######## design 1 ########
Figure 1. Wiring heat map (design 1).
40 x 40 tiles, from black (low) to pale yellow (high), scaled to the fullest tile. Values are wire area over tile area, all layers added.
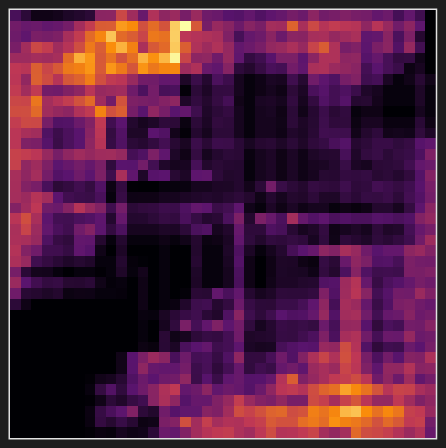

**src/rtl/wb_arbiter.sv**
```systemverilog
// -----------------------------------------------------------------------------
// wb_arbiter
//
// Shares the two register-file writeback ports between the two in-order pipe
// lanes and three long-latency units (mul=0, div=1, lsu=2).
//   - Lane N owns writeback port N whenever pipeN_valid_i is high. Its payload
//     and redirect request pass straight through.
//   - Idle ports are handed to the units round-robin through valid/ready.
//     The search starts at rr_ptr and wraps modulo 3. The first requester takes
//     the lowest free port and the second takes the other free port.
//   - Each unit has a saturating wait counter. When any counter reaches
//     STARVE_LIMIT, stall_issue_o is raised so that the lanes drain and free
//     the ports.
//
// Ports
//   clk, rst_n                 clock, asynchronous active-low reset
//   pipeN_* (N=0,1)            lane result and redirect, no backpressure
//   umul_*, udiv_*, ulsu_*     unit result (valid/payload in, ready out)
//   wbP_* (P=0,1)              writeback port P
//   stall_issue_o              registered issue stall
// -----------------------------------------------------------------------------
module wb_arbiter #(
  parameter int SID_W        = 4,
  parameter int STARVE_LIMIT = 8,
  parameter int CNT_W        = 4
) (
  input  logic             clk,
  input  logic             rst_n,

  input  logic             pipe0_valid_i,
  input  logic [4:0]       pipe0_rd_i,
  input  logic [63:0]      pipe0_value_i,
  input  logic [31:0]      pipe0_inst_i,
  input  logic [SID_W-1:0] pipe0_sid_i,
  input  logic             pipe0_redirect_i,
  input  logic [63:0]      pipe0_redirect_pc_i,

  input  logic             pipe1_valid_i,
  input  logic [4:0]       pipe1_rd_i,
  input  logic [63:0]      pipe1_value_i,
  input  logic [31:0]      pipe1_inst_i,
  input  logic [SID_W-1:0] pipe1_sid_i,
  input  logic             pipe1_redirect_i,
  input  logic [63:0]      pipe1_redirect_pc_i,

  input  logic             umul_valid_i,
  input  logic [4:0]       umul_rd_i,
  input  logic [63:0]      umul_value_i,
  input  logic [31:0]      umul_inst_i,
  input  logic [SID_W-1:0] umul_sid_i,
  output logic             umul_ready_o,

  input  logic             udiv_valid_i,
  input  logic [4:0]       udiv_rd_i,
  input  logic [63:0]      udiv_value_i,
  input  logic [31:0]      udiv_inst_i,
  input  logic [SID_W-1:0] udiv_sid_i,
  output logic             udiv_ready_o,

  input  logic             ulsu_valid_i,
  input  logic [4:0]       ulsu_rd_i,
  input  logic [63:0]      ulsu_value_i,
  input  logic [31:0]      ulsu_inst_i,
  input  logic [SID_W-1:0] ulsu_sid_i,
  output logic             ulsu_ready_o,

  output logic             wb0_valid_o,
  output logic [4:0]       wb0_rd_o,
  output logic [63:0]      wb0_value_o,
  output logic [31:0]      wb0_inst_o,
  output logic [SID_W-1:0] wb0_sid_o,
  output logic             wb0_redirect_o,
  output logic [63:0]      wb0_redirect_pc_o,

  output logic             wb1_valid_o,
  output logic [4:0]       wb1_rd_o,
  output logic [63:0]      wb1_value_o,
  output logic [31:0]      wb1_inst_o,
  output logic [SID_W-1:0] wb1_sid_o,
  output logic             wb1_redirect_o,
  output logic [63:0]      wb1_redirect_pc_o,

  output logic             stall_issue_o
);

  localparam int NU = 3;
  localparam int NP = 2;
  localparam logic [CNT_W-1:0] LIMIT   = CNT_W'(STARVE_LIMIT);
  localparam logic [CNT_W-1:0] CNT_MAX = {CNT_W{1'b1}};

  // Gather the per-source signals into arrays indexed by unit / lane number.
  logic [NU-1:0]    u_valid;
  logic [4:0]       u_rd    [NU];
  logic [63:0]      u_value [NU];
  logic [31:0]      u_inst  [NU];
  logic [SID_W-1:0] u_sid   [NU];

  assign u_valid    = {ulsu_valid_i, udiv_valid_i, umul_valid_i};
  assign u_rd[0]    = umul_rd_i;
  assign u_rd[1]    = udiv_rd_i;
  assign u_rd[2]    = ulsu_rd_i;
  assign u_value[0] = umul_value_i;
  assign u_value[1] = udiv_value_i;
  assign u_value[2] = ulsu_value_i;
  assign u_inst[0]  = umul_inst_i;
  assign u_inst[1]  = udiv_inst_i;
  assign u_inst[2]  = ulsu_inst_i;
  assign u_sid[0]   = umul_sid_i;
  assign u_sid[1]   = udiv_sid_i;
  assign u_sid[2]   = ulsu_sid_i;

  logic [NP-1:0]    p_valid;
  logic [4:0]       p_rd     [NP];
  logic [63:0]      p_value  [NP];
  logic [31:0]      p_inst   [NP];
  logic [SID_W-1:0] p_sid    [NP];
  logic [NP-1:0]    p_redirect;
  logic [63:0]      p_pc     [NP];

  assign p_valid    = {pipe1_valid_i, pipe0_valid_i};
  assign p_rd[0]    = pipe0_rd_i;
  assign p_rd[1]    = pipe1_rd_i;
  assign p_value[0] = pipe0_value_i;
  assign p_value[1] = pipe1_value_i;
  assign p_inst[0]  = pipe0_inst_i;
  assign p_inst[1]  = pipe1_inst_i;
  assign p_sid[0]   = pipe0_sid_i;
  assign p_sid[1]   = pipe1_sid_i;
  assign p_redirect = {pipe1_redirect_i, pipe0_redirect_i};
  assign p_pc[0]    = pipe0_redirect_pc_i;
  assign p_pc[1]    = pipe1_redirect_pc_i;

  // State
  logic [1:0]       rr_ptr_q, rr_ptr_d;
  logic [CNT_W-1:0] cnt_q [NU];
  logic [CNT_W-1:0] cnt_d [NU];
  logic             stall_issue_q, stall_issue_d;

  // Round-robin grant: walk the units starting at rr_ptr, filling free ports
  // lowest-first. A unit that finds no free port is simply skipped.
  logic [NU-1:0]      grant;
  logic [NP-1:0]      fill;
  logic [NP-1:0][1:0] fill_unit;
  logic [1:0]         last_unit;
  logic [2:0]         sum;
  logic [1:0]         idx;

  always_comb begin
    grant     = '0;
    fill      = '0;
    fill_unit = '0;
    last_unit = rr_ptr_q;
    sum       = '0;
    idx       = '0;
    for (int k = 0; k < NU; k++) begin
      sum = {1'b0, rr_ptr_q} + 3'(k);
      if (sum >= 3'd3) sum = sum - 3'd3;
      idx = sum[1:0];
      if (u_valid[idx]) begin
        if (!p_valid[0] && !fill[0]) begin
          fill[0]      = 1'b1;
          fill_unit[0] = idx;
          grant[idx]   = 1'b1;
          last_unit    = idx;
        end else if (!p_valid[1] && !fill[1]) begin
          fill[1]      = 1'b1;
          fill_unit[1] = idx;
          grant[idx]   = 1'b1;
          last_unit    = idx;
        end
      end
    end
  end

  // Pointer moves just past the last unit served this cycle.
  always_comb begin
    rr_ptr_d = rr_ptr_q;
    if (|grant) rr_ptr_d = (last_unit == 2'd2) ? 2'd0 : last_unit + 2'd1;
  end

  // Wait counters: a grant clears, an unserved request counts up and
  // saturates, no request holds. The stall looks at next-state counts so a
  // grant in the cycle the limit would be hit suppresses the stall.
  logic [NU-1:0] at_limit;

  for (genvar gi = 0; gi < NU; gi++) begin : g_cnt
    assign cnt_d[gi] = grant[gi] ? '0 :
                       (u_valid[gi] && (cnt_q[gi] != CNT_MAX)) ? cnt_q[gi] + CNT_W'(1) :
                       cnt_q[gi];
    assign at_limit[gi] = (cnt_d[gi] >= LIMIT);
  end

  assign stall_issue_d = |at_limit;

  always_ff @(posedge clk or negedge rst_n) begin
    if (!rst_n) begin
      rr_ptr_q      <= '0;
      stall_issue_q <= 1'b0;
      for (int i = 0; i < NU; i++) cnt_q[i] <= '0;
    end else begin
      rr_ptr_q      <= rr_ptr_d;
      stall_issue_q <= stall_issue_d;
      for (int i = 0; i < NU; i++) cnt_q[i] <= cnt_d[i];
    end
  end

  // Writeback port mux: lane first, then the unit granted onto the port.
  logic [NP-1:0]    wb_valid;
  logic [4:0]       wb_rd    [NP];
  logic [63:0]      wb_value [NP];
  logic [31:0]      wb_inst  [NP];
  logic [SID_W-1:0] wb_sid   [NP];
  logic [NP-1:0]    wb_redirect;
  logic [63:0]      wb_pc    [NP];

  always_comb begin
    wb_valid    = '0;
    wb_redirect = '0;
    for (int p = 0; p < NP; p++) begin
      wb_rd[p]    = '0;
      wb_value[p] = '0;
      wb_inst[p]  = '0;
      wb_sid[p]   = '0;
      wb_pc[p]    = '0;
      if (p_valid[p]) begin
        wb_valid[p]    = 1'b1;
        wb_rd[p]       = p_rd[p];
        wb_value[p]    = p_value[p];
        wb_inst[p]     = p_inst[p];
        wb_sid[p]      = p_sid[p];
        wb_redirect[p] = p_redirect[p];
        wb_pc[p]       = p_pc[p];
      end else if (fill[p]) begin
        wb_valid[p] = 1'b1;
        wb_rd[p]    = u_rd[fill_unit[p]];
        wb_value[p] = u_value[fill_unit[p]];
        wb_inst[p]  = u_inst[fill_unit[p]];
        wb_sid[p]   = u_sid[fill_unit[p]];
      end
    end
  end

  // Handshake and port valids are gated by rst_n so nothing transfers while
  // reset is held, independent of the clock.
  assign umul_ready_o = grant[0] & rst_n;
  assign udiv_ready_o = grant[1] & rst_n;
  assign ulsu_ready_o = grant[2] & rst_n;

  assign wb0_valid_o       = wb_valid[0] & rst_n;
  assign wb0_rd_o          = wb_rd[0];
  assign wb0_value_o       = wb_value[0];
  assign wb0_inst_o        = wb_inst[0];
  assign wb0_sid_o         = wb_sid[0];
  assign wb0_redirect_o    = wb_redirect[0];
  assign wb0_redirect_pc_o = wb_pc[0];

  assign wb1_valid_o       = wb_valid[1] & rst_n;
  assign wb1_rd_o          = wb_rd[1];
  assign wb1_value_o       = wb_value[1];
  assign wb1_inst_o        = wb_inst[1];
  assign wb1_sid_o         = wb_sid[1];
  assign wb1_redirect_o    = wb_redirect[1];
  assign wb1_redirect_pc_o = wb_pc[1];

  assign stall_issue_o = stall_issue_q;

endmodule
```
**config.mk**
```make
export PLATFORM = sky130hd
export DESIGN_NAME = wb_arbiter
export DESIGN_NICKNAME = d
export VERILOG_FILES = /design/src/rtl/wb_arbiter.sv
export SDC_FILE = /design/constraint.sdc
export NUM_CORES = 1
export LEC_CHECK = 0
export CAP_MARGIN = 20
export CORE_AREA = 3 3 392 394
export DETAILED_ROUTE_END_ITERATION = 6
export DIE_AREA = 0 0 395 397
export PLACE_DENSITY = 0.35
export SLEW_MARGIN = 0
export SYNTH_ARGS = -nofsm -noshare
export SYNTH_HDL_FRONTEND = slang
export SYNTH_SLANG_ARGS = --single-unit
```
**constraint.sdc**
```tcl
create_clock -name clk -period 4.6 [get_ports clk]
set_clock_uncertainty 0.15 [all_clocks]
set_input_delay 0.69 -clock clk [delete_from_list [all_inputs] [get_ports clk]]
set_output_delay 0.69 -clock clk [all_outputs]
set_load 0.02 [all_outputs]
```
######## design 2 ########
--- src/rtl/sum_acc_pkg.sv ---
// Shared types and constants for the sum_accumulator block.
package sum_acc_pkg;

    // Default operand/sum width and burst-length field width.
    localparam int SUM_ACC_WIDTH = 32;
    localparam int SUM_ACC_CNT_W = 8;

    // Widest sum the saturate helper can produce.
    localparam int SUM_ACC_MAX_W = 64;

    typedef enum logic [1:0] {
        ST_IDLE  = 2'd0,
        ST_ACCUM = 2'd1,
        ST_DONE  = 2'd2
    } sum_acc_state_e;

    // All-ones pattern that the accumulator clamps to on overflow when
    // saturation is compiled in. Callers size-cast it down to WIDTH.
    function automatic logic [SUM_ACC_MAX_W-1:0] sat_ones();
        return '1;
    endfunction

endpackage

--- src/rtl/acc_add_core.sv ---
// WIDTH-bit ripple-carry adder: one full-adder cell per bit, carry chained
// from bit 0 upward. Purely combinational.
module acc_add_core #(
    parameter int WIDTH = 32
) (
    input  logic [WIDTH-1:0] i_a,
    input  logic [WIDTH-1:0] i_b,
    input  logic             i_cin,
    output logic [WIDTH-1:0] o_sum,
    output logic             o_cout
);

    logic [WIDTH:0] w_carry;

    assign w_carry[0] = i_cin;

    // One full-adder cell per bit; each cell feeds its carry to the next.
    for (genvar g = 0; g < WIDTH; g++) begin : g_fa
        assign o_sum[g]       = i_a[g] ^ i_b[g] ^ w_carry[g];
        assign w_carry[g + 1] = (i_a[g] & i_b[g]) | (w_carry[g] & (i_a[g] ^ i_b[g]));
    end

    assign o_cout = w_carry[WIDTH];

endmodule

--- src/rtl/sum_accumulator.sv ---
// Burst accumulator: sums burst_len unsigned operands through a ripple-carry
// adder and presents one registered sum with a sticky overflow flag.
// Optional feature macro: SUM_ACC_SATURATE_EN (clamp sum to all-ones on carry).
module sum_accumulator
    import sum_acc_pkg::*;
#(
    parameter int WIDTH = SUM_ACC_WIDTH,
    parameter int CNT_W = SUM_ACC_CNT_W
) (
    input  logic             clk,
    input  logic             rst,
    input  logic             i_start,
    input  logic [CNT_W-1:0] i_burst_len,
    input  logic             i_in_valid,
    output logic             o_in_ready,
    input  logic [WIDTH-1:0] i_in_data,
    output logic             o_out_valid,
    input  logic             i_out_ready,
    output logic [WIDTH-1:0] o_out_sum,
    output logic             o_out_overflow,
    output logic             o_busy
);

    sum_acc_state_e   r_state;
    sum_acc_state_e   w_next;
    logic [WIDTH-1:0] r_acc;
    logic             r_ovf;
    logic [CNT_W-1:0] r_cnt;

    logic [WIDTH-1:0] w_sum;
    logic             w_cout;
    logic [WIDTH-1:0] w_acc_next;
    logic             w_beat;

    // Single adder evaluation per cycle; carry-in is always zero.
    acc_add_core #(.WIDTH(WIDTH)) u_add (
        .i_a    (r_acc),
        .i_b    (i_in_data),
        .i_cin  (1'b0),
        .o_sum  (w_sum),
        .o_cout (w_cout)
    );

`ifdef SUM_ACC_SATURATE_EN
    // Once clamped, further adds of nonzero data carry again and re-clamp,
    // and adds of zero leave all-ones unchanged, so the clamp is sticky.
    localparam logic [WIDTH-1:0] SAT_VAL = WIDTH'(sat_ones());
    assign w_acc_next = w_cout ? SAT_VAL : w_sum;
`else
    assign w_acc_next = w_sum;
`endif

    assign w_beat    = i_in_valid && (r_state == ST_ACCUM);
    assign o_out_sum = r_acc;
    assign o_out_overflow = r_ovf;

    // Next-state and handshake outputs derived from the current state.
    always_comb begin
        w_next      = r_state;
        o_in_ready  = 1'b0;
        o_out_valid = 1'b0;
        o_busy      = 1'b0;
        case (r_state)
            ST_IDLE: begin
                if (i_start)
                    w_next = (i_burst_len == '0) ? ST_DONE : ST_ACCUM;
            end
            ST_ACCUM: begin
                o_in_ready = 1'b1;
                o_busy     = 1'b1;
                if (i_in_valid && (r_cnt == CNT_W'(1)))
                    w_next = ST_DONE;
            end
            ST_DONE: begin
                o_out_valid = 1'b1;
                o_busy      = 1'b1;
                if (i_out_ready)
                    w_next = ST_IDLE;
            end
            default: w_next = ST_IDLE;
        endcase
    end

    // State register plus accumulator, sticky overflow and beat counter.
    always_ff @(posedge clk) begin
        if (rst) begin
            r_state <= ST_IDLE;
            r_acc   <= '0;
            r_ovf   <= 1'b0;
            r_cnt   <= '0;
        end else begin
            r_state <= w_next;
            if ((r_state == ST_IDLE) && i_start) begin
                r_acc <= '0;
                r_ovf <= 1'b0;
                r_cnt <= i_burst_len;
            end else if (w_beat) begin
                r_acc <= w_acc_next;
                r_ovf <= r_ovf | w_cout;
                r_cnt <= r_cnt - CNT_W'(1);
            end
        end
    end

endmodule

--- config.mk ---
export PLATFORM = sky130hd
export DESIGN_NAME = sum_accumulator
export DESIGN_NICKNAME = d
export VERILOG_FILES = /design/src/rtl/sum_acc_pkg.sv /design/src/rtl/acc_add_core.sv /design/src/rtl/sum_accumulator.sv
export SDC_FILE = /design/constraint.sdc
export NUM_CORES = 1
export LEC_CHECK = 0
export ABC_AREA = 1
export ABC_CLOCK_PERIOD_IN_PS = 14800
export CORE_ASPECT_RATIO = 0.8
export CORE_MARGIN = 10
export CORE_UTILIZATION = 25
export CTS_BUF_LIST = sky130_fd_sc_hd__clkbuf_4
export DETAILED_ROUTE_END_ITERATION = 6
export PLACE_DENSITY_LB_ADDON = 0.05
export SLEW_MARGIN = 15
export SYNTH_ARGS = -nofsm -noshare
export SYNTH_HDL_FRONTEND = slang
export SYNTH_HIERARCHICAL = 1
export SYNTH_SLANG_ARGS = --single-unit
--- constraint.sdc ---
create_clock -name clk -period 14.8 [get_ports clk]
set_clock_uncertainty 0.05 [all_clocks]
set_input_delay 1.48 -clock clk [delete_from_list [all_inputs] [get_ports clk]]
set_output_delay 1.48 -clock clk [all_outputs]
set_load 0.05 [all_outputs]
######## design 3 ########
### config.mk
export PLATFORM = sky130hd
export DESIGN_NAME = ecall_ctrl
export DESIGN_NICKNAME = d
export VERILOG_FILES = /design/src/rtl/ecall_ctrl.sv
export SDC_FILE = /design/constraint.sdc
export NUM_CORES = 1
export LEC_CHECK = 0
export ABC_AREA = 1
export CAP_MARGIN = 20
export CORE_UTILIZATION = 63
export CTS_CLUSTER_SIZE = 40
export DETAILED_ROUTE_END_ITERATION = 12
export DONT_BUFFER_PORTS = 1
export PLACE_DENSITY = 0.89
export SYNTH_ARGS = -nofsm -noshare
export SYNTH_HDL_FRONTEND = slang
export SYNTH_SLANG_ARGS = --single-unit
export TNS_END_PERCENT = 50
### constraint.sdc
create_clock -name clk -period 2.4 [get_ports clk]
set_clock_uncertainty 0.2 [all_clocks]
set_input_delay 0.72 -clock clk [delete_from_list [all_inputs] [get_ports clk]]
set_output_delay 0.72 -clock clk [all_outputs]
set_load 0.01 [all_outputs]
### src/rtl/ecall_ctrl.sv
// ecall_ctrl: services RV32I environment calls for the single-cycle core.
// Print calls (a7 = 1/11/34) retire in zero extra cycles by latching the
// display registers. Read-int (a7 = 5) stalls the core until a debounced,
// freshly pressed confirm button, then writes the switch value to x10.
// Exit (a7 = 10) stalls the core permanently.
//
// Handshake: while stall=1 the core holds the ecall instruction, so
// ecall_req/a7_val/a0_val stay stable. The call retires on the first rising
// edge where stall=0. wb_en and the PC advance share that edge.
module ecall_ctrl #(
  parameter int SW_W       = 16,
  parameter int DEB_CYCLES = 4,
  parameter bit SIGN_EXT   = 1'b1
) (
  input  logic            clk,
  input  logic            rst,
  input  logic            ecall_req,
  input  logic [31:0]     a7_val,
  input  logic [31:0]     a0_val,
  input  logic [SW_W-1:0] sw_in,
  input  logic            confirm_btn,
  output logic            stall,
  output logic            wb_en,
  output logic [31:0]     wb_data,
  output logic [31:0]     disp_data,
  output logic [1:0]      disp_mode,
  output logic            wait_led,
  output logic            halted,
  output logic [1:0]      state_dbg
);

  typedef enum logic [1:0] {
    S_IDLE    = 2'd0,
    S_WAIT_IN = 2'd1,
    S_WB      = 2'd2,
    S_HALT    = 2'd3
  } state_t;

  localparam int              CNT_W    = (DEB_CYCLES > 1) ? $clog2(DEB_CYCLES) : 1;
  localparam logic [CNT_W-1:0] CNT_LAST = CNT_W'(DEB_CYCLES - 1);

  localparam logic [31:0] SVC_PRINT_INT  = 32'd1;
  localparam logic [31:0] SVC_READ_INT   = 32'd5;
  localparam logic [31:0] SVC_EXIT       = 32'd10;
  localparam logic [31:0] SVC_PRINT_CHAR = 32'd11;
  localparam logic [31:0] SVC_PRINT_HEX  = 32'd34;

  state_t           state;
  state_t           state_nxt;
  logic [CNT_W-1:0] deb_cnt;
  logic             armed;
  logic             is_call;
  logic             press_done;
  logic [31:0]      sw_ext;

  // A new call is only accepted from IDLE; requests in WB/HALT are ignored.
  assign is_call    = (state == S_IDLE) && ecall_req;
  // Final debounced cycle of a fresh press.
  assign press_done = (state == S_WAIT_IN) && armed && confirm_btn && (deb_cnt == CNT_LAST);
  assign sw_ext     = SIGN_EXT ? 32'($signed(sw_in)) : 32'(sw_in);

  // State register.
  always_ff @(posedge clk or negedge rst) begin
    if (!rst) state <= S_IDLE;
    else      state <= state_nxt;
  end

  // Next-state decode.
  always_comb begin
    state_nxt = state;
    unique case (state)
      S_IDLE: begin
        if (is_call && a7_val == SVC_READ_INT) state_nxt = S_WAIT_IN;
        else if (is_call && a7_val == SVC_EXIT) state_nxt = S_HALT;
      end
      S_WAIT_IN: if (press_done) state_nxt = S_WB;
      S_WB:      state_nxt = S_IDLE;
      S_HALT:    state_nxt = S_HALT;
      default:   state_nxt = S_IDLE;
    endcase
  end

  // Outputs decoded from state; stall also looks at the incoming call in IDLE.
  always_comb begin
    stall     = 1'b0;
    wb_en     = 1'b0;
    wait_led  = 1'b0;
    halted    = 1'b0;
    state_dbg = state;
    unique case (state)
      S_IDLE:    stall = is_call && (a7_val == SVC_READ_INT || a7_val == SVC_EXIT);
      S_WAIT_IN: begin
        stall    = 1'b1;
        wait_led = 1'b1;
      end
      S_WB:      wb_en = 1'b1;
      S_HALT: begin
        stall  = 1'b1;
        halted = 1'b1;
      end
      default:   stall = 1'b0;
    endcase
  end

  // Display latch, debounce counter, arming and read result.
  always_ff @(posedge clk or negedge rst) begin
    if (!rst) begin
      disp_data <= 32'd0;
      disp_mode <= 2'd0;
      wb_data   <= 32'd0;
      deb_cnt   <= '0;
      armed     <= 1'b0;
    end else begin
      if (is_call) begin
        unique case (a7_val)
          SVC_PRINT_INT: begin
            disp_data <= a0_val;
            disp_mode <= 2'd1;
          end
          SVC_PRINT_CHAR: begin
            disp_data <= {24'd0, a0_val[7:0]};
            disp_mode <= 2'd2;
          end
          SVC_PRINT_HEX: begin
            disp_data <= a0_val;
            disp_mode <= 2'd3;
          end
          SVC_READ_INT: begin
            deb_cnt <= '0;
            armed   <= 1'b0;
          end
          default: ;
        endcase
      end
      if (state == S_WAIT_IN) begin
        // A low sample arms the read so a button held over from a previous
        // read cannot confirm this one.
        if (!confirm_btn) begin
          armed   <= 1'b1;
          deb_cnt <= '0;
        end else if (armed) begin
          if (deb_cnt == CNT_LAST) wb_data <= sw_ext;
          else                     deb_cnt <= deb_cnt + CNT_W'(1);
        end
      end
    end
  end

endmodule

######## design 4 ########
[config.mk]
export PLATFORM = sky130hd
export DESIGN_NAME = selector_cursor_ctrl
export DESIGN_NICKNAME = d
export VERILOG_FILES = /design/src/rtl/selector_cursor_ctrl_pkg.sv /design/src/rtl/selector_cursor_ctrl_edge_rise.sv /design/src/rtl/selector_cursor_ctrl.sv
export SDC_FILE = /design/constraint.sdc
export NUM_CORES = 1
export LEC_CHECK = 0
export CORE_ASPECT_RATIO = 0.5
export CORE_MARGIN = 2
export CORE_UTILIZATION = 54
export CTS_CLUSTER_DIAMETER = 100
export DETAILED_ROUTE_END_ITERATION = 6
export PLACE_DENSITY = 0.84
export SYNTH_ARGS = -nofsm -noshare
export SYNTH_HDL_FRONTEND = slang
export SYNTH_SLANG_ARGS = --single-unit
[constraint.sdc]
create_clock -name clk -period 3.6 [get_ports clk]
set_input_delay 0.72 -clock clk [delete_from_list [all_inputs] [get_ports clk]]
set_output_delay 0.72 -clock clk [all_outputs]
set_load 0.02 [all_outputs]
[src/rtl/selector_cursor_ctrl_pkg.sv]
// Shared constants for the keypad selection cursor: grid defaults, key FSM
// encoding and the border-comparator zone codes of the selection strip.
package selector_cursor_ctrl_pkg;

  localparam int N_COL_DEF  = 9;
  localparam int N_ROW_DEF  = 3;

  localparam int SEL_X_BASE = 10;
  localparam int SEL_Y_ROW0 = 8;
  localparam int DEFAULT_X  = 31;
  localparam int DEFAULT_Y  = 15;

  typedef enum logic [1:0] {
    KEY_IDLE    = 2'd0,
    KEY_PEND    = 2'd1,
    KEY_RELEASE = 2'd2
  } key_state_e;

  function automatic logic [4:0] key_index(input logic [1:0] row,
                                           input logic [3:0] col,
                                           input int         n_col);
    return 5'(int'(row) * n_col + int'(col));
  endfunction

endpackage

[src/rtl/selector_cursor_ctrl_edge_rise.sv]
// Rising-edge detector for one clk-synchronous button level.
module edge_rise (
  input  logic clk,
  input  logic lvl_i,
  output logic rise_o
);

  logic lvl_q;

  // The copy tracks the level even in reset, so a button held through reset
  // produces no event afterwards.
  always_ff @(posedge clk) begin
    lvl_q <= lvl_i;
  end

  assign rise_o = lvl_i & ~lvl_q;

endmodule

[src/rtl/selector_cursor_ctrl.sv]
// Keypad selection cursor: button-driven cursor with wrap, key handshake FSM,
// blinking highlight and the per-pixel selection-strip hit.
//
// state       | meaning
// KEY_IDLE    | waiting for a btn_ok rising edge
// KEY_PEND    | key_valid high, key_code held until key_ready
// KEY_RELEASE | transfer done, waiting for btn_ok to go low
module selector_cursor_ctrl
  import selector_cursor_ctrl_pkg::*;
#(
  parameter int N_COL        = N_COL_DEF,
  parameter int N_ROW        = N_ROW_DEF,
  parameter int BLINK_FRAMES = 15
) (
  input  logic       clk,
  input  logic       rst_n,
  input  logic       frame_tick,
  input  logic       btn_up,
  input  logic       btn_down,
  input  logic       btn_left,
  input  logic       btn_right,
  input  logic       btn_ok,
  input  logic       key_ready,
  input  logic [4:0] zone_x,
  input  logic [3:0] zone_y,
  output logic [3:0] sel_col,
  output logic [1:0] sel_row,
  output logic       highlight_on,
  output logic       sel_hit,
  output logic       key_valid,
  output logic [4:0] key_code
);

  localparam int             CW           = (BLINK_FRAMES > 1) ? $clog2(BLINK_FRAMES) : 1;
  localparam logic [CW-1:0]  BLINK_RELOAD = CW'(BLINK_FRAMES - 1);

  logic rise_up, rise_down, rise_left, rise_right, rise_ok;

  edge_rise u_up    (.clk(clk), .lvl_i(btn_up),    .rise_o(rise_up));
  edge_rise u_down  (.clk(clk), .lvl_i(btn_down),  .rise_o(rise_down));
  edge_rise u_left  (.clk(clk), .lvl_i(btn_left),  .rise_o(rise_left));
  edge_rise u_right (.clk(clk), .lvl_i(btn_right), .rise_o(rise_right));
  edge_rise u_ok    (.clk(clk), .lvl_i(btn_ok),    .rise_o(rise_ok));

  logic [3:0]    col_q, col_d;
  logic [1:0]    row_q, row_d;
  logic          hl_q, hl_d;
  logic [CW-1:0] cnt_q, cnt_d;
  logic          kv_q, kv_d;
  logic [4:0]    kc_q, kc_d;
  key_state_e    state_q, state_d;
  logic          any_move;

  always_comb begin
    col_d    = col_q;
    row_d    = row_q;
    any_move = rise_up | rise_down | rise_left | rise_right;
    if (rise_up) begin
      row_d = (row_q == 2'd0) ? 2'(N_ROW - 1) : row_q - 2'd1;
    end else if (rise_down) begin
      row_d = (row_q == 2'(N_ROW - 1)) ? 2'd0 : row_q + 2'd1;
    end else if (rise_left) begin
      col_d = (col_q == 4'd0) ? 4'(N_COL - 1) : col_q - 4'd1;
    end else if (rise_right) begin
      col_d = (col_q == 4'(N_COL - 1)) ? 4'd0 : col_q + 4'd1;
    end
  end

  always_comb begin
    state_d = state_q;
    kv_d    = kv_q;
    kc_d    = kc_q;
    case (state_q)
      KEY_IDLE: begin
        if (rise_ok) begin
          kc_d    = key_index(row_q, col_q, N_COL);
          kv_d    = 1'b1;
          state_d = KEY_PEND;
        end
      end
      KEY_PEND: begin
        if (key_ready) begin
          kv_d    = 1'b0;
          state_d = KEY_RELEASE;
        end
      end
      KEY_RELEASE: begin
        if (!btn_ok) state_d = KEY_IDLE;
      end
      default: state_d = KEY_IDLE;
    endcase
  end

  // Holding the mark on through the exit cycle makes blinking restart at phase 1, count 0.
  always_comb begin
    hl_d  = hl_q;
    cnt_d = cnt_q;
    if (any_move || state_q == KEY_PEND || state_d == KEY_PEND) begin
      hl_d  = 1'b1;
      cnt_d = BLINK_RELOAD;
    end else if (frame_tick) begin
      if (cnt_q == '0) begin
        hl_d  = ~hl_q;
        cnt_d = BLINK_RELOAD;
      end else begin
        cnt_d = cnt_q - 1'b1;
      end
    end
  end

  always_ff @(posedge clk) begin
    if (!rst_n) begin
      col_q   <= 4'd0;
      row_q   <= 2'd0;
      hl_q    <= 1'b1;
      cnt_q   <= BLINK_RELOAD;
      kv_q    <= 1'b0;
      kc_q    <= 5'd0;
      state_q <= KEY_IDLE;
    end else begin
      col_q   <= col_d;
      row_q   <= row_d;
      hl_q    <= hl_d;
      cnt_q   <= cnt_d;
      kv_q    <= kv_d;
      kc_q    <= kc_d;
      state_q <= state_d;
    end
  end

  assign sel_col      = col_q;
  assign sel_row      = row_q;
  assign highlight_on = hl_q;
  assign key_valid    = kv_q;
  assign key_code     = kc_q;

  assign sel_hit = hl_q
                && (zone_x != 5'(DEFAULT_X)) && (zone_y != 4'(DEFAULT_Y))
                && (zone_x == 5'(SEL_X_BASE + int'(col_q)))
                && (zone_y == 4'(SEL_Y_ROW0 - int'(row_q)));

endmodule

Figure 2. Routed metal, one colour a layer (design 2).
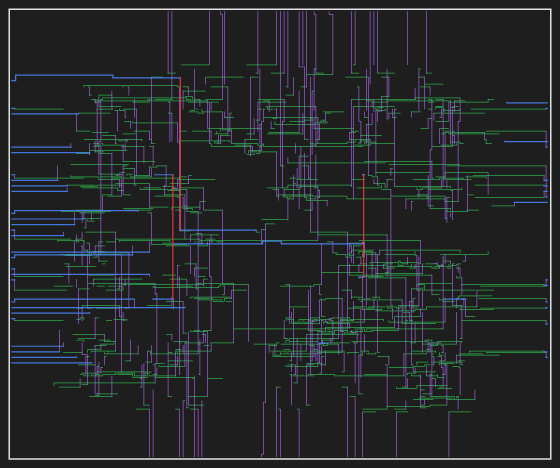
| colour | layer | wire length |
|---|---|---|
| red | metal 4 | 93.2 microns |
| blue | metal 3 | 582 microns |
| green | metal 1 | 3280 microns |
| purple | metal 2 | 3030 microns |

==> flow_metrics.env, design 2 <==
# physical design summary
export IMPL_status="finished, final reports clean"
export IMPL_placed_cells=510
export IMPL_design_seq_count=43
export IMPL_vias_per_cell=4.07
export IMPL_gp_congestion=0.763
export IMPL_crit_path_end="o_out_sum[31]"
export IMPL_overflow=0
export IMPL_largestClassByArea="combinational gates"
export IMPL_clkSinkCount=43
export IMPL_slowest_delay_ps=420
export IMPL_initCoreUtil_pct=26.0
export IMPL_fa_ha_area_share_pct=27.7
export IMPL_nClkBuffers=7
export IMPL_logic_area_sq_um=1500
export IMPL_track_usage_pct=10.0
export IMPL_port_buffers=80
export IMPL_holdCritPathClass="reg -> reg"
export IMPL_simple_gate_share_pct=21.1
export IMPL_p_int_w=0.000235
export IMPL_vias=2109
export IMPL_rr_endpoint="o_out_sum[31]"
export IMPL_use_met2_pct=15.1
export IMPL_postLayoutSetupSlackWorst_ps=495
export IMPL_drtAntennaViolNets=0
export IMPL_clock_latency_ps=380
export IMPL_die_area_sq_um=14600
export IMPL_wirelength_microns=6980
export IMPL_clk_power_w=0.0000654
export IMPL_m1WireLength_microns=3280
export IMPL_sw_frac_of_total_pct=46.8
export IMPL_cp_required_ps=15070
export IMPL_whs_path_depth=2
export IMPL_path_max_fanout=1
export IMPL_r2r_start="o_out_sum[0]"
design 2: cell usage in the layout, fill, tap and decap left out, types with 2 or more instances in the layout:
cell and count:
nand3_1 8, nor2_4 2, xor2_1 2, nor2_1 17
clkbuf_4 7, dfxtp_1 43, o21ai_0 4, clkinv_2 2
fa_1 30, a31oi_1 2, a21oi_1 37, clkdlybuf4s50_1 80
ha_1 5, nand2_2 3, inv_1 28, inv_2 3
fa_2 2, nand2_1 101
design 2: flip-flops by register name, summed over array words and instances (netlist names):
name,cells
r_cnt,8
o_out_overflow,1
o_out_sum,32
r_state,2
design 2: what timing repair did:
item / 4_1_cts / 5_1_grt
hold endpoints to repair: 0 / 0
setup endpoints to repair: 0 / 1
resized: 0 / 3
design 2: cell families (layout without fill, tap and decap cells):
| family | after synthesis | after routing |
|---|---|---|
| buf+inv | 42 | 120 |
| other cells | 1 | 1 |
| fa+ha+maj | 37 | 37 |
| compound gates | 46 | 46 |
| flops | 43 | 43 |
| simple gates | 133 | 133 |
| xor+xnor | 2 | 2 |
design 2: worst min-delay path, cell delays in order, from the launching register on:
cell     delay, ps
dfxtp_1        340
inv_1           50
a21oi_1         50
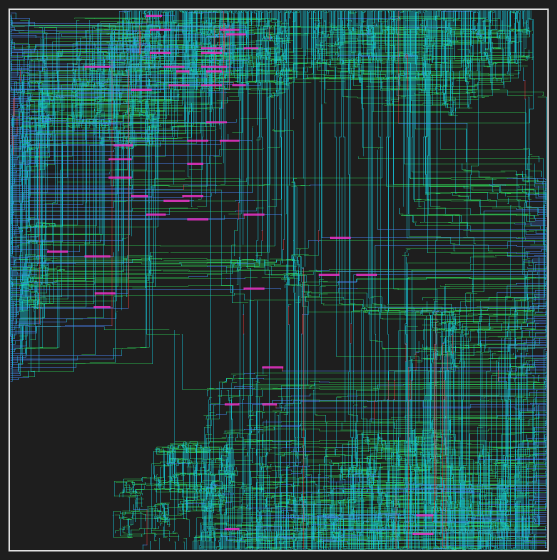
Figure 3: design 1, routed metal, one colour a layer.
| colour | layer | wire length |
|---|---|---|
| green | metal 1 | 61.9 mm |
| magenta | metal 5 | 572 microns |
| cyan | metal 2 | 74.5 mm |
| blue | metal 3 | 15400 microns |
| red | metal 4 | 2180 microns |

Figure 4. M1 wires (design 1).
Supply wires on this layer in grey.
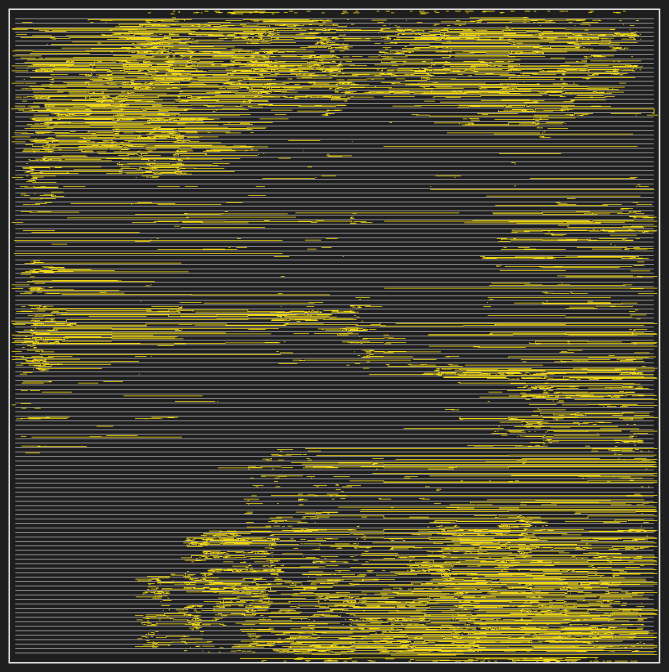
longest straight run: 235 microns
main direction: horizontal
nets with wire on the layer: 2559

## Picture notes: Figure 1
emptiest ninth of the die: lower left
nearly empty tiles: 11%
tiles over half the peak: 11%
mean over tiles: 0.16
fullest tile: 0.70

==> flow_metrics.env, design 1 <==
# physical design summary
export IMPL_slew_viol_final=0
export IMPL_vias_per_cell=3.52
export IMPL_leakage_nw=8.62
export IMPL_port_buffers=1007
export IMPL_grt_pass1_vias=14516
export IMPL_dp_slack_ps=-621
export IMPL_critical_path_cell_count=11
export IMPL_drtAntennaViolNets=0
export IMPL_slowest_delay_ps=630
export IMPL_worstRegToRegCells=12
export IMPL_chipWidth_microns=395
export IMPL_area_growth_pct=194
export IMPL_drc=0
export IMPL_status="finished, final reports clean"
export IMPL_postLayoutCellArea_sq_um=21900
export IMPL_pwr_share_clk_pct=1.9
export IMPL_cts_setup_buffers=0
export IMPL_synth_top_cell_by_area="mux2i_1"
[design 1: through the flow]
stage          instances  hold WS (ps)  power [W]
6_report            4179           401    0.00903
5_1_grt             4145           428    0.00940
4_1_cts             4139           399    0.00911
3_5_place_dp        4135           392    0.00893
3_3_place_gp        4135           393    0.00897
2_1_floorplan       1055           244    0.00354
[design 1: cell families after synthesis]
group | Yosys count | share of synthesized area (%)
DFF | 15 | 5.04
AOI/OAI and AO/OA | 479 | 40.8
adders and majority gates | 7 | 1.18
buffers and inverters | 127 | 7.10
muxes | 218 | 29.3
and+or+nand+nor | 200 | 15.5
xor gates and xnor gates | 9 | 1.06
[design 1: worst register-to-register path, cell delays in order, from the launching register on]
cell and delay (ps):
dfrtp_1 400, inv_1 90, ha_1 300, mux2i_2 290, o21ai_1 120, buf_4 170, buf_4 170, a211o_1 290
a21oi_1 380, o2bb2ai_1 250, buf_4 210, nor2_1 60, or3_1 310
[design 1: layout make-up]
cell class                 count  area (sq um)
timing repair buffer        1186         12000
inverter                       8          35.0
clock buffer                   4          78.8
fill                       17204        128000
multi-input combinational    913          6800
tap                         2016          2520
sequential                    15           375
antenna                       37          92.6
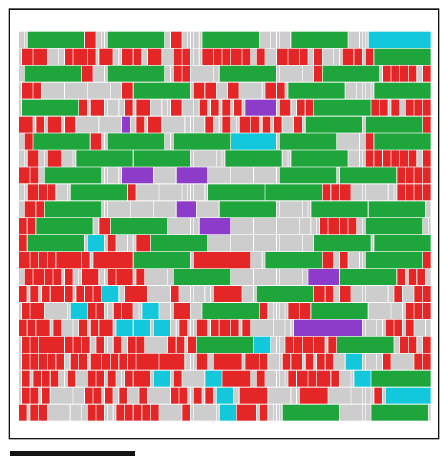
Figure 5: design 3, placement by cell class.
The bar under the picture is 20 microns long. Fill, decap, tap and diode cells in grey.
| colour | class | cells |
|---|---|---|
| green | flops | 55 |
| cyan | other buffers and delay cells | 17 |
| red | combinational and other logic | 278 |
| purple | clock drivers and dummy loads | 8 |

==> flow_metrics.env, design 3 <==
# physical design summary
export IMPL_synth_top_cell_by_area="dfrtp_1"
export IMPL_ys_chip_area_sq_um=2800
export IMPL_min_period_ps=2400
export IMPL_buffers=17
export IMPL_wl_met2_microns=3120
export IMPL_whs_ps=55.0
export IMPL_yosysWarningCount=0
export IMPL_antennaDiodeCount=0
export IMPL_wl_per_cell_microns=14.5
export IMPL_antenna_found_initial=0
export IMPL_clkSinkCount=55
export IMPL_grtUsageMet1_pct=26.1
export IMPL_numSynthFlops=55
export IMPL_cp_required_ps=1480
export IMPL_cts_root_buf="clkbuf_8"
export IMPL_grt_pass1_vias=1972
export IMPL_drive_gt1_share_pct=14.2
export IMPL_m1WireLength_microns=2200
export IMPL_yosysUniqueCellTypes=26
export IMPL_p_comb_share_pct=5.0
export IMPL_finalSetupTns_ps=0
export IMPL_grt_busiest_layer="met2"
export IMPL_status="finished, final reports clean"
export IMPL_clock_latency_ps=290
export IMPL_pin_count=156
export IMPL_logic_area_sq_um=1140
export IMPL_overflow=0
export IMPL_max_slew_worst_pin_slew_ps=418
export IMPL_vias_per_cell=5.36
export IMPL_comb_cells=243
export IMPL_grtUsageMet3_pct=6.91
export IMPL_port_buffers=0
export IMPL_postSynth_asyncResetShare_pct=100
export IMPL_synth_area_sq_um=2800
-- design 3: worst paths after layout --
kind                       cells past startpoint  slack [ps]       endpoint
hold / removal                                 1          50    wb_data[10]
hold reg to reg                                2         330          armed
setup / recovery                               8           2          stall
max in group asynchronous                      1        1690    wb_data[15]
min in group clk                               2         320     wb_data[5]
setup reg to reg                               9         360  disp_data[30]
-- design 3: metrics by stage --
step	instance area (sq um)	util, %	instances
detailed placement	2810	67.8	396
global placement	2810	67.8	396
global route	3000	72.4	408
finish	3000	72.4	408
CTS	2990	72.3	408
floorplan	2810	-	359
-- design 3: power groups by stage --
stage,sequential (W),clock (W),combinational [W]
detailed placement,0.000967,0,0.0000595
global route,0.000951,0.000650,0.000100
floorplan,0.000964,0,0.0000489
global placement,0.000965,0,0.0000556
finish,0.000948,0.000610,0.0000827
CTS,0.000948,0.000619,0.0000849
-- design 3: logic make-up (layout without fill, tap and decap cells) --
logic type | Yosys count | after routing | share of synthesized area, %
compound gates | 7 | 7 | 1.34
buf+inv | 61 | 60 | 11.4
simple gates | 230 | 230 | 35.5
fa+ha+maj | 6 | 6 | 2.68
flops | 55 | 55 | 49.1
Figure 6. Wiring heat map (design 4).
16 x 8 tiles, from black (low) to pale yellow (high), scaled to the fullest tile. Values are wire area over tile area, all layers added.
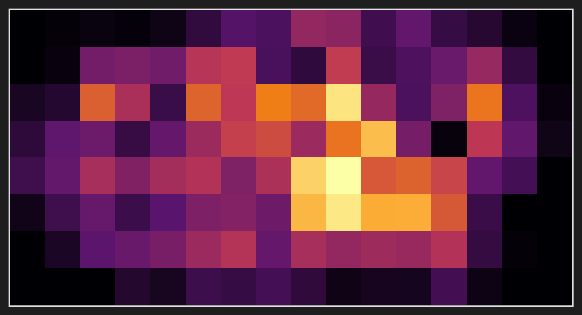
fullest tile: 0.54
mean over tiles: 0.16
emptiest ninth of the die: lower left
densest ninth of the die: centre

==> flow_metrics.env, design 4 <==
# physical design summary
export IMPL_whs_ps=512
export IMPL_clk_pin_slew_ps=90
export IMPL_postPlaceCellArea_sq_um=1810
export IMPL_track_usage_pct=20.6
export IMPL_logic_area_sq_um=916
export IMPL_drive_gt1_share_pct=5.24
export IMPL_cp_required_ps=2880
export IMPL_buffers=32
export IMPL_wirelength_microns=3140
export IMPL_status="finished, final reports clean"
export IMPL_muxShareOfSynthArea_pct=4.20
export IMPL_grt_start_max_net_pins=18
export IMPL_dp_hpwl_microns=2380
export IMPL_rsz0062_at_grt="no"
export IMPL_postLayoutSetupSlackWorst_ps=301
export IMPL_clkSinkCount=24
export IMPL_drtAntennaViolNets=0
export IMPL_crit_path_end_kind="primary output"
export IMPL_yosys_area_share_aoi_pct=17.7
export IMPL_crit_family="buffers and inverters"
export IMPL_cts_max_path_buffers=2
export IMPL_simple_gate_share_pct=20.2
export IMPL_fa_ha_area_share_pct=13.4
export IMPL_cp_arrival_ps=2580
export IMPL_port_buffers=31
export IMPL_min_period_ps=3300
export IMPL_path_class="reg -> out"
export IMPL_clock_fmax_mhz=303
export IMPL_leakage_nw=0.769
export IMPL_syn_area_per_cell_sq_um=9.30
export IMPL_clock_latency_ps=270
export IMPL_postLayoutCellArea_sq_um=1860
export IMPL_dp_slack_ps=329
export IMPL_holdCritPathClass="reg -> reg"
export IMPL_grtUsageMet3_pct=5.51
export IMPL_grt_busiest_layer="met2"
design 4: state kept, by name, indices dropped and copies added (netlist names):
| name | cells |
|---|---|
| sel_row | 2 |
| sel_col | 4 |
| highlight_on | 1 |
| u_left.lvl_q | 1 |
| cnt_q | 4 |
| key_valid | 1 |
| u_ok.lvl_q | 1 |
| state_q | 2 |
| u_up.lvl_q | 1 |
| key_code | 5 |
| u_right.lvl_q | 1 |
| u_down.lvl_q | 1 |
design 4: cells in the mapped netlist (all sizes together), types with 5 or more instances:
master and count:
dfxtp 24, nand2 15, ha 14, inv 13, a21oi 11, nor2b 9, nand2b 8, xnor2 7
mux2i 5, o21ai 5, xor2 5
design 4: worst paths after layout:
check | startpoint | end | slack [ps] | cells after the start
worst min-delay path | key_code[2] | key_code[2] | 510 | 1
worst min register to register | key_code[2] | key_code[2] | 510 | 1
worst max register to register | sel_col[0] | key_code[3] | 1790 | 7
worst max-delay path | sel_col[1] | sel_hit | 300 | 7
design 4: power by group:
part	internal (W)	switching [W]
logic	0.0000724	0.0000704
clock network	0.0000977	0.0000869
registers	0.000278	0.0000156

######## design 5 ########
Figure 7. Placement by cell class (design 5).
The bar under the picture is 200 microns long. Fill, decap, tap and diode cells in grey.
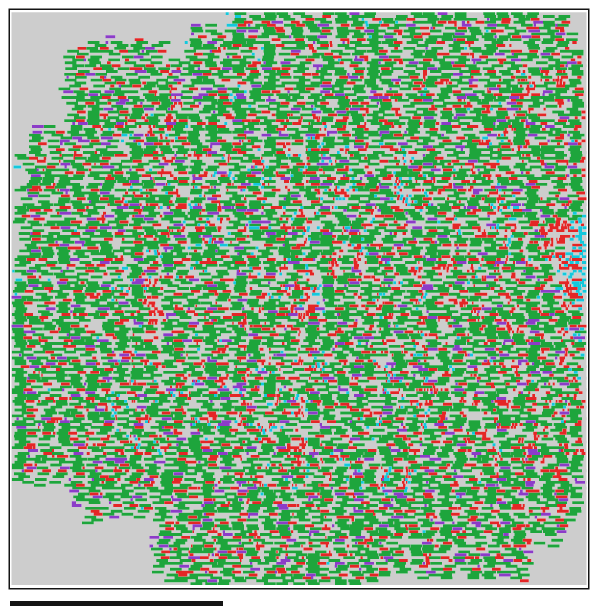

===== config.mk =====
export PLATFORM = sky130hd
export DESIGN_NAME = memory_bus_responder_flat
export DESIGN_NICKNAME = d
export VERILOG_FILES = /design/src/rtl/memory_bus_responder_if.sv /design/src/rtl/memory_bus_responder.sv /design/src/flat_wrapper.sv
export SDC_FILE = /design/constraint.sdc
export NUM_CORES = 2
export LEC_CHECK = 0
export CAP_MARGIN = 5
export CORE_MARGIN = 1
export CORE_UTILIZATION = 54
export DETAILED_ROUTE_END_ITERATION = 7
export MAX_ROUTING_LAYER = met4
export PLACE_DENSITY_LB_ADDON = 0.1
export SYNTH_ARGS = -nofsm -noshare
export SYNTH_HDL_FRONTEND = slang
export SYNTH_SLANG_ARGS = --single-unit

===== constraint.sdc =====
create_clock -name clock -period 18.3 [get_ports clock]
set_clock_uncertainty 0.05 [all_clocks]
set_input_delay 2.745 -clock clock [delete_from_list [all_inputs] [get_ports clock]]
set_output_delay 2.745 -clock clock [all_outputs]
set_load 0.05 [all_outputs]

===== src/rtl/memory_bus_responder_if.sv =====
// memory_bus_responder_if: granted-master memory bus plus snoop response signals
interface memory_bus_responder_if #(
  parameter int ADDRESS_WIDTH = 8,
  parameter int DATA_WIDTH = 16
);
  logic [ADDRESS_WIDTH-1:0] address;
  logic [DATA_WIDTH-1:0] dataOut;
  logic [DATA_WIDTH-1:0] dataIn;
  logic readEnabled;
  logic writeEnabled;
  logic functionComplete;
  logic [1:0] commandIn;
  logic snoopyHitIn;
  logic [DATA_WIDTH-1:0] snoopyDataIn;
  logic snoopyFunctionCompleteIn;
  logic protocolError;
  modport master (
    output address, dataOut, readEnabled, writeEnabled, commandIn,
    output snoopyHitIn, snoopyDataIn, snoopyFunctionCompleteIn,
    input  dataIn, functionComplete, protocolError
  );
  modport slave (
    input  address, dataOut, readEnabled, writeEnabled, commandIn,
    input  snoopyHitIn, snoopyDataIn, snoopyFunctionCompleteIn,
    output dataIn, functionComplete, protocolError
  );
endinterface


===== src/rtl/memory_bus_responder.sv =====
// memory_bus_responder: main memory with cache-to-cache intervention; MEMORY_INTERVENTION_UPDATE_EN also writes intervened data to memory
module memory_bus_responder #(
  parameter int ADDRESS_WIDTH = 8,
  parameter int DATA_WIDTH = 16,
  parameter int ACCESS_LATENCY = 2
) (
  input logic clock,
  input logic reset,
  memory_bus_responder_if.slave bus
);
  localparam logic [1:0] BUS_READ = 2'd1;
  localparam logic [3:0] LATENCY = 4'(ACCESS_LATENCY);
`ifdef MEMORY_INTERVENTION_UPDATE_EN
  localparam logic UPDATE = 1'b1;
`else
  localparam logic UPDATE = 1'b0;
`endif
  typedef enum logic [1:0] {IDLE, WAIT, INTERVENE, COMPLETE} state_t;
  state_t state, state_n;
  logic [3:0] count, count_n;
  logic is_write, is_write_n;
  logic [DATA_WIDTH-1:0] data, data_n, mem_wdata;
  logic done, done_n, error, error_n, mem_we;
  logic [DATA_WIDTH-1:0] mem [2**ADDRESS_WIDTH];
  always_comb begin
    state_n = state;
    count_n = count;
    is_write_n = is_write;
    data_n = data;
    done_n = done;
    error_n = error | (bus.readEnabled & bus.writeEnabled);
    mem_we = 1'b0;
    mem_wdata = bus.dataOut;
    case (state)
      IDLE:
        if (bus.readEnabled && !bus.writeEnabled && bus.commandIn == BUS_READ && bus.snoopyHitIn)
          state_n = INTERVENE;
        else if (bus.readEnabled || bus.writeEnabled) begin
          count_n = LATENCY;
          is_write_n = bus.writeEnabled;
          state_n = WAIT;
        end
      WAIT:
        if (count != 4'd0)
          count_n = count - 4'd1;
        else begin
          mem_we = is_write;
          data_n = is_write ? data : mem[bus.address];
          done_n = 1'b1;
          state_n = COMPLETE;
        end
      INTERVENE:
        if (bus.snoopyFunctionCompleteIn) begin
          data_n = bus.snoopyDataIn;
          mem_we = UPDATE;
          mem_wdata = bus.snoopyDataIn;
          done_n = 1'b1;
          state_n = COMPLETE;
        end else if (!bus.snoopyHitIn) begin
          count_n = LATENCY;
          is_write_n = 1'b0;
          state_n = WAIT;
        end
      COMPLETE:
        if (!bus.readEnabled && !bus.writeEnabled) begin
          done_n = 1'b0;
          state_n = IDLE;
        end
      default: state_n = IDLE;
    endcase
  end
  always_ff @(posedge clock or negedge reset)
    if (!reset) begin
      state <= IDLE;
      count <= '0;
      is_write <= 1'b0;
      data <= '0;
      done <= 1'b0;
      error <= 1'b0;
    end else begin
      state <= state_n;
      count <= count_n;
      is_write <= is_write_n;
      data <= data_n;
      done <= done_n;
      error <= error_n;
    end
  // no reset on the array: contents survive reset
  always_ff @(posedge clock)
    if (mem_we) mem[bus.address] <= mem_wdata;
  assign bus.dataIn = data;
  assign bus.functionComplete = done;
  assign bus.protocolError = error;
endmodule


===== src/flat_wrapper.sv =====
// flat-port wrapper written by rule: the top's interface ports become plain ports
module memory_bus_responder_flat 
#(
  parameter int ADDRESS_WIDTH = 8,
  parameter int DATA_WIDTH = 16,
  parameter int ACCESS_LATENCY = 2
)
  (clock, reset, bus_address, bus_dataOut, bus_readEnabled, bus_writeEnabled, bus_commandIn, bus_snoopyHitIn, bus_snoopyDataIn, bus_snoopyFunctionCompleteIn, bus_dataIn, bus_functionComplete, bus_protocolError);
  memory_bus_responder_if #(.ADDRESS_WIDTH(ADDRESS_WIDTH), .DATA_WIDTH(DATA_WIDTH)) bus_i ();
  input logic clock;
  input logic reset;
  input wire logic [$bits(bus_i.address)-1:0] bus_address;
  input wire logic [$bits(bus_i.dataOut)-1:0] bus_dataOut;
  input wire logic [$bits(bus_i.readEnabled)-1:0] bus_readEnabled;
  input wire logic [$bits(bus_i.writeEnabled)-1:0] bus_writeEnabled;
  input wire logic [$bits(bus_i.commandIn)-1:0] bus_commandIn;
  input wire logic [$bits(bus_i.snoopyHitIn)-1:0] bus_snoopyHitIn;
  input wire logic [$bits(bus_i.snoopyDataIn)-1:0] bus_snoopyDataIn;
  input wire logic [$bits(bus_i.snoopyFunctionCompleteIn)-1:0] bus_snoopyFunctionCompleteIn;
  output wire logic [$bits(bus_i.dataIn)-1:0] bus_dataIn;
  output wire logic [$bits(bus_i.functionComplete)-1:0] bus_functionComplete;
  output wire logic [$bits(bus_i.protocolError)-1:0] bus_protocolError;
  assign bus_i.address = bus_address;
  assign bus_i.dataOut = bus_dataOut;
  assign bus_i.readEnabled = bus_readEnabled;
  assign bus_i.writeEnabled = bus_writeEnabled;
  assign bus_i.commandIn = bus_commandIn;
  assign bus_i.snoopyHitIn = bus_snoopyHitIn;
  assign bus_i.snoopyDataIn = bus_snoopyDataIn;
  assign bus_i.snoopyFunctionCompleteIn = bus_snoopyFunctionCompleteIn;
  assign bus_dataIn = bus_i.dataIn;
  assign bus_functionComplete = bus_i.functionComplete;
  assign bus_protocolError = bus_i.protocolError;
  memory_bus_responder #(.ADDRESS_WIDTH(ADDRESS_WIDTH), .DATA_WIDTH(DATA_WIDTH), .ACCESS_LATENCY(ACCESS_LATENCY)) u_core (.clock(clock), .reset(reset), .bus(bus_i));
endmodule

######## design 6 ########
File: config.mk
export PLATFORM = sky130hd
export DESIGN_NAME = dram_arbiter_flat
export DESIGN_NICKNAME = d
export VERILOG_FILES = /design/src/rtl/dram_arbiter_if.sv /design/src/rtl/dram_arbiter.sv /design/src/flat_wrapper.sv
export SDC_FILE = /design/constraint.sdc
export NUM_CORES = 1
export LEC_CHECK = 0
export ABC_AREA = 1
export CAP_MARGIN = 40
export CORE_AREA = 5 5 351 353
export CTS_CLUSTER_DIAMETER = 150
export CTS_CLUSTER_SIZE = 24
export DETAILED_ROUTE_END_ITERATION = 8
export DIE_AREA = 0 0 356 358
export PLACE_DENSITY = 0.4
export SKIP_CTS_REPAIR_TIMING = 1
export SYNTH_ARGS = -nofsm -noshare
export SYNTH_HDL_FRONTEND = slang
export SYNTH_SLANG_ARGS = --single-unit
File: constraint.sdc
create_clock -name clk_166_67_mhz -period 2.24 [get_ports clk_166_67_mhz]
set_clock_uncertainty 0.05 [all_clocks]
set_input_delay 0.448 -clock clk_166_67_mhz [delete_from_list [all_inputs] [get_ports clk_166_67_mhz]]
set_output_delay 0.448 -clock clk_166_67_mhz [all_outputs]
set_load 0.01 [all_outputs]
File: src/rtl/dram_arbiter_if.sv
// Request/response and DRAM command bundle between dram_arbiter (slave) and its requesters (master).
interface dram_arbiter_if #(
    parameter int unsigned ADDR_W = 27,
    parameter int unsigned DATA_W = 128,
    parameter int unsigned MASK_W = 16
);
    logic              m0_req_valid;
    logic              m0_req_ready;
    logic              m0_req_wen;
    logic [ADDR_W-1:0] m0_req_addr;
    logic [DATA_W-1:0] m0_req_wdata;
    logic [MASK_W-1:0] m0_req_wmask;
    logic [DATA_W-1:0] m0_rdata;
    logic              m0_rvalid;

    logic              m1_req_valid;
    logic              m1_req_ready;
    logic              m1_req_wen;
    logic [ADDR_W-1:0] m1_req_addr;
    logic [DATA_W-1:0] m1_req_wdata;
    logic [MASK_W-1:0] m1_req_wmask;
    logic [DATA_W-1:0] m1_rdata;
    logic              m1_rvalid;

    logic              dram_ren;
    logic              dram_wen;
    logic [ADDR_W-1:0] dram_addr;
    logic [DATA_W-1:0] dram_wdata;
    logic [MASK_W-1:0] dram_wmask;
    logic              dram_init_calib_complete;
    logic              dram_busy;
    logic [DATA_W-1:0] dram_rdata;
    logic              dram_rdata_valid;

    logic              err_timeout;
    logic              err_spurious;

    modport slave (
        input  m0_req_valid, m0_req_wen, m0_req_addr, m0_req_wdata, m0_req_wmask,
        input  m1_req_valid, m1_req_wen, m1_req_addr, m1_req_wdata, m1_req_wmask,
        input  dram_init_calib_complete, dram_busy, dram_rdata, dram_rdata_valid,
        output m0_req_ready, m0_rdata, m0_rvalid,
        output m1_req_ready, m1_rdata, m1_rvalid,
        output dram_ren, dram_wen, dram_addr, dram_wdata, dram_wmask,
        output err_timeout, err_spurious
    );

    modport master (
        output m0_req_valid, m0_req_wen, m0_req_addr, m0_req_wdata, m0_req_wmask,
        output m1_req_valid, m1_req_wen, m1_req_addr, m1_req_wdata, m1_req_wmask,
        output dram_init_calib_complete, dram_busy, dram_rdata, dram_rdata_valid,
        input  m0_req_ready, m0_rdata, m0_rvalid,
        input  m1_req_ready, m1_rdata, m1_rvalid,
        input  dram_ren, dram_wen, dram_addr, dram_wdata, dram_wmask,
        input  err_timeout, err_spurious
    );
endinterface

File: src/rtl/dram_arbiter.sv
// Two-port DRAM request arbiter/sequencer with read routing and read watchdog.
// Define DRAM_ARB_RR_EN for round-robin arbitration; default is fixed priority (port 0 wins).
module dram_arbiter #(
    parameter int unsigned ADDR_W     = 27,
    parameter int unsigned DATA_W     = 128,
    parameter int unsigned MASK_W     = 16,
    parameter int unsigned RD_TIMEOUT = 1023
) (
    input  logic          clk_166_67_mhz,
    input  logic          dram_rstx_async,
    dram_arbiter_if.slave bus
);
    localparam int unsigned WD_RAW = $clog2(RD_TIMEOUT + 1);
    localparam int unsigned WD_W   = (WD_RAW < 10) ? 10 : WD_RAW;
    localparam logic [WD_W-1:0] WD_LAST = WD_W'(RD_TIMEOUT - 1);

    typedef enum logic [1:0] {IDLE, ISSUE, WAIT_RD} state_t;

    state_t state, state_nxt;

    logic              gnt0_c, gnt1_c, grant_c;
    logic              cmd_taken_c, rd_done_c, rd_tmo_c;
    logic              sel_wen_c;
    logic [ADDR_W-1:0] sel_addr_c;
    logic [DATA_W-1:0] sel_wdata_c;
    logic [MASK_W-1:0] sel_wmask_c;
    logic [DATA_W-1:0] ret_data_c;

    logic              wen_q, owner_q;
    logic              ren_stb_q, wen_stb_q;
    logic [ADDR_W-1:0] addr_q;
    logic [DATA_W-1:0] wdata_q;
    logic [MASK_W-1:0] wmask_q;
    logic [DATA_W-1:0] rdata0_q, rdata1_q;
    logic              rvalid0_q, rvalid1_q;
    logic              err_tmo_q, err_spur_q;
    logic [WD_W-1:0]   wd_q;
`ifdef DRAM_ARB_RR_EN
    logic              last_grant_q;
`endif

    // State register
    always_ff @(posedge clk_166_67_mhz or negedge dram_rstx_async) begin
        if (!dram_rstx_async) state <= IDLE;
        else                  state <= state_nxt;
    end

    // Arbitration, command acceptance and read completion
    always_comb begin
        state_nxt   = state;
        gnt0_c      = 1'b0;
        gnt1_c      = 1'b0;
        cmd_taken_c = 1'b0;
        rd_done_c   = 1'b0;
        rd_tmo_c    = 1'b0;
        case (state)
            IDLE: begin
                if (bus.dram_init_calib_complete && dram_rstx_async) begin
`ifdef DRAM_ARB_RR_EN
                    if (bus.m0_req_valid && bus.m1_req_valid) begin
                        gnt0_c = last_grant_q;
                        gnt1_c = !last_grant_q;
                    end else begin
                        gnt0_c = bus.m0_req_valid;
                        gnt1_c = bus.m1_req_valid;
                    end
`else
                    gnt0_c = bus.m0_req_valid;
                    gnt1_c = bus.m1_req_valid && !bus.m0_req_valid;
`endif
                end
                if (gnt0_c || gnt1_c) state_nxt = ISSUE;
            end
            ISSUE: begin
                // The strobe is always up in ISSUE, so acceptance is just !busy
                if (!bus.dram_busy) begin
                    cmd_taken_c = 1'b1;
                    state_nxt   = wen_q ? IDLE : WAIT_RD;
                end
            end
            WAIT_RD: begin
                if (bus.dram_rdata_valid) begin
                    rd_done_c = 1'b1;
                    state_nxt = IDLE;
                end else if (wd_q == WD_LAST) begin
                    rd_tmo_c  = 1'b1;
                    state_nxt = IDLE;
                end
            end
            default: state_nxt = IDLE;
        endcase
    end

    assign grant_c     = gnt0_c || gnt1_c;
    assign sel_wen_c   = gnt1_c ? bus.m1_req_wen   : bus.m0_req_wen;
    assign sel_addr_c  = gnt1_c ? bus.m1_req_addr  : bus.m0_req_addr;
    assign sel_wdata_c = gnt1_c ? bus.m1_req_wdata : bus.m0_req_wdata;
    assign sel_wmask_c = gnt1_c ? bus.m1_req_wmask : bus.m0_req_wmask;
    assign ret_data_c  = rd_done_c ? bus.dram_rdata : '0;

    // Request latch, command strobes, watchdog, read return and error flags
    always_ff @(posedge clk_166_67_mhz or negedge dram_rstx_async) begin
        if (!dram_rstx_async) begin
            wen_q        <= 1'b0;
            owner_q      <= 1'b0;
            ren_stb_q    <= 1'b0;
            wen_stb_q    <= 1'b0;
            addr_q       <= '0;
            wdata_q      <= '0;
            wmask_q      <= '0;
            rdata0_q     <= '0;
            rdata1_q     <= '0;
            rvalid0_q    <= 1'b0;
            rvalid1_q    <= 1'b0;
            err_tmo_q    <= 1'b0;
            err_spur_q   <= 1'b0;
            wd_q         <= '0;
`ifdef DRAM_ARB_RR_EN
            last_grant_q <= 1'b1;
`endif
        end else begin
            rvalid0_q <= 1'b0;
            rvalid1_q <= 1'b0;
            if (grant_c) begin
                wen_q     <= sel_wen_c;
                owner_q   <= gnt1_c;
                addr_q    <= sel_addr_c;
                wdata_q   <= sel_wdata_c;
                wmask_q   <= sel_wmask_c;
                ren_stb_q <= !sel_wen_c;
                wen_stb_q <= sel_wen_c;
`ifdef DRAM_ARB_RR_EN
                last_grant_q <= gnt1_c;
`endif
            end
            if (cmd_taken_c) begin
                ren_stb_q <= 1'b0;
                wen_stb_q <= 1'b0;
                wd_q      <= '0;
            end
            if (state == WAIT_RD && !rd_done_c && !rd_tmo_c) wd_q <= wd_q + WD_W'(1);
            // Timeout returns zero data so the owner is never left waiting
            if (rd_done_c || rd_tmo_c) begin
                if (owner_q) begin
                    rdata1_q  <= ret_data_c;
                    rvalid1_q <= 1'b1;
                end else begin
                    rdata0_q  <= ret_data_c;
                    rvalid0_q <= 1'b1;
                end
            end
            if (rd_tmo_c) err_tmo_q <= 1'b1;
            if (bus.dram_rdata_valid && state != WAIT_RD) err_spur_q <= 1'b1;
        end
    end

    assign bus.m0_req_ready = gnt0_c;
    assign bus.m1_req_ready = gnt1_c;
    assign bus.m0_rdata     = rdata0_q;
    assign bus.m1_rdata     = rdata1_q;
    assign bus.m0_rvalid    = rvalid0_q;
    assign bus.m1_rvalid    = rvalid1_q;
    assign bus.dram_ren     = ren_stb_q;
    assign bus.dram_wen     = wen_stb_q;
    assign bus.dram_addr    = addr_q;
    assign bus.dram_wdata   = wdata_q;
    assign bus.dram_wmask   = wmask_q;
    assign bus.err_timeout  = err_tmo_q;
    assign bus.err_spurious = err_spur_q;
endmodule

File: src/flat_wrapper.sv
// flat-port wrapper written by rule: the top's interface ports become plain ports
module dram_arbiter_flat 
#(
    parameter int unsigned ADDR_W     = 27,
    parameter int unsigned DATA_W     = 128,
    parameter int unsigned MASK_W     = 16,
    parameter int unsigned RD_TIMEOUT = 1023
)
  (clk_166_67_mhz, dram_rstx_async, bus_m0_req_valid, bus_m0_req_wen, bus_m0_req_addr, bus_m0_req_wdata, bus_m0_req_wmask, bus_m1_req_valid, bus_m1_req_wen, bus_m1_req_addr, bus_m1_req_wdata, bus_m1_req_wmask, bus_dram_init_calib_complete, bus_dram_busy, bus_dram_rdata, bus_dram_rdata_valid, bus_m0_req_ready, bus_m0_rdata, bus_m0_rvalid, bus_m1_req_ready, bus_m1_rdata, bus_m1_rvalid, bus_dram_ren, bus_dram_wen, bus_dram_addr, bus_dram_wdata, bus_dram_wmask, bus_err_timeout, bus_err_spurious);
  dram_arbiter_if #(.ADDR_W(ADDR_W), .DATA_W(DATA_W), .MASK_W(MASK_W)) bus_i ();
  input  logic clk_166_67_mhz;
  input  logic dram_rstx_async;
  input wire logic [$bits(bus_i.m0_req_valid)-1:0] bus_m0_req_valid;
  input wire logic [$bits(bus_i.m0_req_wen)-1:0] bus_m0_req_wen;
  input wire logic [$bits(bus_i.m0_req_addr)-1:0] bus_m0_req_addr;
  input wire logic [$bits(bus_i.m0_req_wdata)-1:0] bus_m0_req_wdata;
  input wire logic [$bits(bus_i.m0_req_wmask)-1:0] bus_m0_req_wmask;
  input wire logic [$bits(bus_i.m1_req_valid)-1:0] bus_m1_req_valid;
  input wire logic [$bits(bus_i.m1_req_wen)-1:0] bus_m1_req_wen;
  input wire logic [$bits(bus_i.m1_req_addr)-1:0] bus_m1_req_addr;
  input wire logic [$bits(bus_i.m1_req_wdata)-1:0] bus_m1_req_wdata;
  input wire logic [$bits(bus_i.m1_req_wmask)-1:0] bus_m1_req_wmask;
  input wire logic [$bits(bus_i.dram_init_calib_complete)-1:0] bus_dram_init_calib_complete;
  input wire logic [$bits(bus_i.dram_busy)-1:0] bus_dram_busy;
  input wire logic [$bits(bus_i.dram_rdata)-1:0] bus_dram_rdata;
  input wire logic [$bits(bus_i.dram_rdata_valid)-1:0] bus_dram_rdata_valid;
  output wire logic [$bits(bus_i.m0_req_ready)-1:0] bus_m0_req_ready;
  output wire logic [$bits(bus_i.m0_rdata)-1:0] bus_m0_rdata;
  output wire logic [$bits(bus_i.m0_rvalid)-1:0] bus_m0_rvalid;
  output wire logic [$bits(bus_i.m1_req_ready)-1:0] bus_m1_req_ready;
  output wire logic [$bits(bus_i.m1_rdata)-1:0] bus_m1_rdata;
  output wire logic [$bits(bus_i.m1_rvalid)-1:0] bus_m1_rvalid;
  output wire logic [$bits(bus_i.dram_ren)-1:0] bus_dram_ren;
  output wire logic [$bits(bus_i.dram_wen)-1:0] bus_dram_wen;
  output wire logic [$bits(bus_i.dram_addr)-1:0] bus_dram_addr;
  output wire logic [$bits(bus_i.dram_wdata)-1:0] bus_dram_wdata;
  output wire logic [$bits(bus_i.dram_wmask)-1:0] bus_dram_wmask;
  output wire logic [$bits(bus_i.err_timeout)-1:0] bus_err_timeout;
  output wire logic [$bits(bus_i.err_spurious)-1:0] bus_err_spurious;
  assign bus_i.m0_req_valid = bus_m0_req_valid;
  assign bus_i.m0_req_wen = bus_m0_req_wen;
  assign bus_i.m0_req_addr = bus_m0_req_addr;
  assign bus_i.m0_req_wdata = bus_m0_req_wdata;
  assign bus_i.m0_req_wmask = bus_m0_req_wmask;
  assign bus_i.m1_req_valid = bus_m1_req_valid;
  assign bus_i.m1_req_wen = bus_m1_req_wen;
  assign bus_i.m1_req_addr = bus_m1_req_addr;
  assign bus_i.m1_req_wdata = bus_m1_req_wdata;
  assign bus_i.m1_req_wmask = bus_m1_req_wmask;
  assign bus_i.dram_init_calib_complete = bus_dram_init_calib_complete;
  assign bus_i.dram_busy = bus_dram_busy;
  assign bus_i.dram_rdata = bus_dram_rdata;
  assign bus_i.dram_rdata_valid = bus_dram_rdata_valid;
  assign bus_m0_req_ready = bus_i.m0_req_ready;
  assign bus_m0_rdata = bus_i.m0_rdata;
  assign bus_m0_rvalid = bus_i.m0_rvalid;
  assign bus_m1_req_ready = bus_i.m1_req_ready;
  assign bus_m1_rdata = bus_i.m1_rdata;
  assign bus_m1_rvalid = bus_i.m1_rvalid;
  assign bus_dram_ren = bus_i.dram_ren;
  assign bus_dram_wen = bus_i.dram_wen;
  assign bus_dram_addr = bus_i.dram_addr;
  assign bus_dram_wdata = bus_i.dram_wdata;
  assign bus_dram_wmask = bus_i.dram_wmask;
  assign bus_err_timeout = bus_i.err_timeout;
  assign bus_err_spurious = bus_i.err_spurious;
  dram_arbiter #(.ADDR_W(ADDR_W), .DATA_W(DATA_W), .MASK_W(MASK_W), .RD_TIMEOUT(RD_TIMEOUT)) u_core (.clk_166_67_mhz(clk_166_67_mhz), .dram_rstx_async(dram_rstx_async), .bus(bus_i));
endmodule
######## design 7 ########
===== src/rtl/seg7_scan_driver.sv =====
// Multiplexed hex driver for an N-digit common-anode seven-segment display.
// Buffers a written word and swaps it in only at a frame boundary so a frame never mixes two words.
module seg7_scan_driver #(
    parameter int N_DIGITS  = 8,
    parameter int PRESCALER = 100000
) (
    input  logic                  clk,
    input  logic                  cl,
    input  logic                  w,
    input  logic [4*N_DIGITS-1:0] din,
    input  logic [N_DIGITS-1:0]   dp_in,
    input  logic                  blank_lz,
    output logic                  pending,
    output logic [N_DIGITS-1:0]   an,
    output logic [6:0]            seg,
    output logic                  dp
);

    localparam int CNT_W = $clog2(PRESCALER);
    localparam int IDX_W = (N_DIGITS > 1) ? $clog2(N_DIGITS) : 1;
    localparam logic [CNT_W-1:0] CNT_TOP  = CNT_W'(PRESCALER - 1);
    localparam logic [IDX_W-1:0] IDX_LAST = IDX_W'(N_DIGITS - 1);

    function automatic logic [6:0] hex_to_seg(input logic [3:0] h);
        case (h)
            4'h0: hex_to_seg = 7'b1000000;
            4'h1: hex_to_seg = 7'b1111001;
            4'h2: hex_to_seg = 7'b0100100;
            4'h3: hex_to_seg = 7'b0110000;
            4'h4: hex_to_seg = 7'b0011001;
            4'h5: hex_to_seg = 7'b0010010;
            4'h6: hex_to_seg = 7'b0000010;
            4'h7: hex_to_seg = 7'b1111000;
            4'h8: hex_to_seg = 7'b0000000;
            4'h9: hex_to_seg = 7'b0010000;
            4'hA: hex_to_seg = 7'b0001000;
            4'hB: hex_to_seg = 7'b0000011;
            4'hC: hex_to_seg = 7'b1000110;
            4'hD: hex_to_seg = 7'b0100001;
            4'hE: hex_to_seg = 7'b0000110;
            default: hex_to_seg = 7'b0001110;
        endcase
    endfunction

    logic [CNT_W-1:0]      cnt_q, cnt_d;
    logic [IDX_W-1:0]      idx_q, idx_d;
    logic [4*N_DIGITS-1:0] pend_word_q, pend_word_d;
    logic [N_DIGITS-1:0]   pend_dp_q, pend_dp_d;
    logic [4*N_DIGITS-1:0] disp_word_q, disp_word_d;
    logic [N_DIGITS-1:0]   disp_dp_q, disp_dp_d;
    logic                  pending_q, pending_d;
    logic [N_DIGITS-1:0]   an_q, an_d;
    logic [6:0]            seg_q, seg_d;
    logic                  dp_q, dp_d;

    logic       tick;
    logic       commit;
    logic       nz_above;
    logic       blank;
    logic [3:0] cur_nib;
    logic       cur_dp;

    // Slot timer is a down-counter: loaded with PRESCALER-1, slot ends at zero.
    always_comb begin
        tick   = (cnt_q == '0);
        cnt_d  = tick ? CNT_TOP : cnt_q - CNT_W'(1);
        idx_d  = idx_q;
        if (tick) begin
            idx_d = (idx_q == IDX_LAST) ? '0 : idx_q + IDX_W'(1);
        end

        commit      = tick && (idx_q == IDX_LAST) && pending_q;
        disp_word_d = commit ? pend_word_q : disp_word_q;
        disp_dp_d   = commit ? pend_dp_q : disp_dp_q;
        pend_word_d = w ? din : pend_word_q;
        pend_dp_d   = w ? dp_in : pend_dp_q;
        pending_d   = pending_q;
        if (commit) pending_d = 1'b0;
        if (w)      pending_d = 1'b1;
    end

    // Digit selection and leading-zero detection for the digit currently in its slot.
    always_comb begin
        nz_above = 1'b0;
        cur_nib  = 4'h0;
        cur_dp   = 1'b0;
        an_d     = '1;
        for (int j = 0; j < N_DIGITS; j++) begin
            if (j >= int'(idx_q) && disp_word_q[4*j +: 4] != 4'h0) nz_above = 1'b1;
            if (j == int'(idx_q)) begin
                cur_nib = disp_word_q[4*j +: 4];
                cur_dp  = disp_dp_q[j];
                an_d[j] = 1'b0;
            end
        end
        blank = blank_lz && (idx_q != '0) && !nz_above;
        seg_d = hex_to_seg(cur_nib);
        dp_d  = ~cur_dp;
        if (blank) begin
            an_d  = '1;
            seg_d = 7'h7F;
            dp_d  = 1'b1;
        end
    end

    always_ff @(posedge clk) begin
        if (cl) begin
            cnt_q       <= CNT_TOP;
            idx_q       <= '0;
            pend_word_q <= '0;
            pend_dp_q   <= '0;
            disp_word_q <= '0;
            disp_dp_q   <= '0;
            pending_q   <= 1'b0;
            an_q        <= '1;
            seg_q       <= 7'h7F;
            dp_q        <= 1'b1;
        end else begin
            cnt_q       <= cnt_d;
            idx_q       <= idx_d;
            pend_word_q <= pend_word_d;
            pend_dp_q   <= pend_dp_d;
            disp_word_q <= disp_word_d;
            disp_dp_q   <= disp_dp_d;
            pending_q   <= pending_d;
            an_q        <= an_d;
            seg_q       <= seg_d;
            dp_q        <= dp_d;
        end
    end

    assign pending = pending_q;
    assign an      = an_q;
    assign seg     = seg_q;
    assign dp      = dp_q;

endmodule


===== config.mk =====
export PLATFORM = sky130hd
export DESIGN_NAME = seg7_scan_driver
export DESIGN_NICKNAME = d
export VERILOG_FILES = /design/src/rtl/seg7_scan_driver.sv
export SDC_FILE = /design/constraint.sdc
export NUM_CORES = 1
export LEC_CHECK = 0
export ABC_AREA = 0
export CORE_MARGIN = 2
export CORE_UTILIZATION = 60
export CTS_BUF_LIST = sky130_fd_sc_hd__clkbuf_8 sky130_fd_sc_hd__clkbuf_16
export CTS_CLUSTER_DIAMETER = 50
export DETAILED_ROUTE_END_ITERATION = 8
export MAX_ROUTING_LAYER = met4
export PLACE_DENSITY = 0.95
export SLEW_MARGIN = 20
export SYNTH_ARGS = -nofsm -noshare
export SYNTH_HDL_FRONTEND = slang
export SYNTH_SLANG_ARGS = --single-unit
export TNS_END_PERCENT = 50

===== constraint.sdc =====
create_clock -name clk -period 5.27 [get_ports clk]
set_clock_uncertainty 0.05 [all_clocks]
set_input_delay 0.527 -clock clk [delete_from_list [all_inputs] [get_ports clk]]
set_output_delay 0.527 -clock clk [all_outputs]
set_load 0.05 [all_outputs]


## Gallery

M1 wires.
Supply wires on this layer in grey.
shot_01.png
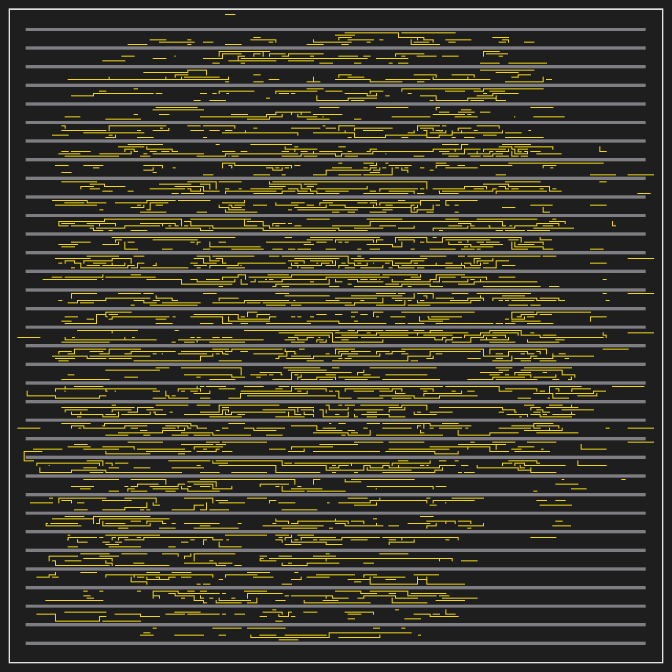
shot_02.png
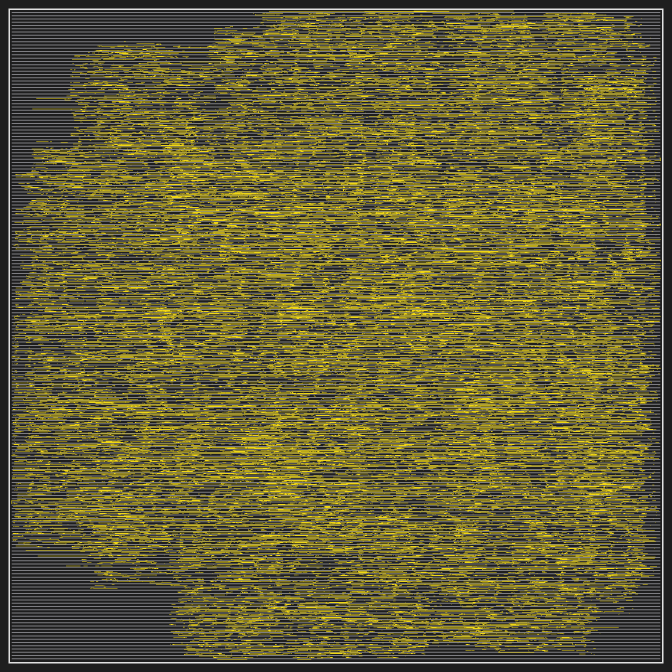
shot_03.png
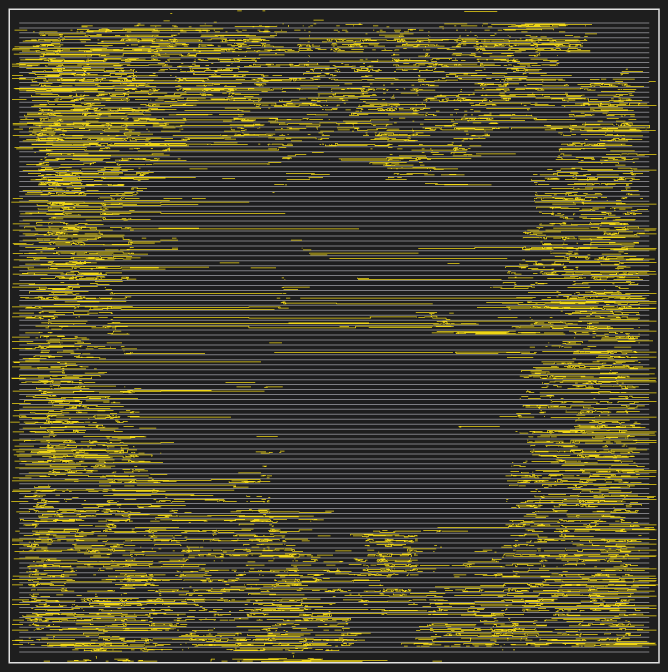
Design 5 is shot_02.png.
Design 6 is shot_03.png.
Design 7 is shot_01.png.

Figure 8. Placement by cell class (design 6).
The bar under the picture is 100 microns long. Fill, decap, tap and diode cells in grey.
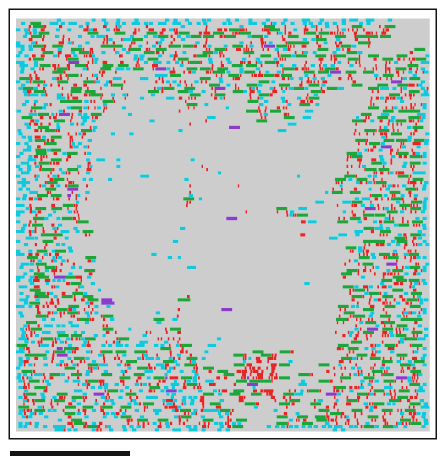
| colour | class | cells |
|---|---|---|
| purple | clock drivers and dummy loads | 28 |
| green | flops | 447 |
| red | combinational and other logic | 1821 |
| cyan | other buffers and delay cells | 1021 |

Figure 9. Wiring heat map (design 6).
36 x 36 tiles, from black (low) to pale yellow (high), scaled to the fullest tile. Values are wire area over tile area, all layers added.
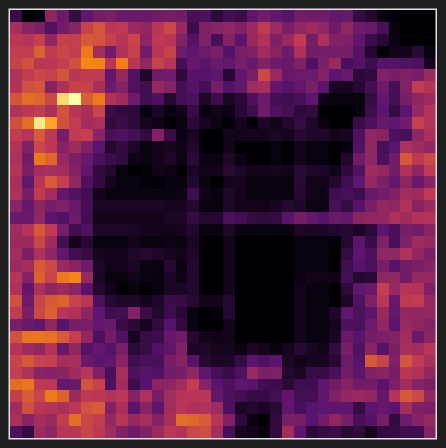
nearly empty tiles: 8.3%
tiles over half the peak: 11%
emptiest ninth of the die: centre
fullest tile: 0.54

==> flow_metrics.env, design 6 <==
# physical design summary
export IMPL_nFillCells=13204
export IMPL_gp_congestion=0.840
export IMPL_cts_max_path_buffers=3
export IMPL_overflow=0
export IMPL_leakage_nw=14.4
export IMPL_postLayoutSetupSlackWorst_ps=31.1
export IMPL_fp_nets=2893
export IMPL_synthTopCellsByCount="nand2_1 (967), dfrtp_1 (447), nor2_1 (311), o21ai_0 (184), a21oi_1 (172)"
export IMPL_met3_length_microns=9050
export IMPL_synthCells=2412
export IMPL_cellPowerDensity_nw_per_um2=1100
export IMPL_holdCritPathClass="in -> reg"
export IMPL_clk_pin_slew_ps=120
export IMPL_regArea_sq_um=11200
export IMPL_grtUsageMet1_pct=20.2
export IMPL_grt_busiest_layer="met2"
export IMPL_yosysCellCount=2412
export IMPL_top_layer="met5"
export IMPL_finalHoldViolations=0
export IMPL_finish_utilization_pct=26.5
export IMPL_drtAntennaViolNets=0
export IMPL_vdd_ir_drop_max_mv=0.477
export IMPL_path_max_fanout=2
export IMPL_status="finished, final reports clean"
export IMPL_muxShareOfSynthArea_pct=0
export IMPL_area_leaders="dfrtp_1 (58%), nand2_1 (19%), nor2_1 (6.0%)"
export IMPL_area_growth_pct=63.3
export IMPL_dp_hpwl_microns=82200
export IMPL_crit_slowest_cell="clkdlybuf4s50_1"
export IMPL_wl_met2_microns=50200
-- design 6: cell type report --
type	count	share of cell area (%)
inverters	157	1.89
repair buffers	1021	32.7
clock inverters	3	0.138
clock buffers	25	1.87
diodes	11	0.0870
multi-input cells	1664	21.6
flip-flops and latches	447	35.4
well taps	1612	6.37
-- design 6: worst max path at each step --
stage | to | slack [ps] | depth (start not counted)
floorplan | bus_m1_req_ready | 600 | 6
global placement | u_core.bus.dram_wdata[64] | -240 | 9
detailed placement | u_core.bus.dram_wdata[64] | -240 | 9
CTS | bus_m1_req_ready | -370 | 4
global route | bus_m1_req_ready | -0.8 | 5
finish | bus_dram_wmask[5] | 30 | 1
-- design 6: worst register-to-register path, delay by kind of cell (launching register included) --
| family | cells | cell delay (ps) |
|---|---|---|
| adder cells (fa/ha/maj) | 1 | 140 |
| buffers and inverters | 4 | 480 |
| flip-flops | 1 | 390 |
| AND/OR/NAND/NOR | 6 | 810 |
-- design 6: cells by family after synthesis --
logic type,Yosys count
flops,447
buf+inv,301
xor+xnor,1
fa+ha+maj,2
simple gates,1301
compound gates,360
-- design 6: where the power goes --
part,internal [W],switching (W)
combinational,0.00829,0.00767
clock,0.00194,0.00310
sequential,0.0115,0.00218
total,0.0218,0.0130
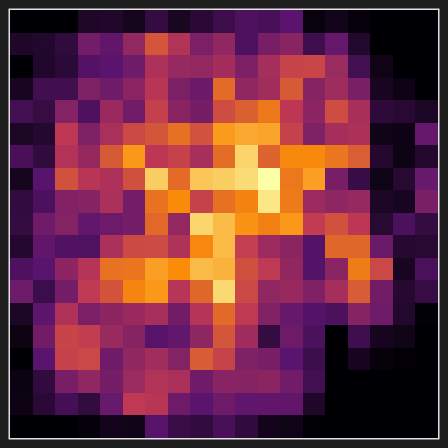
Figure 10: design 7, wiring heat map.
19 x 19 tiles, from black (low) to pale yellow (high), scaled to the fullest tile. Values are wire area over tile area, all layers added.
tiles over half the peak: 25%
nearly empty tiles: 12%
densest ninth of the die: centre
mean over tiles: 0.21
fullest tile: 0.62

==> flow_metrics.env, design 7 <==
# physical design summary
export IMPL_status="finished, final reports clean"
export IMPL_cp_required_ps=5580
export IMPL_largestClassByArea="combinational gates"
export IMPL_cts_tree="built"
export IMPL_r2r_start="idx_q[2]"
export IMPL_synthCells=571
export IMPL_pwr_share_clk_pct=50.6
export IMPL_hold_end="cnt_q[0]"
export IMPL_p_seq_share_pct=44.1
export IMPL_design_seq_count=117
export IMPL_drive_gt1_share_pct=9.87
export IMPL_yosysWarningCount=0
export IMPL_wl_per_cell_microns=15.9
export IMPL_nFillCells=557
export IMPL_track_usage_pct=27.3
export IMPL_cts_root_buf="clkbuf_8"
export IMPL_holdCritPathClass="reg -> reg"
export IMPL_cellPowerDensity_nw_per_um2=342
export IMPL_numCtsBuffers=17
export IMPL_dr_pass1_iters=5
export IMPL_sh_comb_area_pct=39.7
export IMPL_path_class="reg -> reg"
export IMPL_top_area_share_pct=46.8
design 7: layer usage:
metal / wire, microns / vias to the layer above / track usage (%)
met4: 221 / 0 / 9.06
met5: 0 / - / -
met1: 4950 / 2017 / 33.6
li1: - / 2026 / -
met2: 5750 / 175 / 43.3
met3: 749 / 26 / 7.75
design 7: stage by stage:
step	hold slack, ps	total power, W	util, %	std cells	setup WS, ps
finish	374	0.00209	75.3	733	2040
global route	389	0.00215	75.3	733	1880
CTS	377	0.00210	75.3	733	2080
detailed placement	363	0.00105	68.6	702	2150
global placement	348	0.00105	68.6	702	2260
floorplan	334	0.00100	-	571	2570
design 7: layout by cell type (no fill, tap or decap), drive strengths merged, types with 3 or more instances in the layout:
master	Yosys	routed
a221o	5	5
and2	3	3
mux2i	47	47
nand3	5	5
and3	3	3
clkinv	0	5
o21ai	4	4
nand2	120	120
clkbuf	30	18
clkinvlp	0	3
nor3	8	8
nor2	61	61
a21oi	58	58
o211ai	6	6
clkdlybuf4s50	0	58
buf	7	5
inv	16	19
nand2b	5	5
o221ai	5	5
xnor2	10	10
nand3b	6	6
nor4	10	10
nor2b	4	4
a31oi	5	5
ha	13	13
dfxtp	117	117
Figure 11. Routed metal, one colour a layer (design 5).
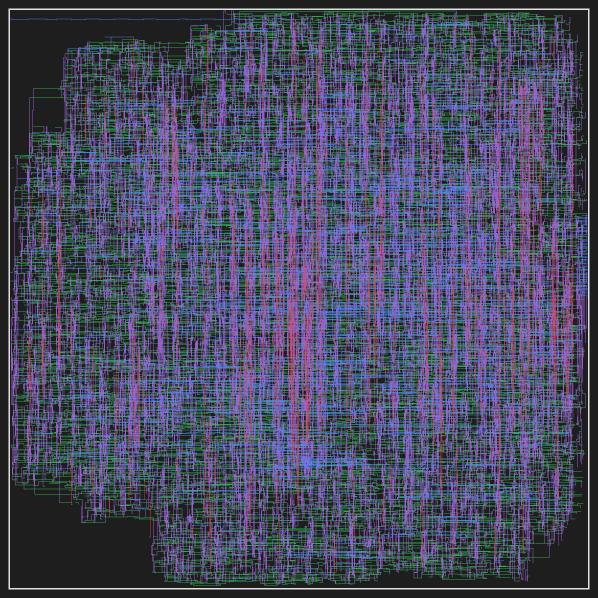
| colour | layer | wire length |
|---|---|---|
| red | metal 4 | 17500 microns |
| purple | metal 2 | 206 mm |
| blue | metal 3 | 44.1 mm |
| green | metal 1 | 173 mm |

Notes on Figure 7 above:
| colour | class | cells |
|---|---|---|
| purple | clock drivers and dummy loads | 755 |
| red | combinational and other logic | 2656 |
| cyan | other buffers and delay cells | 485 |
| green | flops | 4121 |

==> flow_metrics.env, design 5 <==
# physical design summary
export IMPL_pin_count=66
export IMPL_wl_met2_microns=206000
export IMPL_m1WireLength_microns=173000
export IMPL_lay_top_count="edfxtp_1"
export IMPL_final_cell_mix="edfxtp_1 (4096), mux4_2 (934), clkbuf_16 (415), buf_4 (412), mux2i_1 (295)"
export IMPL_rows=198
export IMPL_die_area_sq_um=295000
export IMPL_h_tree_depth=5
export IMPL_status="finished, final reports clean"
export IMPL_power_switching_w=0.00483
export IMPL_whs_ps=434
export IMPL_cts_max_path_buffers=4
export IMPL_grtUsageMet3_pct=5.90
export IMPL_cts_tree="built"
export IMPL_vdd_ir_drop_max_mv=0.121
design 5: per-stage QoR:
stage	util, %	worst slack, ps
global route	61.3	10610
detailed placement	56.8	10020
CTS	61.3	11050
global placement	56.8	10000
finish	61.3	11150
floorplan	-	2860
design 5: power by group through the flow:
| stage | clock, W | sequential (W) | combinational, W |
|---|---|---|---|
| 3_5_place_dp | 0 | 0.0109 | 0.00162 |
| 4_1_cts | 0.00832 | 0.0107 | 0.00162 |
| 3_3_place_gp | 0 | 0.0109 | 0.00158 |
| 6_report | 0.00823 | 0.0107 | 0.00163 |
| 5_1_grt | 0.00866 | 0.0107 | 0.00169 |
| 2_1_floorplan | 0 | 0.0111 | 0.000773 |
design 5: flip-flops by register name, indices dropped and copies added (netlist names):
signal,count
u_core.bus.dataIn,16
u_core.bus.functionComplete,1
u_core.bus.protocolError,1
u_core.count,4
u_core.is_write,1
u_core.mem,4096
u_core.state,2
design 5: critical path: stages:
cell and delay [ps]:
buf_12 250, buf_4 730, buf_4 780, buf_4 880
mux4_2 600, o22ai_1 260, nor2_1 160, a32o_1 280
o21ai_0 840, a31oi_1 180

######## design 8 ########
Figure 12. Wiring heat map (design 8).
25 x 26 tiles, from black (low) to pale yellow (high), scaled to the fullest tile. Values are wire area over tile area, all layers added.
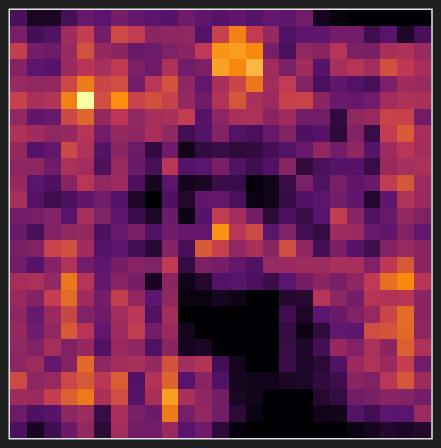

File: src/rtl/pbus_arbiter.sv
// rtl/pbus_arbiter.sv - two-master round-robin arbiter and sequencer for the peripheral bus
//
// Shares one peripheral slave port between master 0 (CPU p-port) and
// master 1 (DMA/debug). It arbitrates in IDLE, drives a req/ack handshake in
// ACCESS and reports the result in DONE. If the slave does not ack within
// TIMEOUT ACCESS cycles, the access ends with a bus error.
//
// Ports:
//   clock, reset                      single clock, async active-high reset
//   mN_addr/wdata/size                requester transaction fields
//   mN_rd_req/wr_req                  level requests, held until done
//   mN_rdata                          registered read result
//   mN_done, mN_err                   one-cycle completion pulse and error flag
//   s_addr/wdata/size                 latched fields to the slave
//   s_rd_req/s_wr_req                 slave strobes, high only in ACCESS
//   s_rdata, s_ack                    slave read data and completion
module pbus_arbiter #(
  parameter int TIMEOUT = 15
) (
  input  logic        clock,
  input  logic        reset,
  input  logic [31:0] m0_addr,
  input  logic [31:0] m0_wdata,
  input  logic [2:0]  m0_size,
  input  logic        m0_rd_req,
  input  logic        m0_wr_req,
  output logic [31:0] m0_rdata,
  output logic        m0_done,
  output logic        m0_err,
  input  logic [31:0] m1_addr,
  input  logic [31:0] m1_wdata,
  input  logic [2:0]  m1_size,
  input  logic        m1_rd_req,
  input  logic        m1_wr_req,
  output logic [31:0] m1_rdata,
  output logic        m1_done,
  output logic        m1_err,
  output logic [31:0] s_addr,
  output logic [31:0] s_wdata,
  output logic [2:0]  s_size,
  output logic        s_rd_req,
  output logic        s_wr_req,
  input  logic [31:0] s_rdata,
  input  logic        s_ack
);

  typedef enum logic [1:0] {
    IDLE   = 2'd0,
    ACCESS = 2'd1,
    DONE   = 2'd2
  } state_t;

  localparam logic [7:0] CNT_LAST = 8'(TIMEOUT - 1);

  state_t     state;
  state_t     state_next;
  logic       g;        // granted master index
  logic       last;     // master granted most recently
  logic       lat_rd;   // latched access type: 1 = read (also when both strobes high)
  logic       err_q;
  logic [7:0] cnt;

  logic req0;
  logic req1;
  logic grant;
  logic timed_out;

  assign req0 = m0_rd_req | m0_wr_req;
  assign req1 = m1_rd_req | m1_wr_req;

  // On a tie the master that did not win last time gets the bus.
  assign grant     = (req0 && req1) ? ~last : req1;
  assign timed_out = (cnt == CNT_LAST);

  always_ff @(posedge clock or posedge reset) begin
    if (reset) begin
      state <= IDLE;
    end else begin
      state <= state_next;
    end
  end

  always_comb begin
    state_next = state;
    case (state)
      IDLE:    if (req0 || req1) state_next = ACCESS;
      ACCESS:  if (s_ack || timed_out) state_next = DONE;
      DONE:    state_next = IDLE;
      default: state_next = IDLE;
    endcase
  end

  always_ff @(posedge clock or posedge reset) begin
    if (reset) begin
      g        <= 1'b0;
      last     <= 1'b1;
      lat_rd   <= 1'b0;
      err_q    <= 1'b0;
      cnt      <= 8'd0;
      s_addr   <= 32'd0;
      s_wdata  <= 32'd0;
      s_size   <= 3'd0;
      m0_rdata <= 32'd0;
      m1_rdata <= 32'd0;
    end else begin
      case (state)
        IDLE: begin
          if (req0 || req1) begin
            g       <= grant;
            s_addr  <= grant ? m1_addr  : m0_addr;
            s_wdata <= grant ? m1_wdata : m0_wdata;
            s_size  <= grant ? m1_size  : m0_size;
            lat_rd  <= grant ? m1_rd_req : m0_rd_req;
            cnt     <= 8'd0;
          end
        end
        ACCESS: begin
          // Ack takes priority over the timeout on the same cycle.
          if (s_ack) begin
            err_q <= 1'b0;
            if (lat_rd) begin
              if (g) m1_rdata <= s_rdata;
              else   m0_rdata <= s_rdata;
            end
          end else if (timed_out) begin
            err_q <= 1'b1;
            if (lat_rd) begin
              if (g) m1_rdata <= 32'hFFFF_FFFF;
              else   m0_rdata <= 32'hFFFF_FFFF;
            end
          end else begin
            cnt <= cnt + 8'd1;
          end
        end
        DONE: begin
          last <= g;
        end
        default: ;
      endcase
    end
  end

  // Outputs decode from state and registers only; nothing combinational from s_ack or requests.
  assign s_rd_req = (state == ACCESS) &&  lat_rd;
  assign s_wr_req = (state == ACCESS) && !lat_rd;
  assign m0_done  = (state == DONE) && !g;
  assign m1_done  = (state == DONE) &&  g;
  assign m0_err   = m0_done && err_q;
  assign m1_err   = m1_done && err_q;

endmodule

File: config.mk
export PLATFORM = sky130hd
export DESIGN_NAME = pbus_arbiter
export DESIGN_NICKNAME = d
export VERILOG_FILES = /design/src/rtl/pbus_arbiter.sv
export SDC_FILE = /design/constraint.sdc
export NUM_CORES = 1
export LEC_CHECK = 0
export CAP_MARGIN = 20
export CORE_AREA = 2 2 125 127
export DETAILED_ROUTE_END_ITERATION = 8
export DIE_AREA = 0 0 127 129
export GPL_ROUTABILITY_DRIVEN = 1
export GPL_TIMING_DRIVEN = 0
export PLACE_DENSITY = 0.84
export SETUP_SLACK_MARGIN = 0.3
export SYNTH_ARGS = -nofsm -noshare
export SYNTH_HDL_FRONTEND = slang
export SYNTH_SLANG_ARGS = --single-unit
File: constraint.sdc
create_clock -name clock -period 14.55 [get_ports clock]
set_clock_uncertainty 0.2 [all_clocks]
set_input_delay 3.6375 -clock clock [delete_from_list [all_inputs] [get_ports clock]]
set_output_delay 3.6375 -clock clock [all_outputs]
set_load 0.1 [all_outputs]
######## design 9 ########
===== config.mk =====
export PLATFORM = sky130hd
export DESIGN_NAME = stump_mem_arbiter_flat
export DESIGN_NICKNAME = d
export VERILOG_FILES = /design/src/rtl/stump_mem_arbiter_if.sv /design/src/rtl/stump_mem_arbiter.sv /design/src/flat_wrapper.sv
export SDC_FILE = /design/constraint.sdc
export NUM_CORES = 1
export LEC_CHECK = 0
export CAP_MARGIN = 20
export CELL_PAD_IN_SITES_DETAIL_PLACEMENT = 1
export CELL_PAD_IN_SITES_GLOBAL_PLACEMENT = 1
export CORE_MARGIN = 10
export CORE_UTILIZATION = 36
export CTS_BUF_LIST = sky130_fd_sc_hd__clkbuf_8
export DETAILED_ROUTE_END_ITERATION = 7
export GPL_TIMING_DRIVEN = 0
export PLACE_DENSITY = 0.95
export SETUP_SLACK_MARGIN = 0.3
export SYNTH_ARGS = -nofsm -noshare
export SYNTH_HDL_FRONTEND = slang
export SYNTH_SLANG_ARGS = --single-unit

===== constraint.sdc =====
create_clock -name clk -period 5.9 [get_ports clk]
set_input_delay 0.59 -clock clk [delete_from_list [all_inputs] [get_ports clk]]
set_output_delay 0.59 -clock clk [all_outputs]
set_load 0.01 [all_outputs]

===== src/rtl/stump_mem_arbiter_if.sv =====
// Bus bundle between the two Stump memory requesters, the arbiter and the memory model.
// The slave modport is the arbiter's view; the master modport is the requester/memory side.
interface stump_mem_arbiter_if #(
    parameter int ADDR_W = 16,
    parameter int DATA_W = 16
);
    // Handshake: a requester raises mX_req with wen/addr/wdata stable and holds all of
    // them until mX_ack, a single-cycle pulse; for reads mX_rdata is valid with that ack
    // and held until the next ack to the same requester.
    logic              m0_req;
    logic              m0_wen;
    logic [ADDR_W-1:0] m0_addr;
    logic [DATA_W-1:0] m0_wdata;
    logic              m0_ack;
    logic [DATA_W-1:0] m0_rdata;

    logic              m1_req;
    logic              m1_wen;
    logic [ADDR_W-1:0] m1_addr;
    logic [DATA_W-1:0] m1_wdata;
    logic              m1_ack;
    logic [DATA_W-1:0] m1_rdata;
    logic              m1_lock;

    logic              cpu_stall;
    logic              grant_id;

    logic [ADDR_W-1:0] mem_addr;
    logic [DATA_W-1:0] mem_wdata;
    logic              mem_wen;
    logic              mem_ren;
    logic [DATA_W-1:0] mem_rdata;

    modport slave (
        input  m0_req, m0_wen, m0_addr, m0_wdata,
        input  m1_req, m1_wen, m1_addr, m1_wdata, m1_lock,
        input  mem_rdata,
        output m0_ack, m0_rdata, m1_ack, m1_rdata,
        output cpu_stall, grant_id,
        output mem_addr, mem_wdata, mem_wen, mem_ren
    );

    modport master (
        output m0_req, m0_wen, m0_addr, m0_wdata,
        output m1_req, m1_wen, m1_addr, m1_wdata, m1_lock,
        output mem_rdata,
        input  m0_ack, m0_rdata, m1_ack, m1_rdata,
        input  cpu_stall, grant_id,
        input  mem_addr, mem_wdata, mem_wen, mem_ren
    );
endinterface


===== src/rtl/stump_mem_arbiter.sv =====
// Two-master round-robin arbiter for the single Stump memory port (IDLE -> ACCESS -> RESP).
// Define STUMP_ARB_LOCK_EN to let master 1 hold the port across a locked burst.
module stump_mem_arbiter #(
    parameter int ADDR_W = 16,
    parameter int DATA_W = 16
) (
    input  logic                 clk,
    input  logic                 rst,
    stump_mem_arbiter_if.slave   bus,
    output logic [1:0]           state_dbg
);

    typedef enum logic [1:0] {
        IDLE   = 2'd0,
        ACCESS = 2'd1,
        RESP   = 2'd2
    } state_t;

    state_t            state_q;
    state_t            state_d;
    logic              last_q;
    logic              gid_q;
    logic              wen_q;
    logic [ADDR_W-1:0] addr_q;
    logic [DATA_W-1:0] wdata_q;
    logic [DATA_W-1:0] m0_rdata_q;
    logic [DATA_W-1:0] m1_rdata_q;

    logic              win_valid;
    logic              win_id;

`ifdef STUMP_ARB_LOCK_EN
    logic              lock_q;
    logic              lock_lat_q;
`else
    logic              unused_lock;
    assign unused_lock = bus.m1_lock;
`endif

    // Arbitration: a lone requester wins; on a tie the master that did not go last wins.
    always_comb begin
        win_valid = bus.m0_req | bus.m1_req;
        win_id    = 1'b0;
        if (bus.m0_req && bus.m1_req) begin
            win_id = ~last_q;
        end else if (bus.m1_req) begin
            win_id = 1'b1;
        end
`ifdef STUMP_ARB_LOCK_EN
        if (lock_q && bus.m1_req) begin
            win_id = 1'b1;
        end
`endif
    end

    always_ff @(posedge clk or posedge rst) begin
        if (rst) begin
            state_q <= IDLE;
        end else begin
            state_q <= state_d;
        end
    end

    always_comb begin
        state_d = state_q;
        case (state_q)
            IDLE:    if (win_valid) state_d = ACCESS;
            ACCESS:  state_d = RESP;
            RESP:    state_d = IDLE;
            default: state_d = IDLE;
        endcase
    end

    // Operand latches and read-data capture.
    always_ff @(posedge clk or posedge rst) begin
        if (rst) begin
            last_q     <= 1'b1;
            gid_q      <= 1'b0;
            wen_q      <= 1'b0;
            addr_q     <= '0;
            wdata_q    <= '0;
            m0_rdata_q <= '0;
            m1_rdata_q <= '0;
        end else begin
            case (state_q)
                IDLE: begin
                    if (win_valid) begin
                        gid_q   <= win_id;
                        wen_q   <= win_id ? bus.m1_wen   : bus.m0_wen;
                        addr_q  <= win_id ? bus.m1_addr  : bus.m0_addr;
                        wdata_q <= win_id ? bus.m1_wdata : bus.m0_wdata;
                    end
                end
                ACCESS: begin
                    last_q <= gid_q;
                    if (!wen_q) begin
                        if (gid_q) begin
                            m1_rdata_q <= bus.mem_rdata;
                        end else begin
                            m0_rdata_q <= bus.mem_rdata;
                        end
                    end
                end
                default: begin
                end
            endcase
        end
    end

`ifdef STUMP_ARB_LOCK_EN
    // The lock request travels with the granted access and takes effect when it completes;
    // master 1 releases it by finishing an unlocked access or by leaving req low in IDLE.
    always_ff @(posedge clk or posedge rst) begin
        if (rst) begin
            lock_q     <= 1'b0;
            lock_lat_q <= 1'b0;
        end else begin
            case (state_q)
                IDLE: begin
                    if (win_valid) begin
                        lock_lat_q <= win_id & bus.m1_lock;
                    end
                    if (lock_q && !bus.m1_req) begin
                        lock_q <= 1'b0;
                    end
                end
                RESP: begin
                    if (gid_q) begin
                        lock_q <= lock_lat_q;
                    end
                end
                default: begin
                end
            endcase
        end
    end
`endif

    // Strobes and acks decode from the state register so a reset drops them at once.
    always_comb begin
        bus.mem_addr  = addr_q;
        bus.mem_wdata = wdata_q;
        bus.mem_wen   = (state_q == ACCESS) &&  wen_q;
        bus.mem_ren   = (state_q == ACCESS) && !wen_q;
        bus.m0_ack    = (state_q == RESP) && !gid_q;
        bus.m1_ack    = (state_q == RESP) &&  gid_q;
        bus.m0_rdata  = m0_rdata_q;
        bus.m1_rdata  = m1_rdata_q;
        bus.grant_id  = gid_q;
        bus.cpu_stall = 1'b0;
        if (state_q == IDLE) begin
            bus.cpu_stall = bus.m0_req && win_valid && win_id;
        end else begin
            bus.cpu_stall = gid_q;
        end
        state_dbg = state_q;
    end

endmodule


===== src/flat_wrapper.sv =====
// flat-port wrapper written by rule: the top's interface ports become plain ports
module stump_mem_arbiter_flat 
#(
    parameter int ADDR_W = 16,
    parameter int DATA_W = 16
)
  (clk, rst, state_dbg, bus_m0_req, bus_m0_wen, bus_m0_addr, bus_m0_wdata, bus_m1_req, bus_m1_wen, bus_m1_addr, bus_m1_wdata, bus_m1_lock, bus_mem_rdata, bus_m0_ack, bus_m0_rdata, bus_m1_ack, bus_m1_rdata, bus_cpu_stall, bus_grant_id, bus_mem_addr, bus_mem_wdata, bus_mem_wen, bus_mem_ren);
  stump_mem_arbiter_if #(.ADDR_W(ADDR_W), .DATA_W(DATA_W)) bus_i ();
  input  logic clk;
  input  logic rst;
  output logic [1:0] state_dbg;
  input wire logic [$bits(bus_i.m0_req)-1:0] bus_m0_req;
  input wire logic [$bits(bus_i.m0_wen)-1:0] bus_m0_wen;
  input wire logic [$bits(bus_i.m0_addr)-1:0] bus_m0_addr;
  input wire logic [$bits(bus_i.m0_wdata)-1:0] bus_m0_wdata;
  input wire logic [$bits(bus_i.m1_req)-1:0] bus_m1_req;
  input wire logic [$bits(bus_i.m1_wen)-1:0] bus_m1_wen;
  input wire logic [$bits(bus_i.m1_addr)-1:0] bus_m1_addr;
  input wire logic [$bits(bus_i.m1_wdata)-1:0] bus_m1_wdata;
  input wire logic [$bits(bus_i.m1_lock)-1:0] bus_m1_lock;
  input wire logic [$bits(bus_i.mem_rdata)-1:0] bus_mem_rdata;
  output wire logic [$bits(bus_i.m0_ack)-1:0] bus_m0_ack;
  output wire logic [$bits(bus_i.m0_rdata)-1:0] bus_m0_rdata;
  output wire logic [$bits(bus_i.m1_ack)-1:0] bus_m1_ack;
  output wire logic [$bits(bus_i.m1_rdata)-1:0] bus_m1_rdata;
  output wire logic [$bits(bus_i.cpu_stall)-1:0] bus_cpu_stall;
  output wire logic [$bits(bus_i.grant_id)-1:0] bus_grant_id;
  output wire logic [$bits(bus_i.mem_addr)-1:0] bus_mem_addr;
  output wire logic [$bits(bus_i.mem_wdata)-1:0] bus_mem_wdata;
  output wire logic [$bits(bus_i.mem_wen)-1:0] bus_mem_wen;
  output wire logic [$bits(bus_i.mem_ren)-1:0] bus_mem_ren;
  assign bus_i.m0_req = bus_m0_req;
  assign bus_i.m0_wen = bus_m0_wen;
  assign bus_i.m0_addr = bus_m0_addr;
  assign bus_i.m0_wdata = bus_m0_wdata;
  assign bus_i.m1_req = bus_m1_req;
  assign bus_i.m1_wen = bus_m1_wen;
  assign bus_i.m1_addr = bus_m1_addr;
  assign bus_i.m1_wdata = bus_m1_wdata;
  assign bus_i.m1_lock = bus_m1_lock;
  assign bus_i.mem_rdata = bus_mem_rdata;
  assign bus_m0_ack = bus_i.m0_ack;
  assign bus_m0_rdata = bus_i.m0_rdata;
  assign bus_m1_ack = bus_i.m1_ack;
  assign bus_m1_rdata = bus_i.m1_rdata;
  assign bus_cpu_stall = bus_i.cpu_stall;
  assign bus_grant_id = bus_i.grant_id;
  assign bus_mem_addr = bus_i.mem_addr;
  assign bus_mem_wdata = bus_i.mem_wdata;
  assign bus_mem_wen = bus_i.mem_wen;
  assign bus_mem_ren = bus_i.mem_ren;
  stump_mem_arbiter #(.ADDR_W(ADDR_W), .DATA_W(DATA_W)) u_core (.clk(clk), .rst(rst), .bus(bus_i), .state_dbg(state_dbg));
endmodule

######## design 10 ########
**src/rtl/sram_arbiter_pkg.sv**
```systemverilog
// Shared types and constants for the two-port SRAM arbiter.
package sram_arbiter_pkg;

  typedef enum logic [1:0] {
    S_IDLE = 2'b00,
    S_GNT0 = 2'b01,
    S_GNT1 = 2'b10
  } arb_state_e;

  localparam logic PORT_IF = 1'b0;  // instruction fetch
  localparam logic PORT_DC = 1'b1;  // data cache controller

  localparam int unsigned TIMEOUT_CYCLES_DEF = 255;

endpackage

```
**src/rtl/sram_arbiter_rr_pick2.sv**
```systemverilog
// Two-way request picker for the SRAM arbiter.
// Tie rule selected by ARB_ROUND_ROBIN_EN: defined -> alternate against
// last_owner, undefined -> the data port always wins.
module rr_pick2
  import sram_arbiter_pkg::*;
(
  input  logic [1:0] pending,
  input  logic       last_owner,
  input  logic [1:0] exclude,
  output logic       grant_valid,
  output logic       grant_idx
);

  logic [1:0] w_elig;

`ifndef ARB_ROUND_ROBIN_EN
  logic w_unused_last_owner;
  assign w_unused_last_owner = last_owner;
`endif

  // Choose one eligible requester; a completing owner is masked via exclude.
  always_comb begin
    w_elig      = pending & ~exclude;
    grant_valid = |w_elig;
    grant_idx   = PORT_IF;
    unique case (w_elig)
      2'b01:   grant_idx = PORT_IF;
      2'b10:   grant_idx = PORT_DC;
`ifdef ARB_ROUND_ROBIN_EN
      2'b11:   grant_idx = ~last_owner;
`else
      2'b11:   grant_idx = PORT_DC;
`endif
      default: grant_idx = PORT_IF;
    endcase
  end

endmodule

```
**src/rtl/sram_arbiter.sv**
```systemverilog
// Shares one SRAM controller port between instruction fetch (port 0) and the
// data cache controller (port 1). Grant held per transaction until sram_ready.
// Optional: ARB_ROUND_ROBIN_EN selects round-robin ties (see rr_pick2).
module sram_arbiter
  import sram_arbiter_pkg::*;
#(
  parameter int unsigned TIMEOUT_CYCLES = TIMEOUT_CYCLES_DEF
) (
  input  logic        clk,
  input  logic        rst,
  input  logic [31:0] p0_address,
  input  logic [31:0] p1_address,
  input  logic [31:0] p0_write_data,
  input  logic [31:0] p1_write_data,
  input  logic        p0_r_en,
  input  logic        p0_w_en,
  input  logic        p1_r_en,
  input  logic        p1_w_en,
  output logic [63:0] p0_rdata,
  output logic [63:0] p1_rdata,
  output logic        p0_ready,
  output logic        p1_ready,
  output logic [31:0] sram_address,
  output logic [31:0] sram_write_data,
  output logic        sram_read_en,
  output logic        sram_write_en,
  input  logic [63:0] sram_read_data,
  input  logic        sram_ready,
  output logic        timeout_err
);

  localparam logic [7:0] LP_TMO = 8'(TIMEOUT_CYCLES);

  arb_state_e r_state;
  arb_state_e w_next;
  logic [7:0] r_cnt;
  logic       r_last_owner;
  logic       r_timeout_err;

  logic       w_pend0;
  logic       w_pend1;
  logic [1:0] w_exclude;
  logic       w_pick_valid;
  logic       w_pick_idx;
  logic       w_granted;
  logic       w_owner_pend;
  logic [8:0] w_cnt_inc;

  assign w_pend0      = p0_r_en | p0_w_en;
  assign w_pend1      = p1_r_en | p1_w_en;
  assign w_granted    = (r_state == S_GNT0) | (r_state == S_GNT1);
  assign w_owner_pend = (r_state == S_GNT0) ? w_pend0 : w_pend1;
  assign w_exclude    = {(r_state == S_GNT1), (r_state == S_GNT0)};
  assign w_cnt_inc    = {1'b0, r_cnt} + 9'd1;

  assign p0_ready    = ~w_pend0 | ((r_state == S_GNT0) & sram_ready);
  assign p1_ready    = ~w_pend1 | ((r_state == S_GNT1) & sram_ready);
  assign timeout_err = r_timeout_err;

  rr_pick2 u_pick (
    .pending     ({w_pend1, w_pend0}),
    .last_owner  (r_last_owner),
    .exclude     (w_exclude),
    .grant_valid (w_pick_valid),
    .grant_idx   (w_pick_idx)
  );

  // Next state, SRAM drive and read-data return for the current owner.
  always_comb begin
    w_next          = r_state;
    sram_address    = '0;
    sram_write_data = '0;
    sram_read_en    = 1'b0;
    sram_write_en   = 1'b0;
    p0_rdata        = '0;
    p1_rdata        = '0;
    unique case (r_state)
      S_IDLE: begin
        if (w_pick_valid) w_next = w_pick_idx ? S_GNT1 : S_GNT0;
      end
      S_GNT0: begin
        sram_address    = p0_address;
        sram_write_data = p0_write_data;
        sram_write_en   = p0_w_en;
        sram_read_en    = p0_r_en & ~p0_w_en;
        if (!w_pend0) begin
          w_next = S_IDLE;
        end else if (sram_ready) begin
          if (p0_r_en & ~p0_w_en) p0_rdata = sram_read_data;
          w_next = w_pick_valid ? S_GNT1 : S_IDLE;
        end
      end
      S_GNT1: begin
        sram_address    = p1_address;
        sram_write_data = p1_write_data;
        sram_write_en   = p1_w_en;
        sram_read_en    = p1_r_en & ~p1_w_en;
        if (!w_pend1) begin
          w_next = S_IDLE;
        end else if (sram_ready) begin
          if (p1_r_en & ~p1_w_en) p1_rdata = sram_read_data;
          w_next = w_pick_valid ? S_GNT0 : S_IDLE;
        end
      end
      default: w_next = S_IDLE;
    endcase
  end

  // State, wait counter, last owner and sticky timeout flag.
  always_ff @(posedge clk or negedge rst) begin
    if (!rst) begin
      r_state       <= S_IDLE;
      r_cnt         <= '0;
      r_last_owner  <= PORT_DC;
      r_timeout_err <= 1'b0;
    end else begin
      r_state <= w_next;
      if (w_granted & w_owner_pend & ~sram_ready) begin
        if (r_cnt != LP_TMO) r_cnt <= w_cnt_inc[7:0];
        if (w_cnt_inc >= {1'b0, LP_TMO}) r_timeout_err <= 1'b1;
      end else begin
        r_cnt <= '0;
      end
      if (w_granted & w_owner_pend & sram_ready) r_last_owner <= (r_state == S_GNT1);
    end
  end

endmodule

```
**config.mk**
```make
export PLATFORM = sky130hd
export DESIGN_NAME = sram_arbiter
export DESIGN_NICKNAME = d
export VERILOG_FILES = /design/src/rtl/sram_arbiter_pkg.sv /design/src/rtl/sram_arbiter_rr_pick2.sv /design/src/rtl/sram_arbiter.sv
export SDC_FILE = /design/constraint.sdc
export NUM_CORES = 1
export LEC_CHECK = 0
export CAP_MARGIN = 30
export CORE_AREA = 2 2 156 158
export DETAILED_ROUTE_END_ITERATION = 8
export DIE_AREA = 0 0 158 160
export PLACE_DENSITY = 0.48
export SETUP_SLACK_MARGIN = 0.1
export SYNTH_ARGS = -nofsm -noshare
export SYNTH_HDL_FRONTEND = slang
export SYNTH_SLANG_ARGS = --single-unit
```
**constraint.sdc**
```tcl
create_clock -name clk -period 3.4 [get_ports clk]
set_clock_uncertainty 0.2 [all_clocks]
set_input_delay 0.34 -clock clk [delete_from_list [all_inputs] [get_ports clk]]
set_output_delay 0.34 -clock clk [all_outputs]
set_load 0.005 [all_outputs]
```
Figure 13. Placement view (design 10).
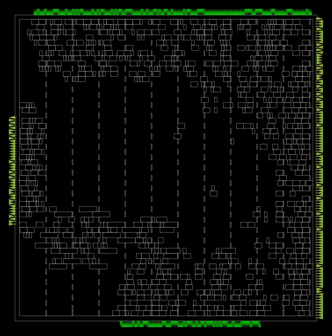
FILL cells: 2638
Rows: 57
Core ar.: 23800 sq um
sequential cell area share: 4.04%

Figure 14. Wiring heat map (design 10).
32 x 32 tiles, from black (low) to pale yellow (high), scaled to the fullest tile. Values are wire area over tile area, all layers added.
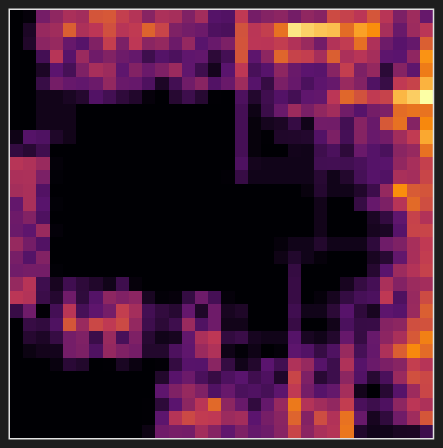
emptiest ninth of the die: centre
fullest tile: 0.58
nearly empty tiles: 35%

==> flow_metrics.env, design 10 <==
# physical design summary
export IMPL_status="finished, final reports clean"
export IMPL_fp_nets=660
export IMPL_simple_gate_share_pct=46.2
export IMPL_clk_pin_slew_ps=40
export IMPL_clock_area_share_pct=1.16
export IMPL_wl_met2_microns=8860
export IMPL_ys_chip_area_sq_um=2430
export IMPL_logic_area_sq_um=1940
export IMPL_logic_family="simple AND/OR/NAND/NOR gates"
export IMPL_numCtsBuffers=3
export IMPL_antennaDiodeCount=1
export IMPL_finalHoldViolations=0
export IMPL_buffers=404
export IMPL_cp_required_ps=2860
export IMPL_rsz0062_at_grt="no"
export IMPL_cts_tree="built"
export IMPL_largest_reg_flops=8
export IMPL_grtUsageMet1_pct=15.6
export IMPL_comb_cells=390
export IMPL_finalSetupTns_ps=0
export IMPL_drc=0
## design 10: through the flow
| step | hold WS (ps) | utilization [%] | setup WS, ps |
|---|---|---|---|
| final | 250 | 28.6 | 653 |
| after global routing | 298 | 28.6 | 514 |
| after CTS | 279 | 28.6 | 603 |
| after detailed placement | 377 | 28.3 | 716 |
| after global placement | 369 | 28.3 | 726 |
| after floorplan | -156 | - | 1360 |
## design 10: path summary, 6_finish.rpt
| check | startpoint | cells past startpoint | slack, ps | to |
|---|---|---|---|---|
| worst max-delay path | r_state[0] | 6 | 650 | p1_rdata[28] |
| worst min-delay path | rst | 1 | 250 | timeout_err |
| worst max register to register | r_state[0] | 7 | 1020 | timeout_err |
| worst min register to register | r_state[1] | 1 | 380 | r_state[1] |
| max in group asynchronous | rst | 1 | 2390 | r_cnt[5] |
| min in group clk | r_state[1] | 1 | 380 | r_state[1] |
Figure 15. Placement view (design 9).
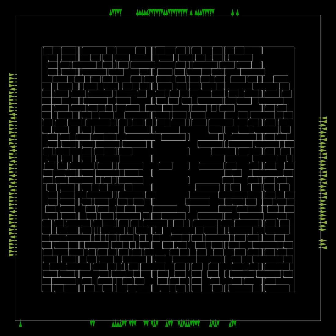
Core ar.: 8810 sq um
FILL cells: 852
# Taps: 108
Rows: 34
Non-Filler Instances: 476

Figure 16. Placement by cell class (design 9).
The bar under the picture is 20 microns long. Fill, decap, tap and diode cells in grey.
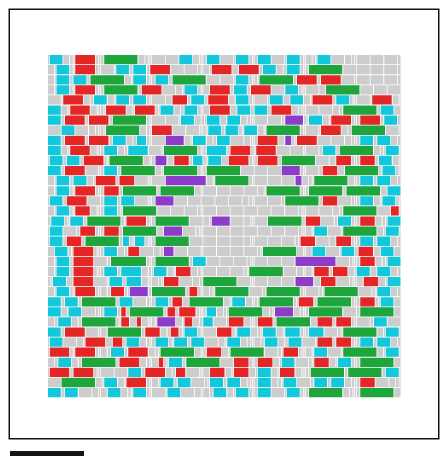
| colour | class | cells |
|---|---|---|
| purple | clock drivers and dummy loads | 16 |
| green | flops | 69 |
| cyan | other buffers and delay cells | 169 |
| red | combinational and other logic | 114 |

==> flow_metrics.env, design 9 <==
# physical design summary
export IMPL_synth_area_sq_um=3270
export IMPL_synth_edff_count=0
export IMPL_worstRegToRegCells=5
export IMPL_yosys_area_share_aoi_pct=0.994
export IMPL_syn_area_per_cell_sq_um=16.8
export IMPL_initCoreUtil_pct=37.2
export IMPL_placed_cells=460
export IMPL_ys_chip_area_sq_um=3270
export IMPL_cp_required_ps=5310
export IMPL_vias=2258
export IMPL_grt_start_max_net_pins=70
export IMPL_logic_family="multiplexers"
export IMPL_crit_chain="clkdlybuf4s50_1, a21bo_1, buf_6, buf_8, o22ai_1, clkdlybuf4s50_1"
export IMPL_whs_ps=505
export IMPL_cp_arrival_ps=2320
export IMPL_path_max_fanout=10
export IMPL_h_tree_depth=3
export IMPL_max_slew_margin_pct=43.9
export IMPL_pin_count=159
export IMPL_drive_gt1_share_pct=35.3
export IMPL_rrSetupSlack_ps=4110
export IMPL_yosysCellCount=195
export IMPL_vias_per_cell=4.74
export IMPL_simple_gate_share_pct=1.83
export IMPL_final_cell_mix="clkdlybuf4s50_1 (157), dfrtp_1 (68), mux2_4 (56), mux2_2 (43), clkbuf_8 (10)"
export IMPL_status="finished, final reports clean"
export IMPL_period_used_pct=49.3
export IMPL_path_class="in -> out"
export IMPL_antenna_found_initial=0
export IMPL_synthCells=195
export IMPL_drt_first_iter_violations=40
-- design 9: layout make-up --
| type | instances | area [sq um] |
|---|---|---|
| well taps | 108 | 135 |
| fillers | 852 | 3600 |
| flip-flops and latches | 69 | 1730 |
| clock buffers | 10 | 138 |
| repair buffers | 157 | 1570 |
| plain buffers | 12 | 121 |
| inverters | 2 | 10.0 |
| multi-input cells | 112 | 1420 |
| clock inverters | 6 | 86.3 |
-- design 9: per-layer routing --
layer | global-route usage [%] | wire length (microns)
met5 | 0 | 0
met4 | 5.32 | 133
met2 | 26.7 | 5210
met1 | 14.8 | 3580
met3 | 5.73 | 812
-- design 9: worst min-delay path by stage --
| stage | startpoint | to | cells past startpoint |
|---|---|---|---|
| final | u_core.bus.m0_rdata[3] | u_core.bus.m0_rdata[3] | 1 |
| after global routing | u_core.bus.m0_rdata[3] | u_core.bus.m0_rdata[3] | 1 |
| after CTS | u_core.bus.m0_rdata[3] | u_core.bus.m0_rdata[3] | 1 |
| after detailed placement | u_core.bus.mem_addr[6] | u_core.bus.mem_addr[6] | 1 |
| after global placement | u_core.bus.m0_rdata[2] | u_core.bus.m0_rdata[2] | 1 |
| after floorplan | u_core.wen_q | u_core.wen_q | 1 |
Figure 17. M1 wires (design 8).
Supply wires on this layer in grey.
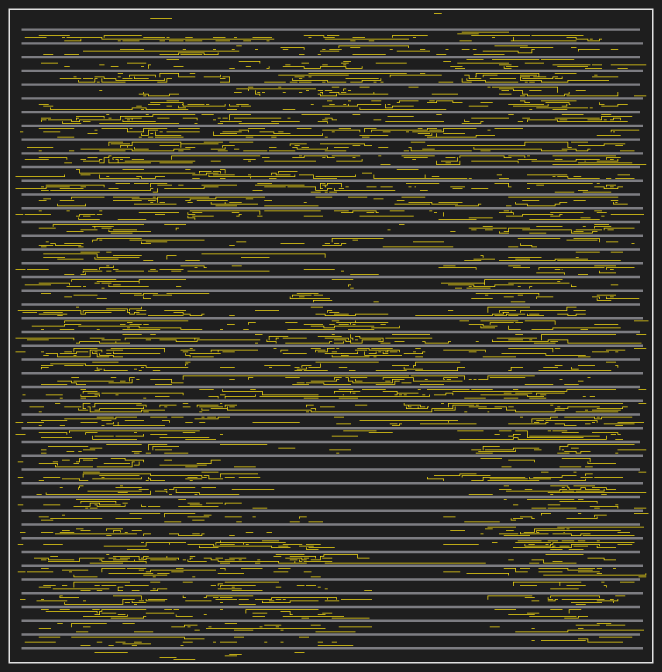
main direction: horizontal
wire length on this layer: 7370 microns

## Picture notes: Figure 12
nearly empty tiles: 6.0%
tiles over half the peak: 14%
fullest tile: 0.59
mean over tiles: 0.19
emptiest ninth of the die: bottom centre

==> flow_metrics.env, design 8 <==
# physical design summary
export IMPL_chipWidth_microns=127
export IMPL_drv_cap=0
export IMPL_ff_type="dfrtp_1"
export IMPL_dp_slack_ps=8550
export IMPL_yosys_area_share_aoi_pct=8.06
export IMPL_vias=5390
export IMPL_cp_arrival_ps=2590
export IMPL_crit_chain="inv_1, nor2_1, and2_1, clkdlybuf4s50_1"
export IMPL_top_area_share_pct=55.7
export IMPL_antenna_found_initial=0
export IMPL_ctsResizeCount=0
export IMPL_core_area_sq_um=15000
export IMPL_status="finished, final reports clean"
export IMPL_die_area_sq_um=16400
export IMPL_slowest_delay_ps=1140
export IMPL_cts_root_buf="clkbuf_16"
export IMPL_finalHoldViolations=0
export IMPL_finish_utilization_pct=69.6
export IMPL_grtUsageMet1_pct=27.0
export IMPL_fp_nets=718
export IMPL_rrSetupSlack_ps=12130
export IMPL_clkSinkCount=145
export IMPL_path_class="reg -> out"
export IMPL_grtUsageMet3_pct=6.20
export IMPL_numSynthFlops=145
export IMPL_clock_latency_ps=410
export IMPL_crit_slowest_cell="clkdlybuf4s50_1"
export IMPL_postSynth_asyncResetShare_pct=100
export IMPL_placed_cells=1040
export IMPL_setup_viol=0
export IMPL_critical_path_cell_count=4
export IMPL_pin_count=310
export IMPL_ctsHoldBuffers=0
export IMPL_fin_cells=1071
export IMPL_port_buffers=308
export IMPL_met3_length_microns=1350
export IMPL_ys_chip_area_sq_um=6470
export IMPL_antennaDiodeCount=0
export IMPL_setup_worst_path_start="g"
export IMPL_cts_max_path_buffers=2
export IMPL_cp_start_kind="flip-flop"
export IMPL_slew_viol_final=0
export IMPL_wl_per_cell_microns=17.8
export IMPL_initCoreUtil_pct=43.2
[design 8: flip-flops by register name (all words and copies together) (netlist names)]
register and flops:
cnt 8, err_q 1, s_size 3, g 1, lat_rd 1, state 2
last 1, s_wdata 32, m1_rdata 32, s_addr 32, m0_rdata 32
[design 8: final cells by class]
cell class	count	area [sq um]	area share (%)
timing repair buffer	309	3110	29.8
multi-input combinational	359	2630	25.2
clock buffer	23	498	4.78
inverter	6	27.5	0.264
clock inverter	8	101	0.973
buffer	33	189	1.81
sequential	145	3630	34.8
tap	188	235	2.26
[design 8: layout by cell type, fill, tap and decap left out, types with 10 or more instances in the layout]
cell               n
buf_2             10
clkbuf_1          16
o21ai_0           72
nand2b_1          34
nand2_1           72
clkbuf_16         17
mux2_2            61
mux2i_1           67
clkdlybuf4s50_1  308
dfrtp_1          144
[design 8: worst min-delay path: cells and delay by family (launching register included)]
kind | cells | cell delay, ps
compound gates | 1 | 60
flops | 1 | 340
simple gates | 1 | 50


==> gallery <==
Placement view.
Plate I
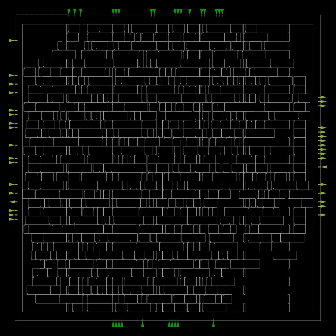
Plate II
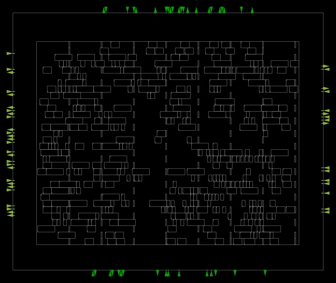
Plate III
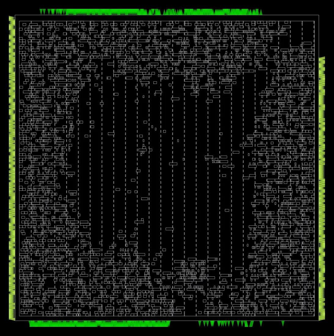
Plate IV
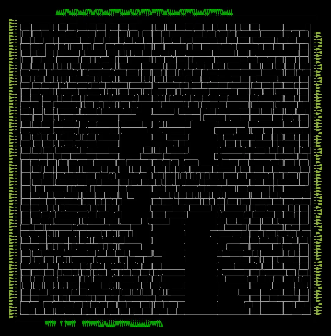
Plate V
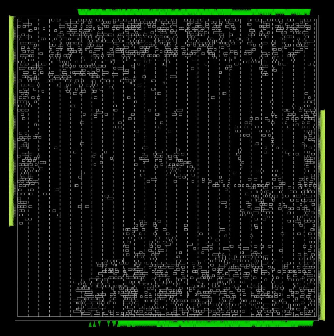
Plate VI
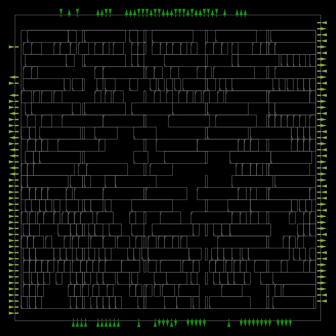
| from | picture |
|---|---|
| design 3 | Plate VI |
| design 7 | Plate I |
| design 6 | Plate III |
| design 1 | Plate V |
| design 8 | Plate IV |
| design 2 | Plate II |
Of these, most cells: Plate III


==> notes/layouts.md <==
Pictures saved along the way, in no particular order.

M1 wires.
Supply wires on this layer in grey.
image #1
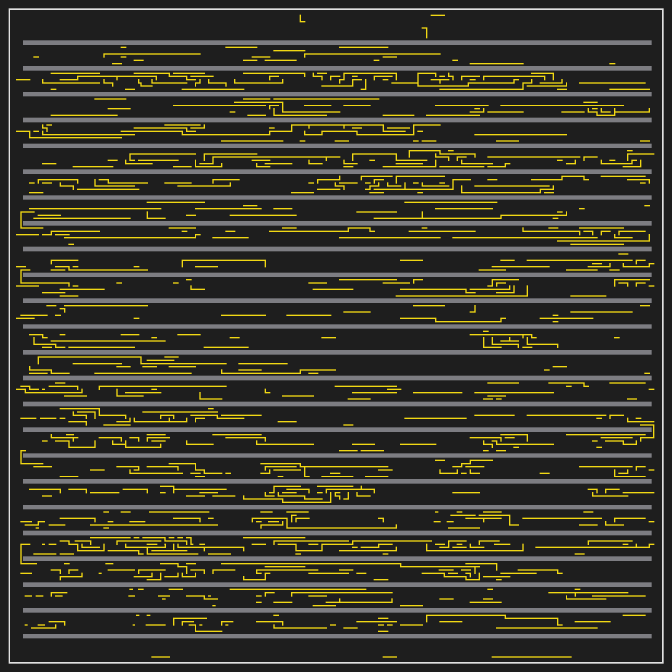
image #2
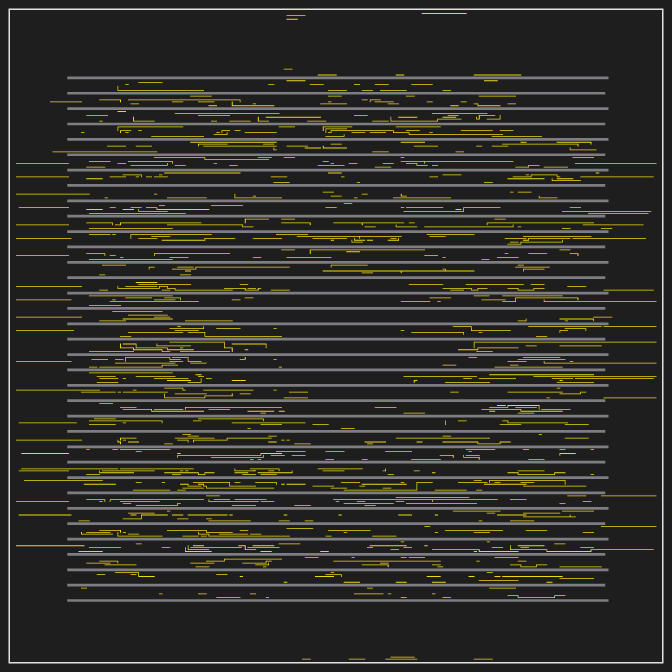
image #3
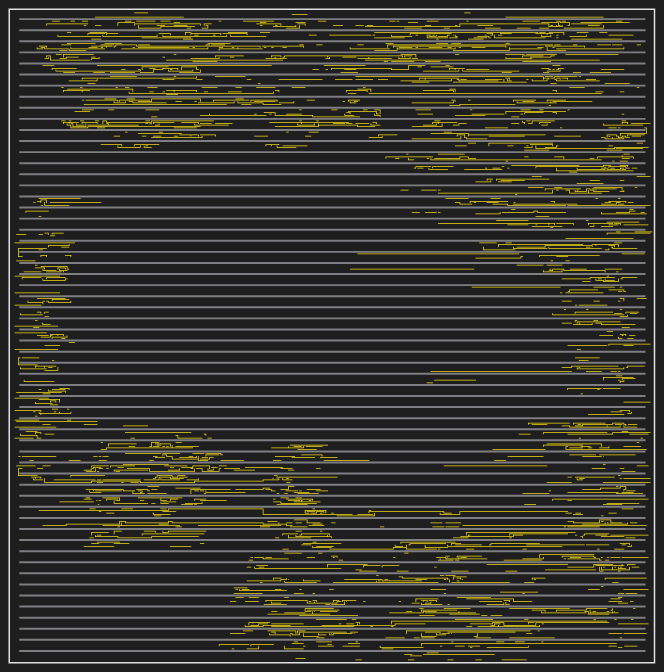
image #4
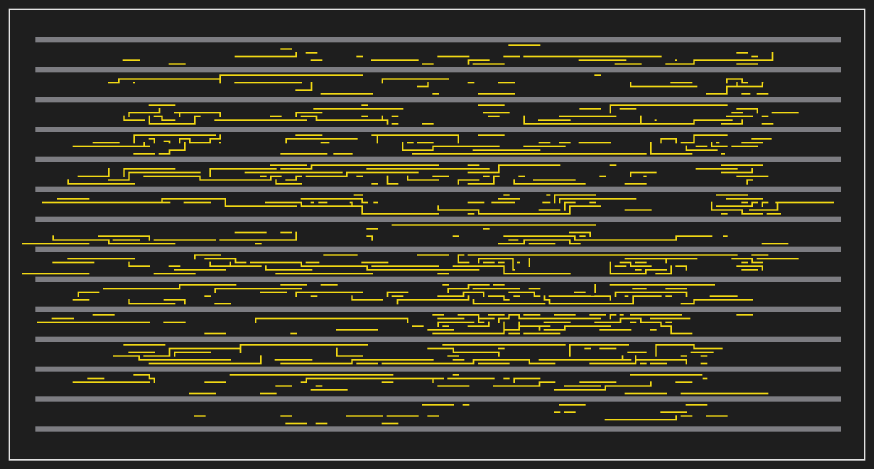
image #5
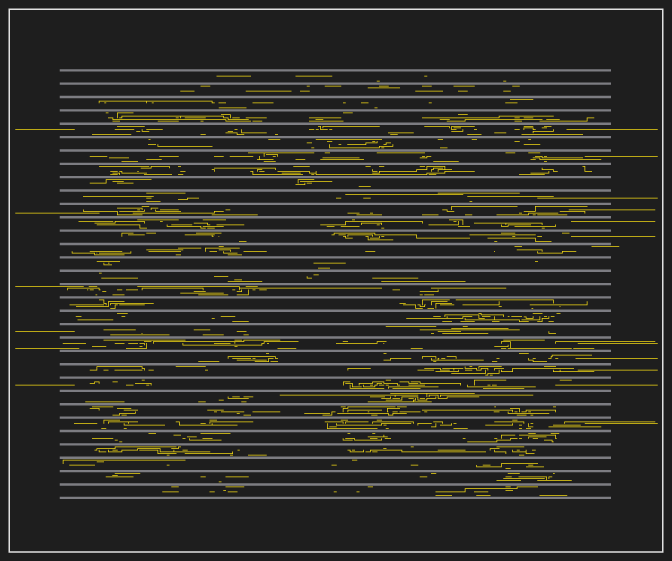
| from | picture |
|---|---|
| design 4 | image #4 |
| design 2 | image #5 |
| design 10 | image #3 |
| design 9 | image #2 |
| design 3 | image #1 |

Key to image #3:
longest straight run: 57.5 microns
wire length on this layer: 7390 microns
main direction: horizontal
nets with wire on the layer: 877

Power figures rest on the tool's default switching activity, not on a simulated workload.
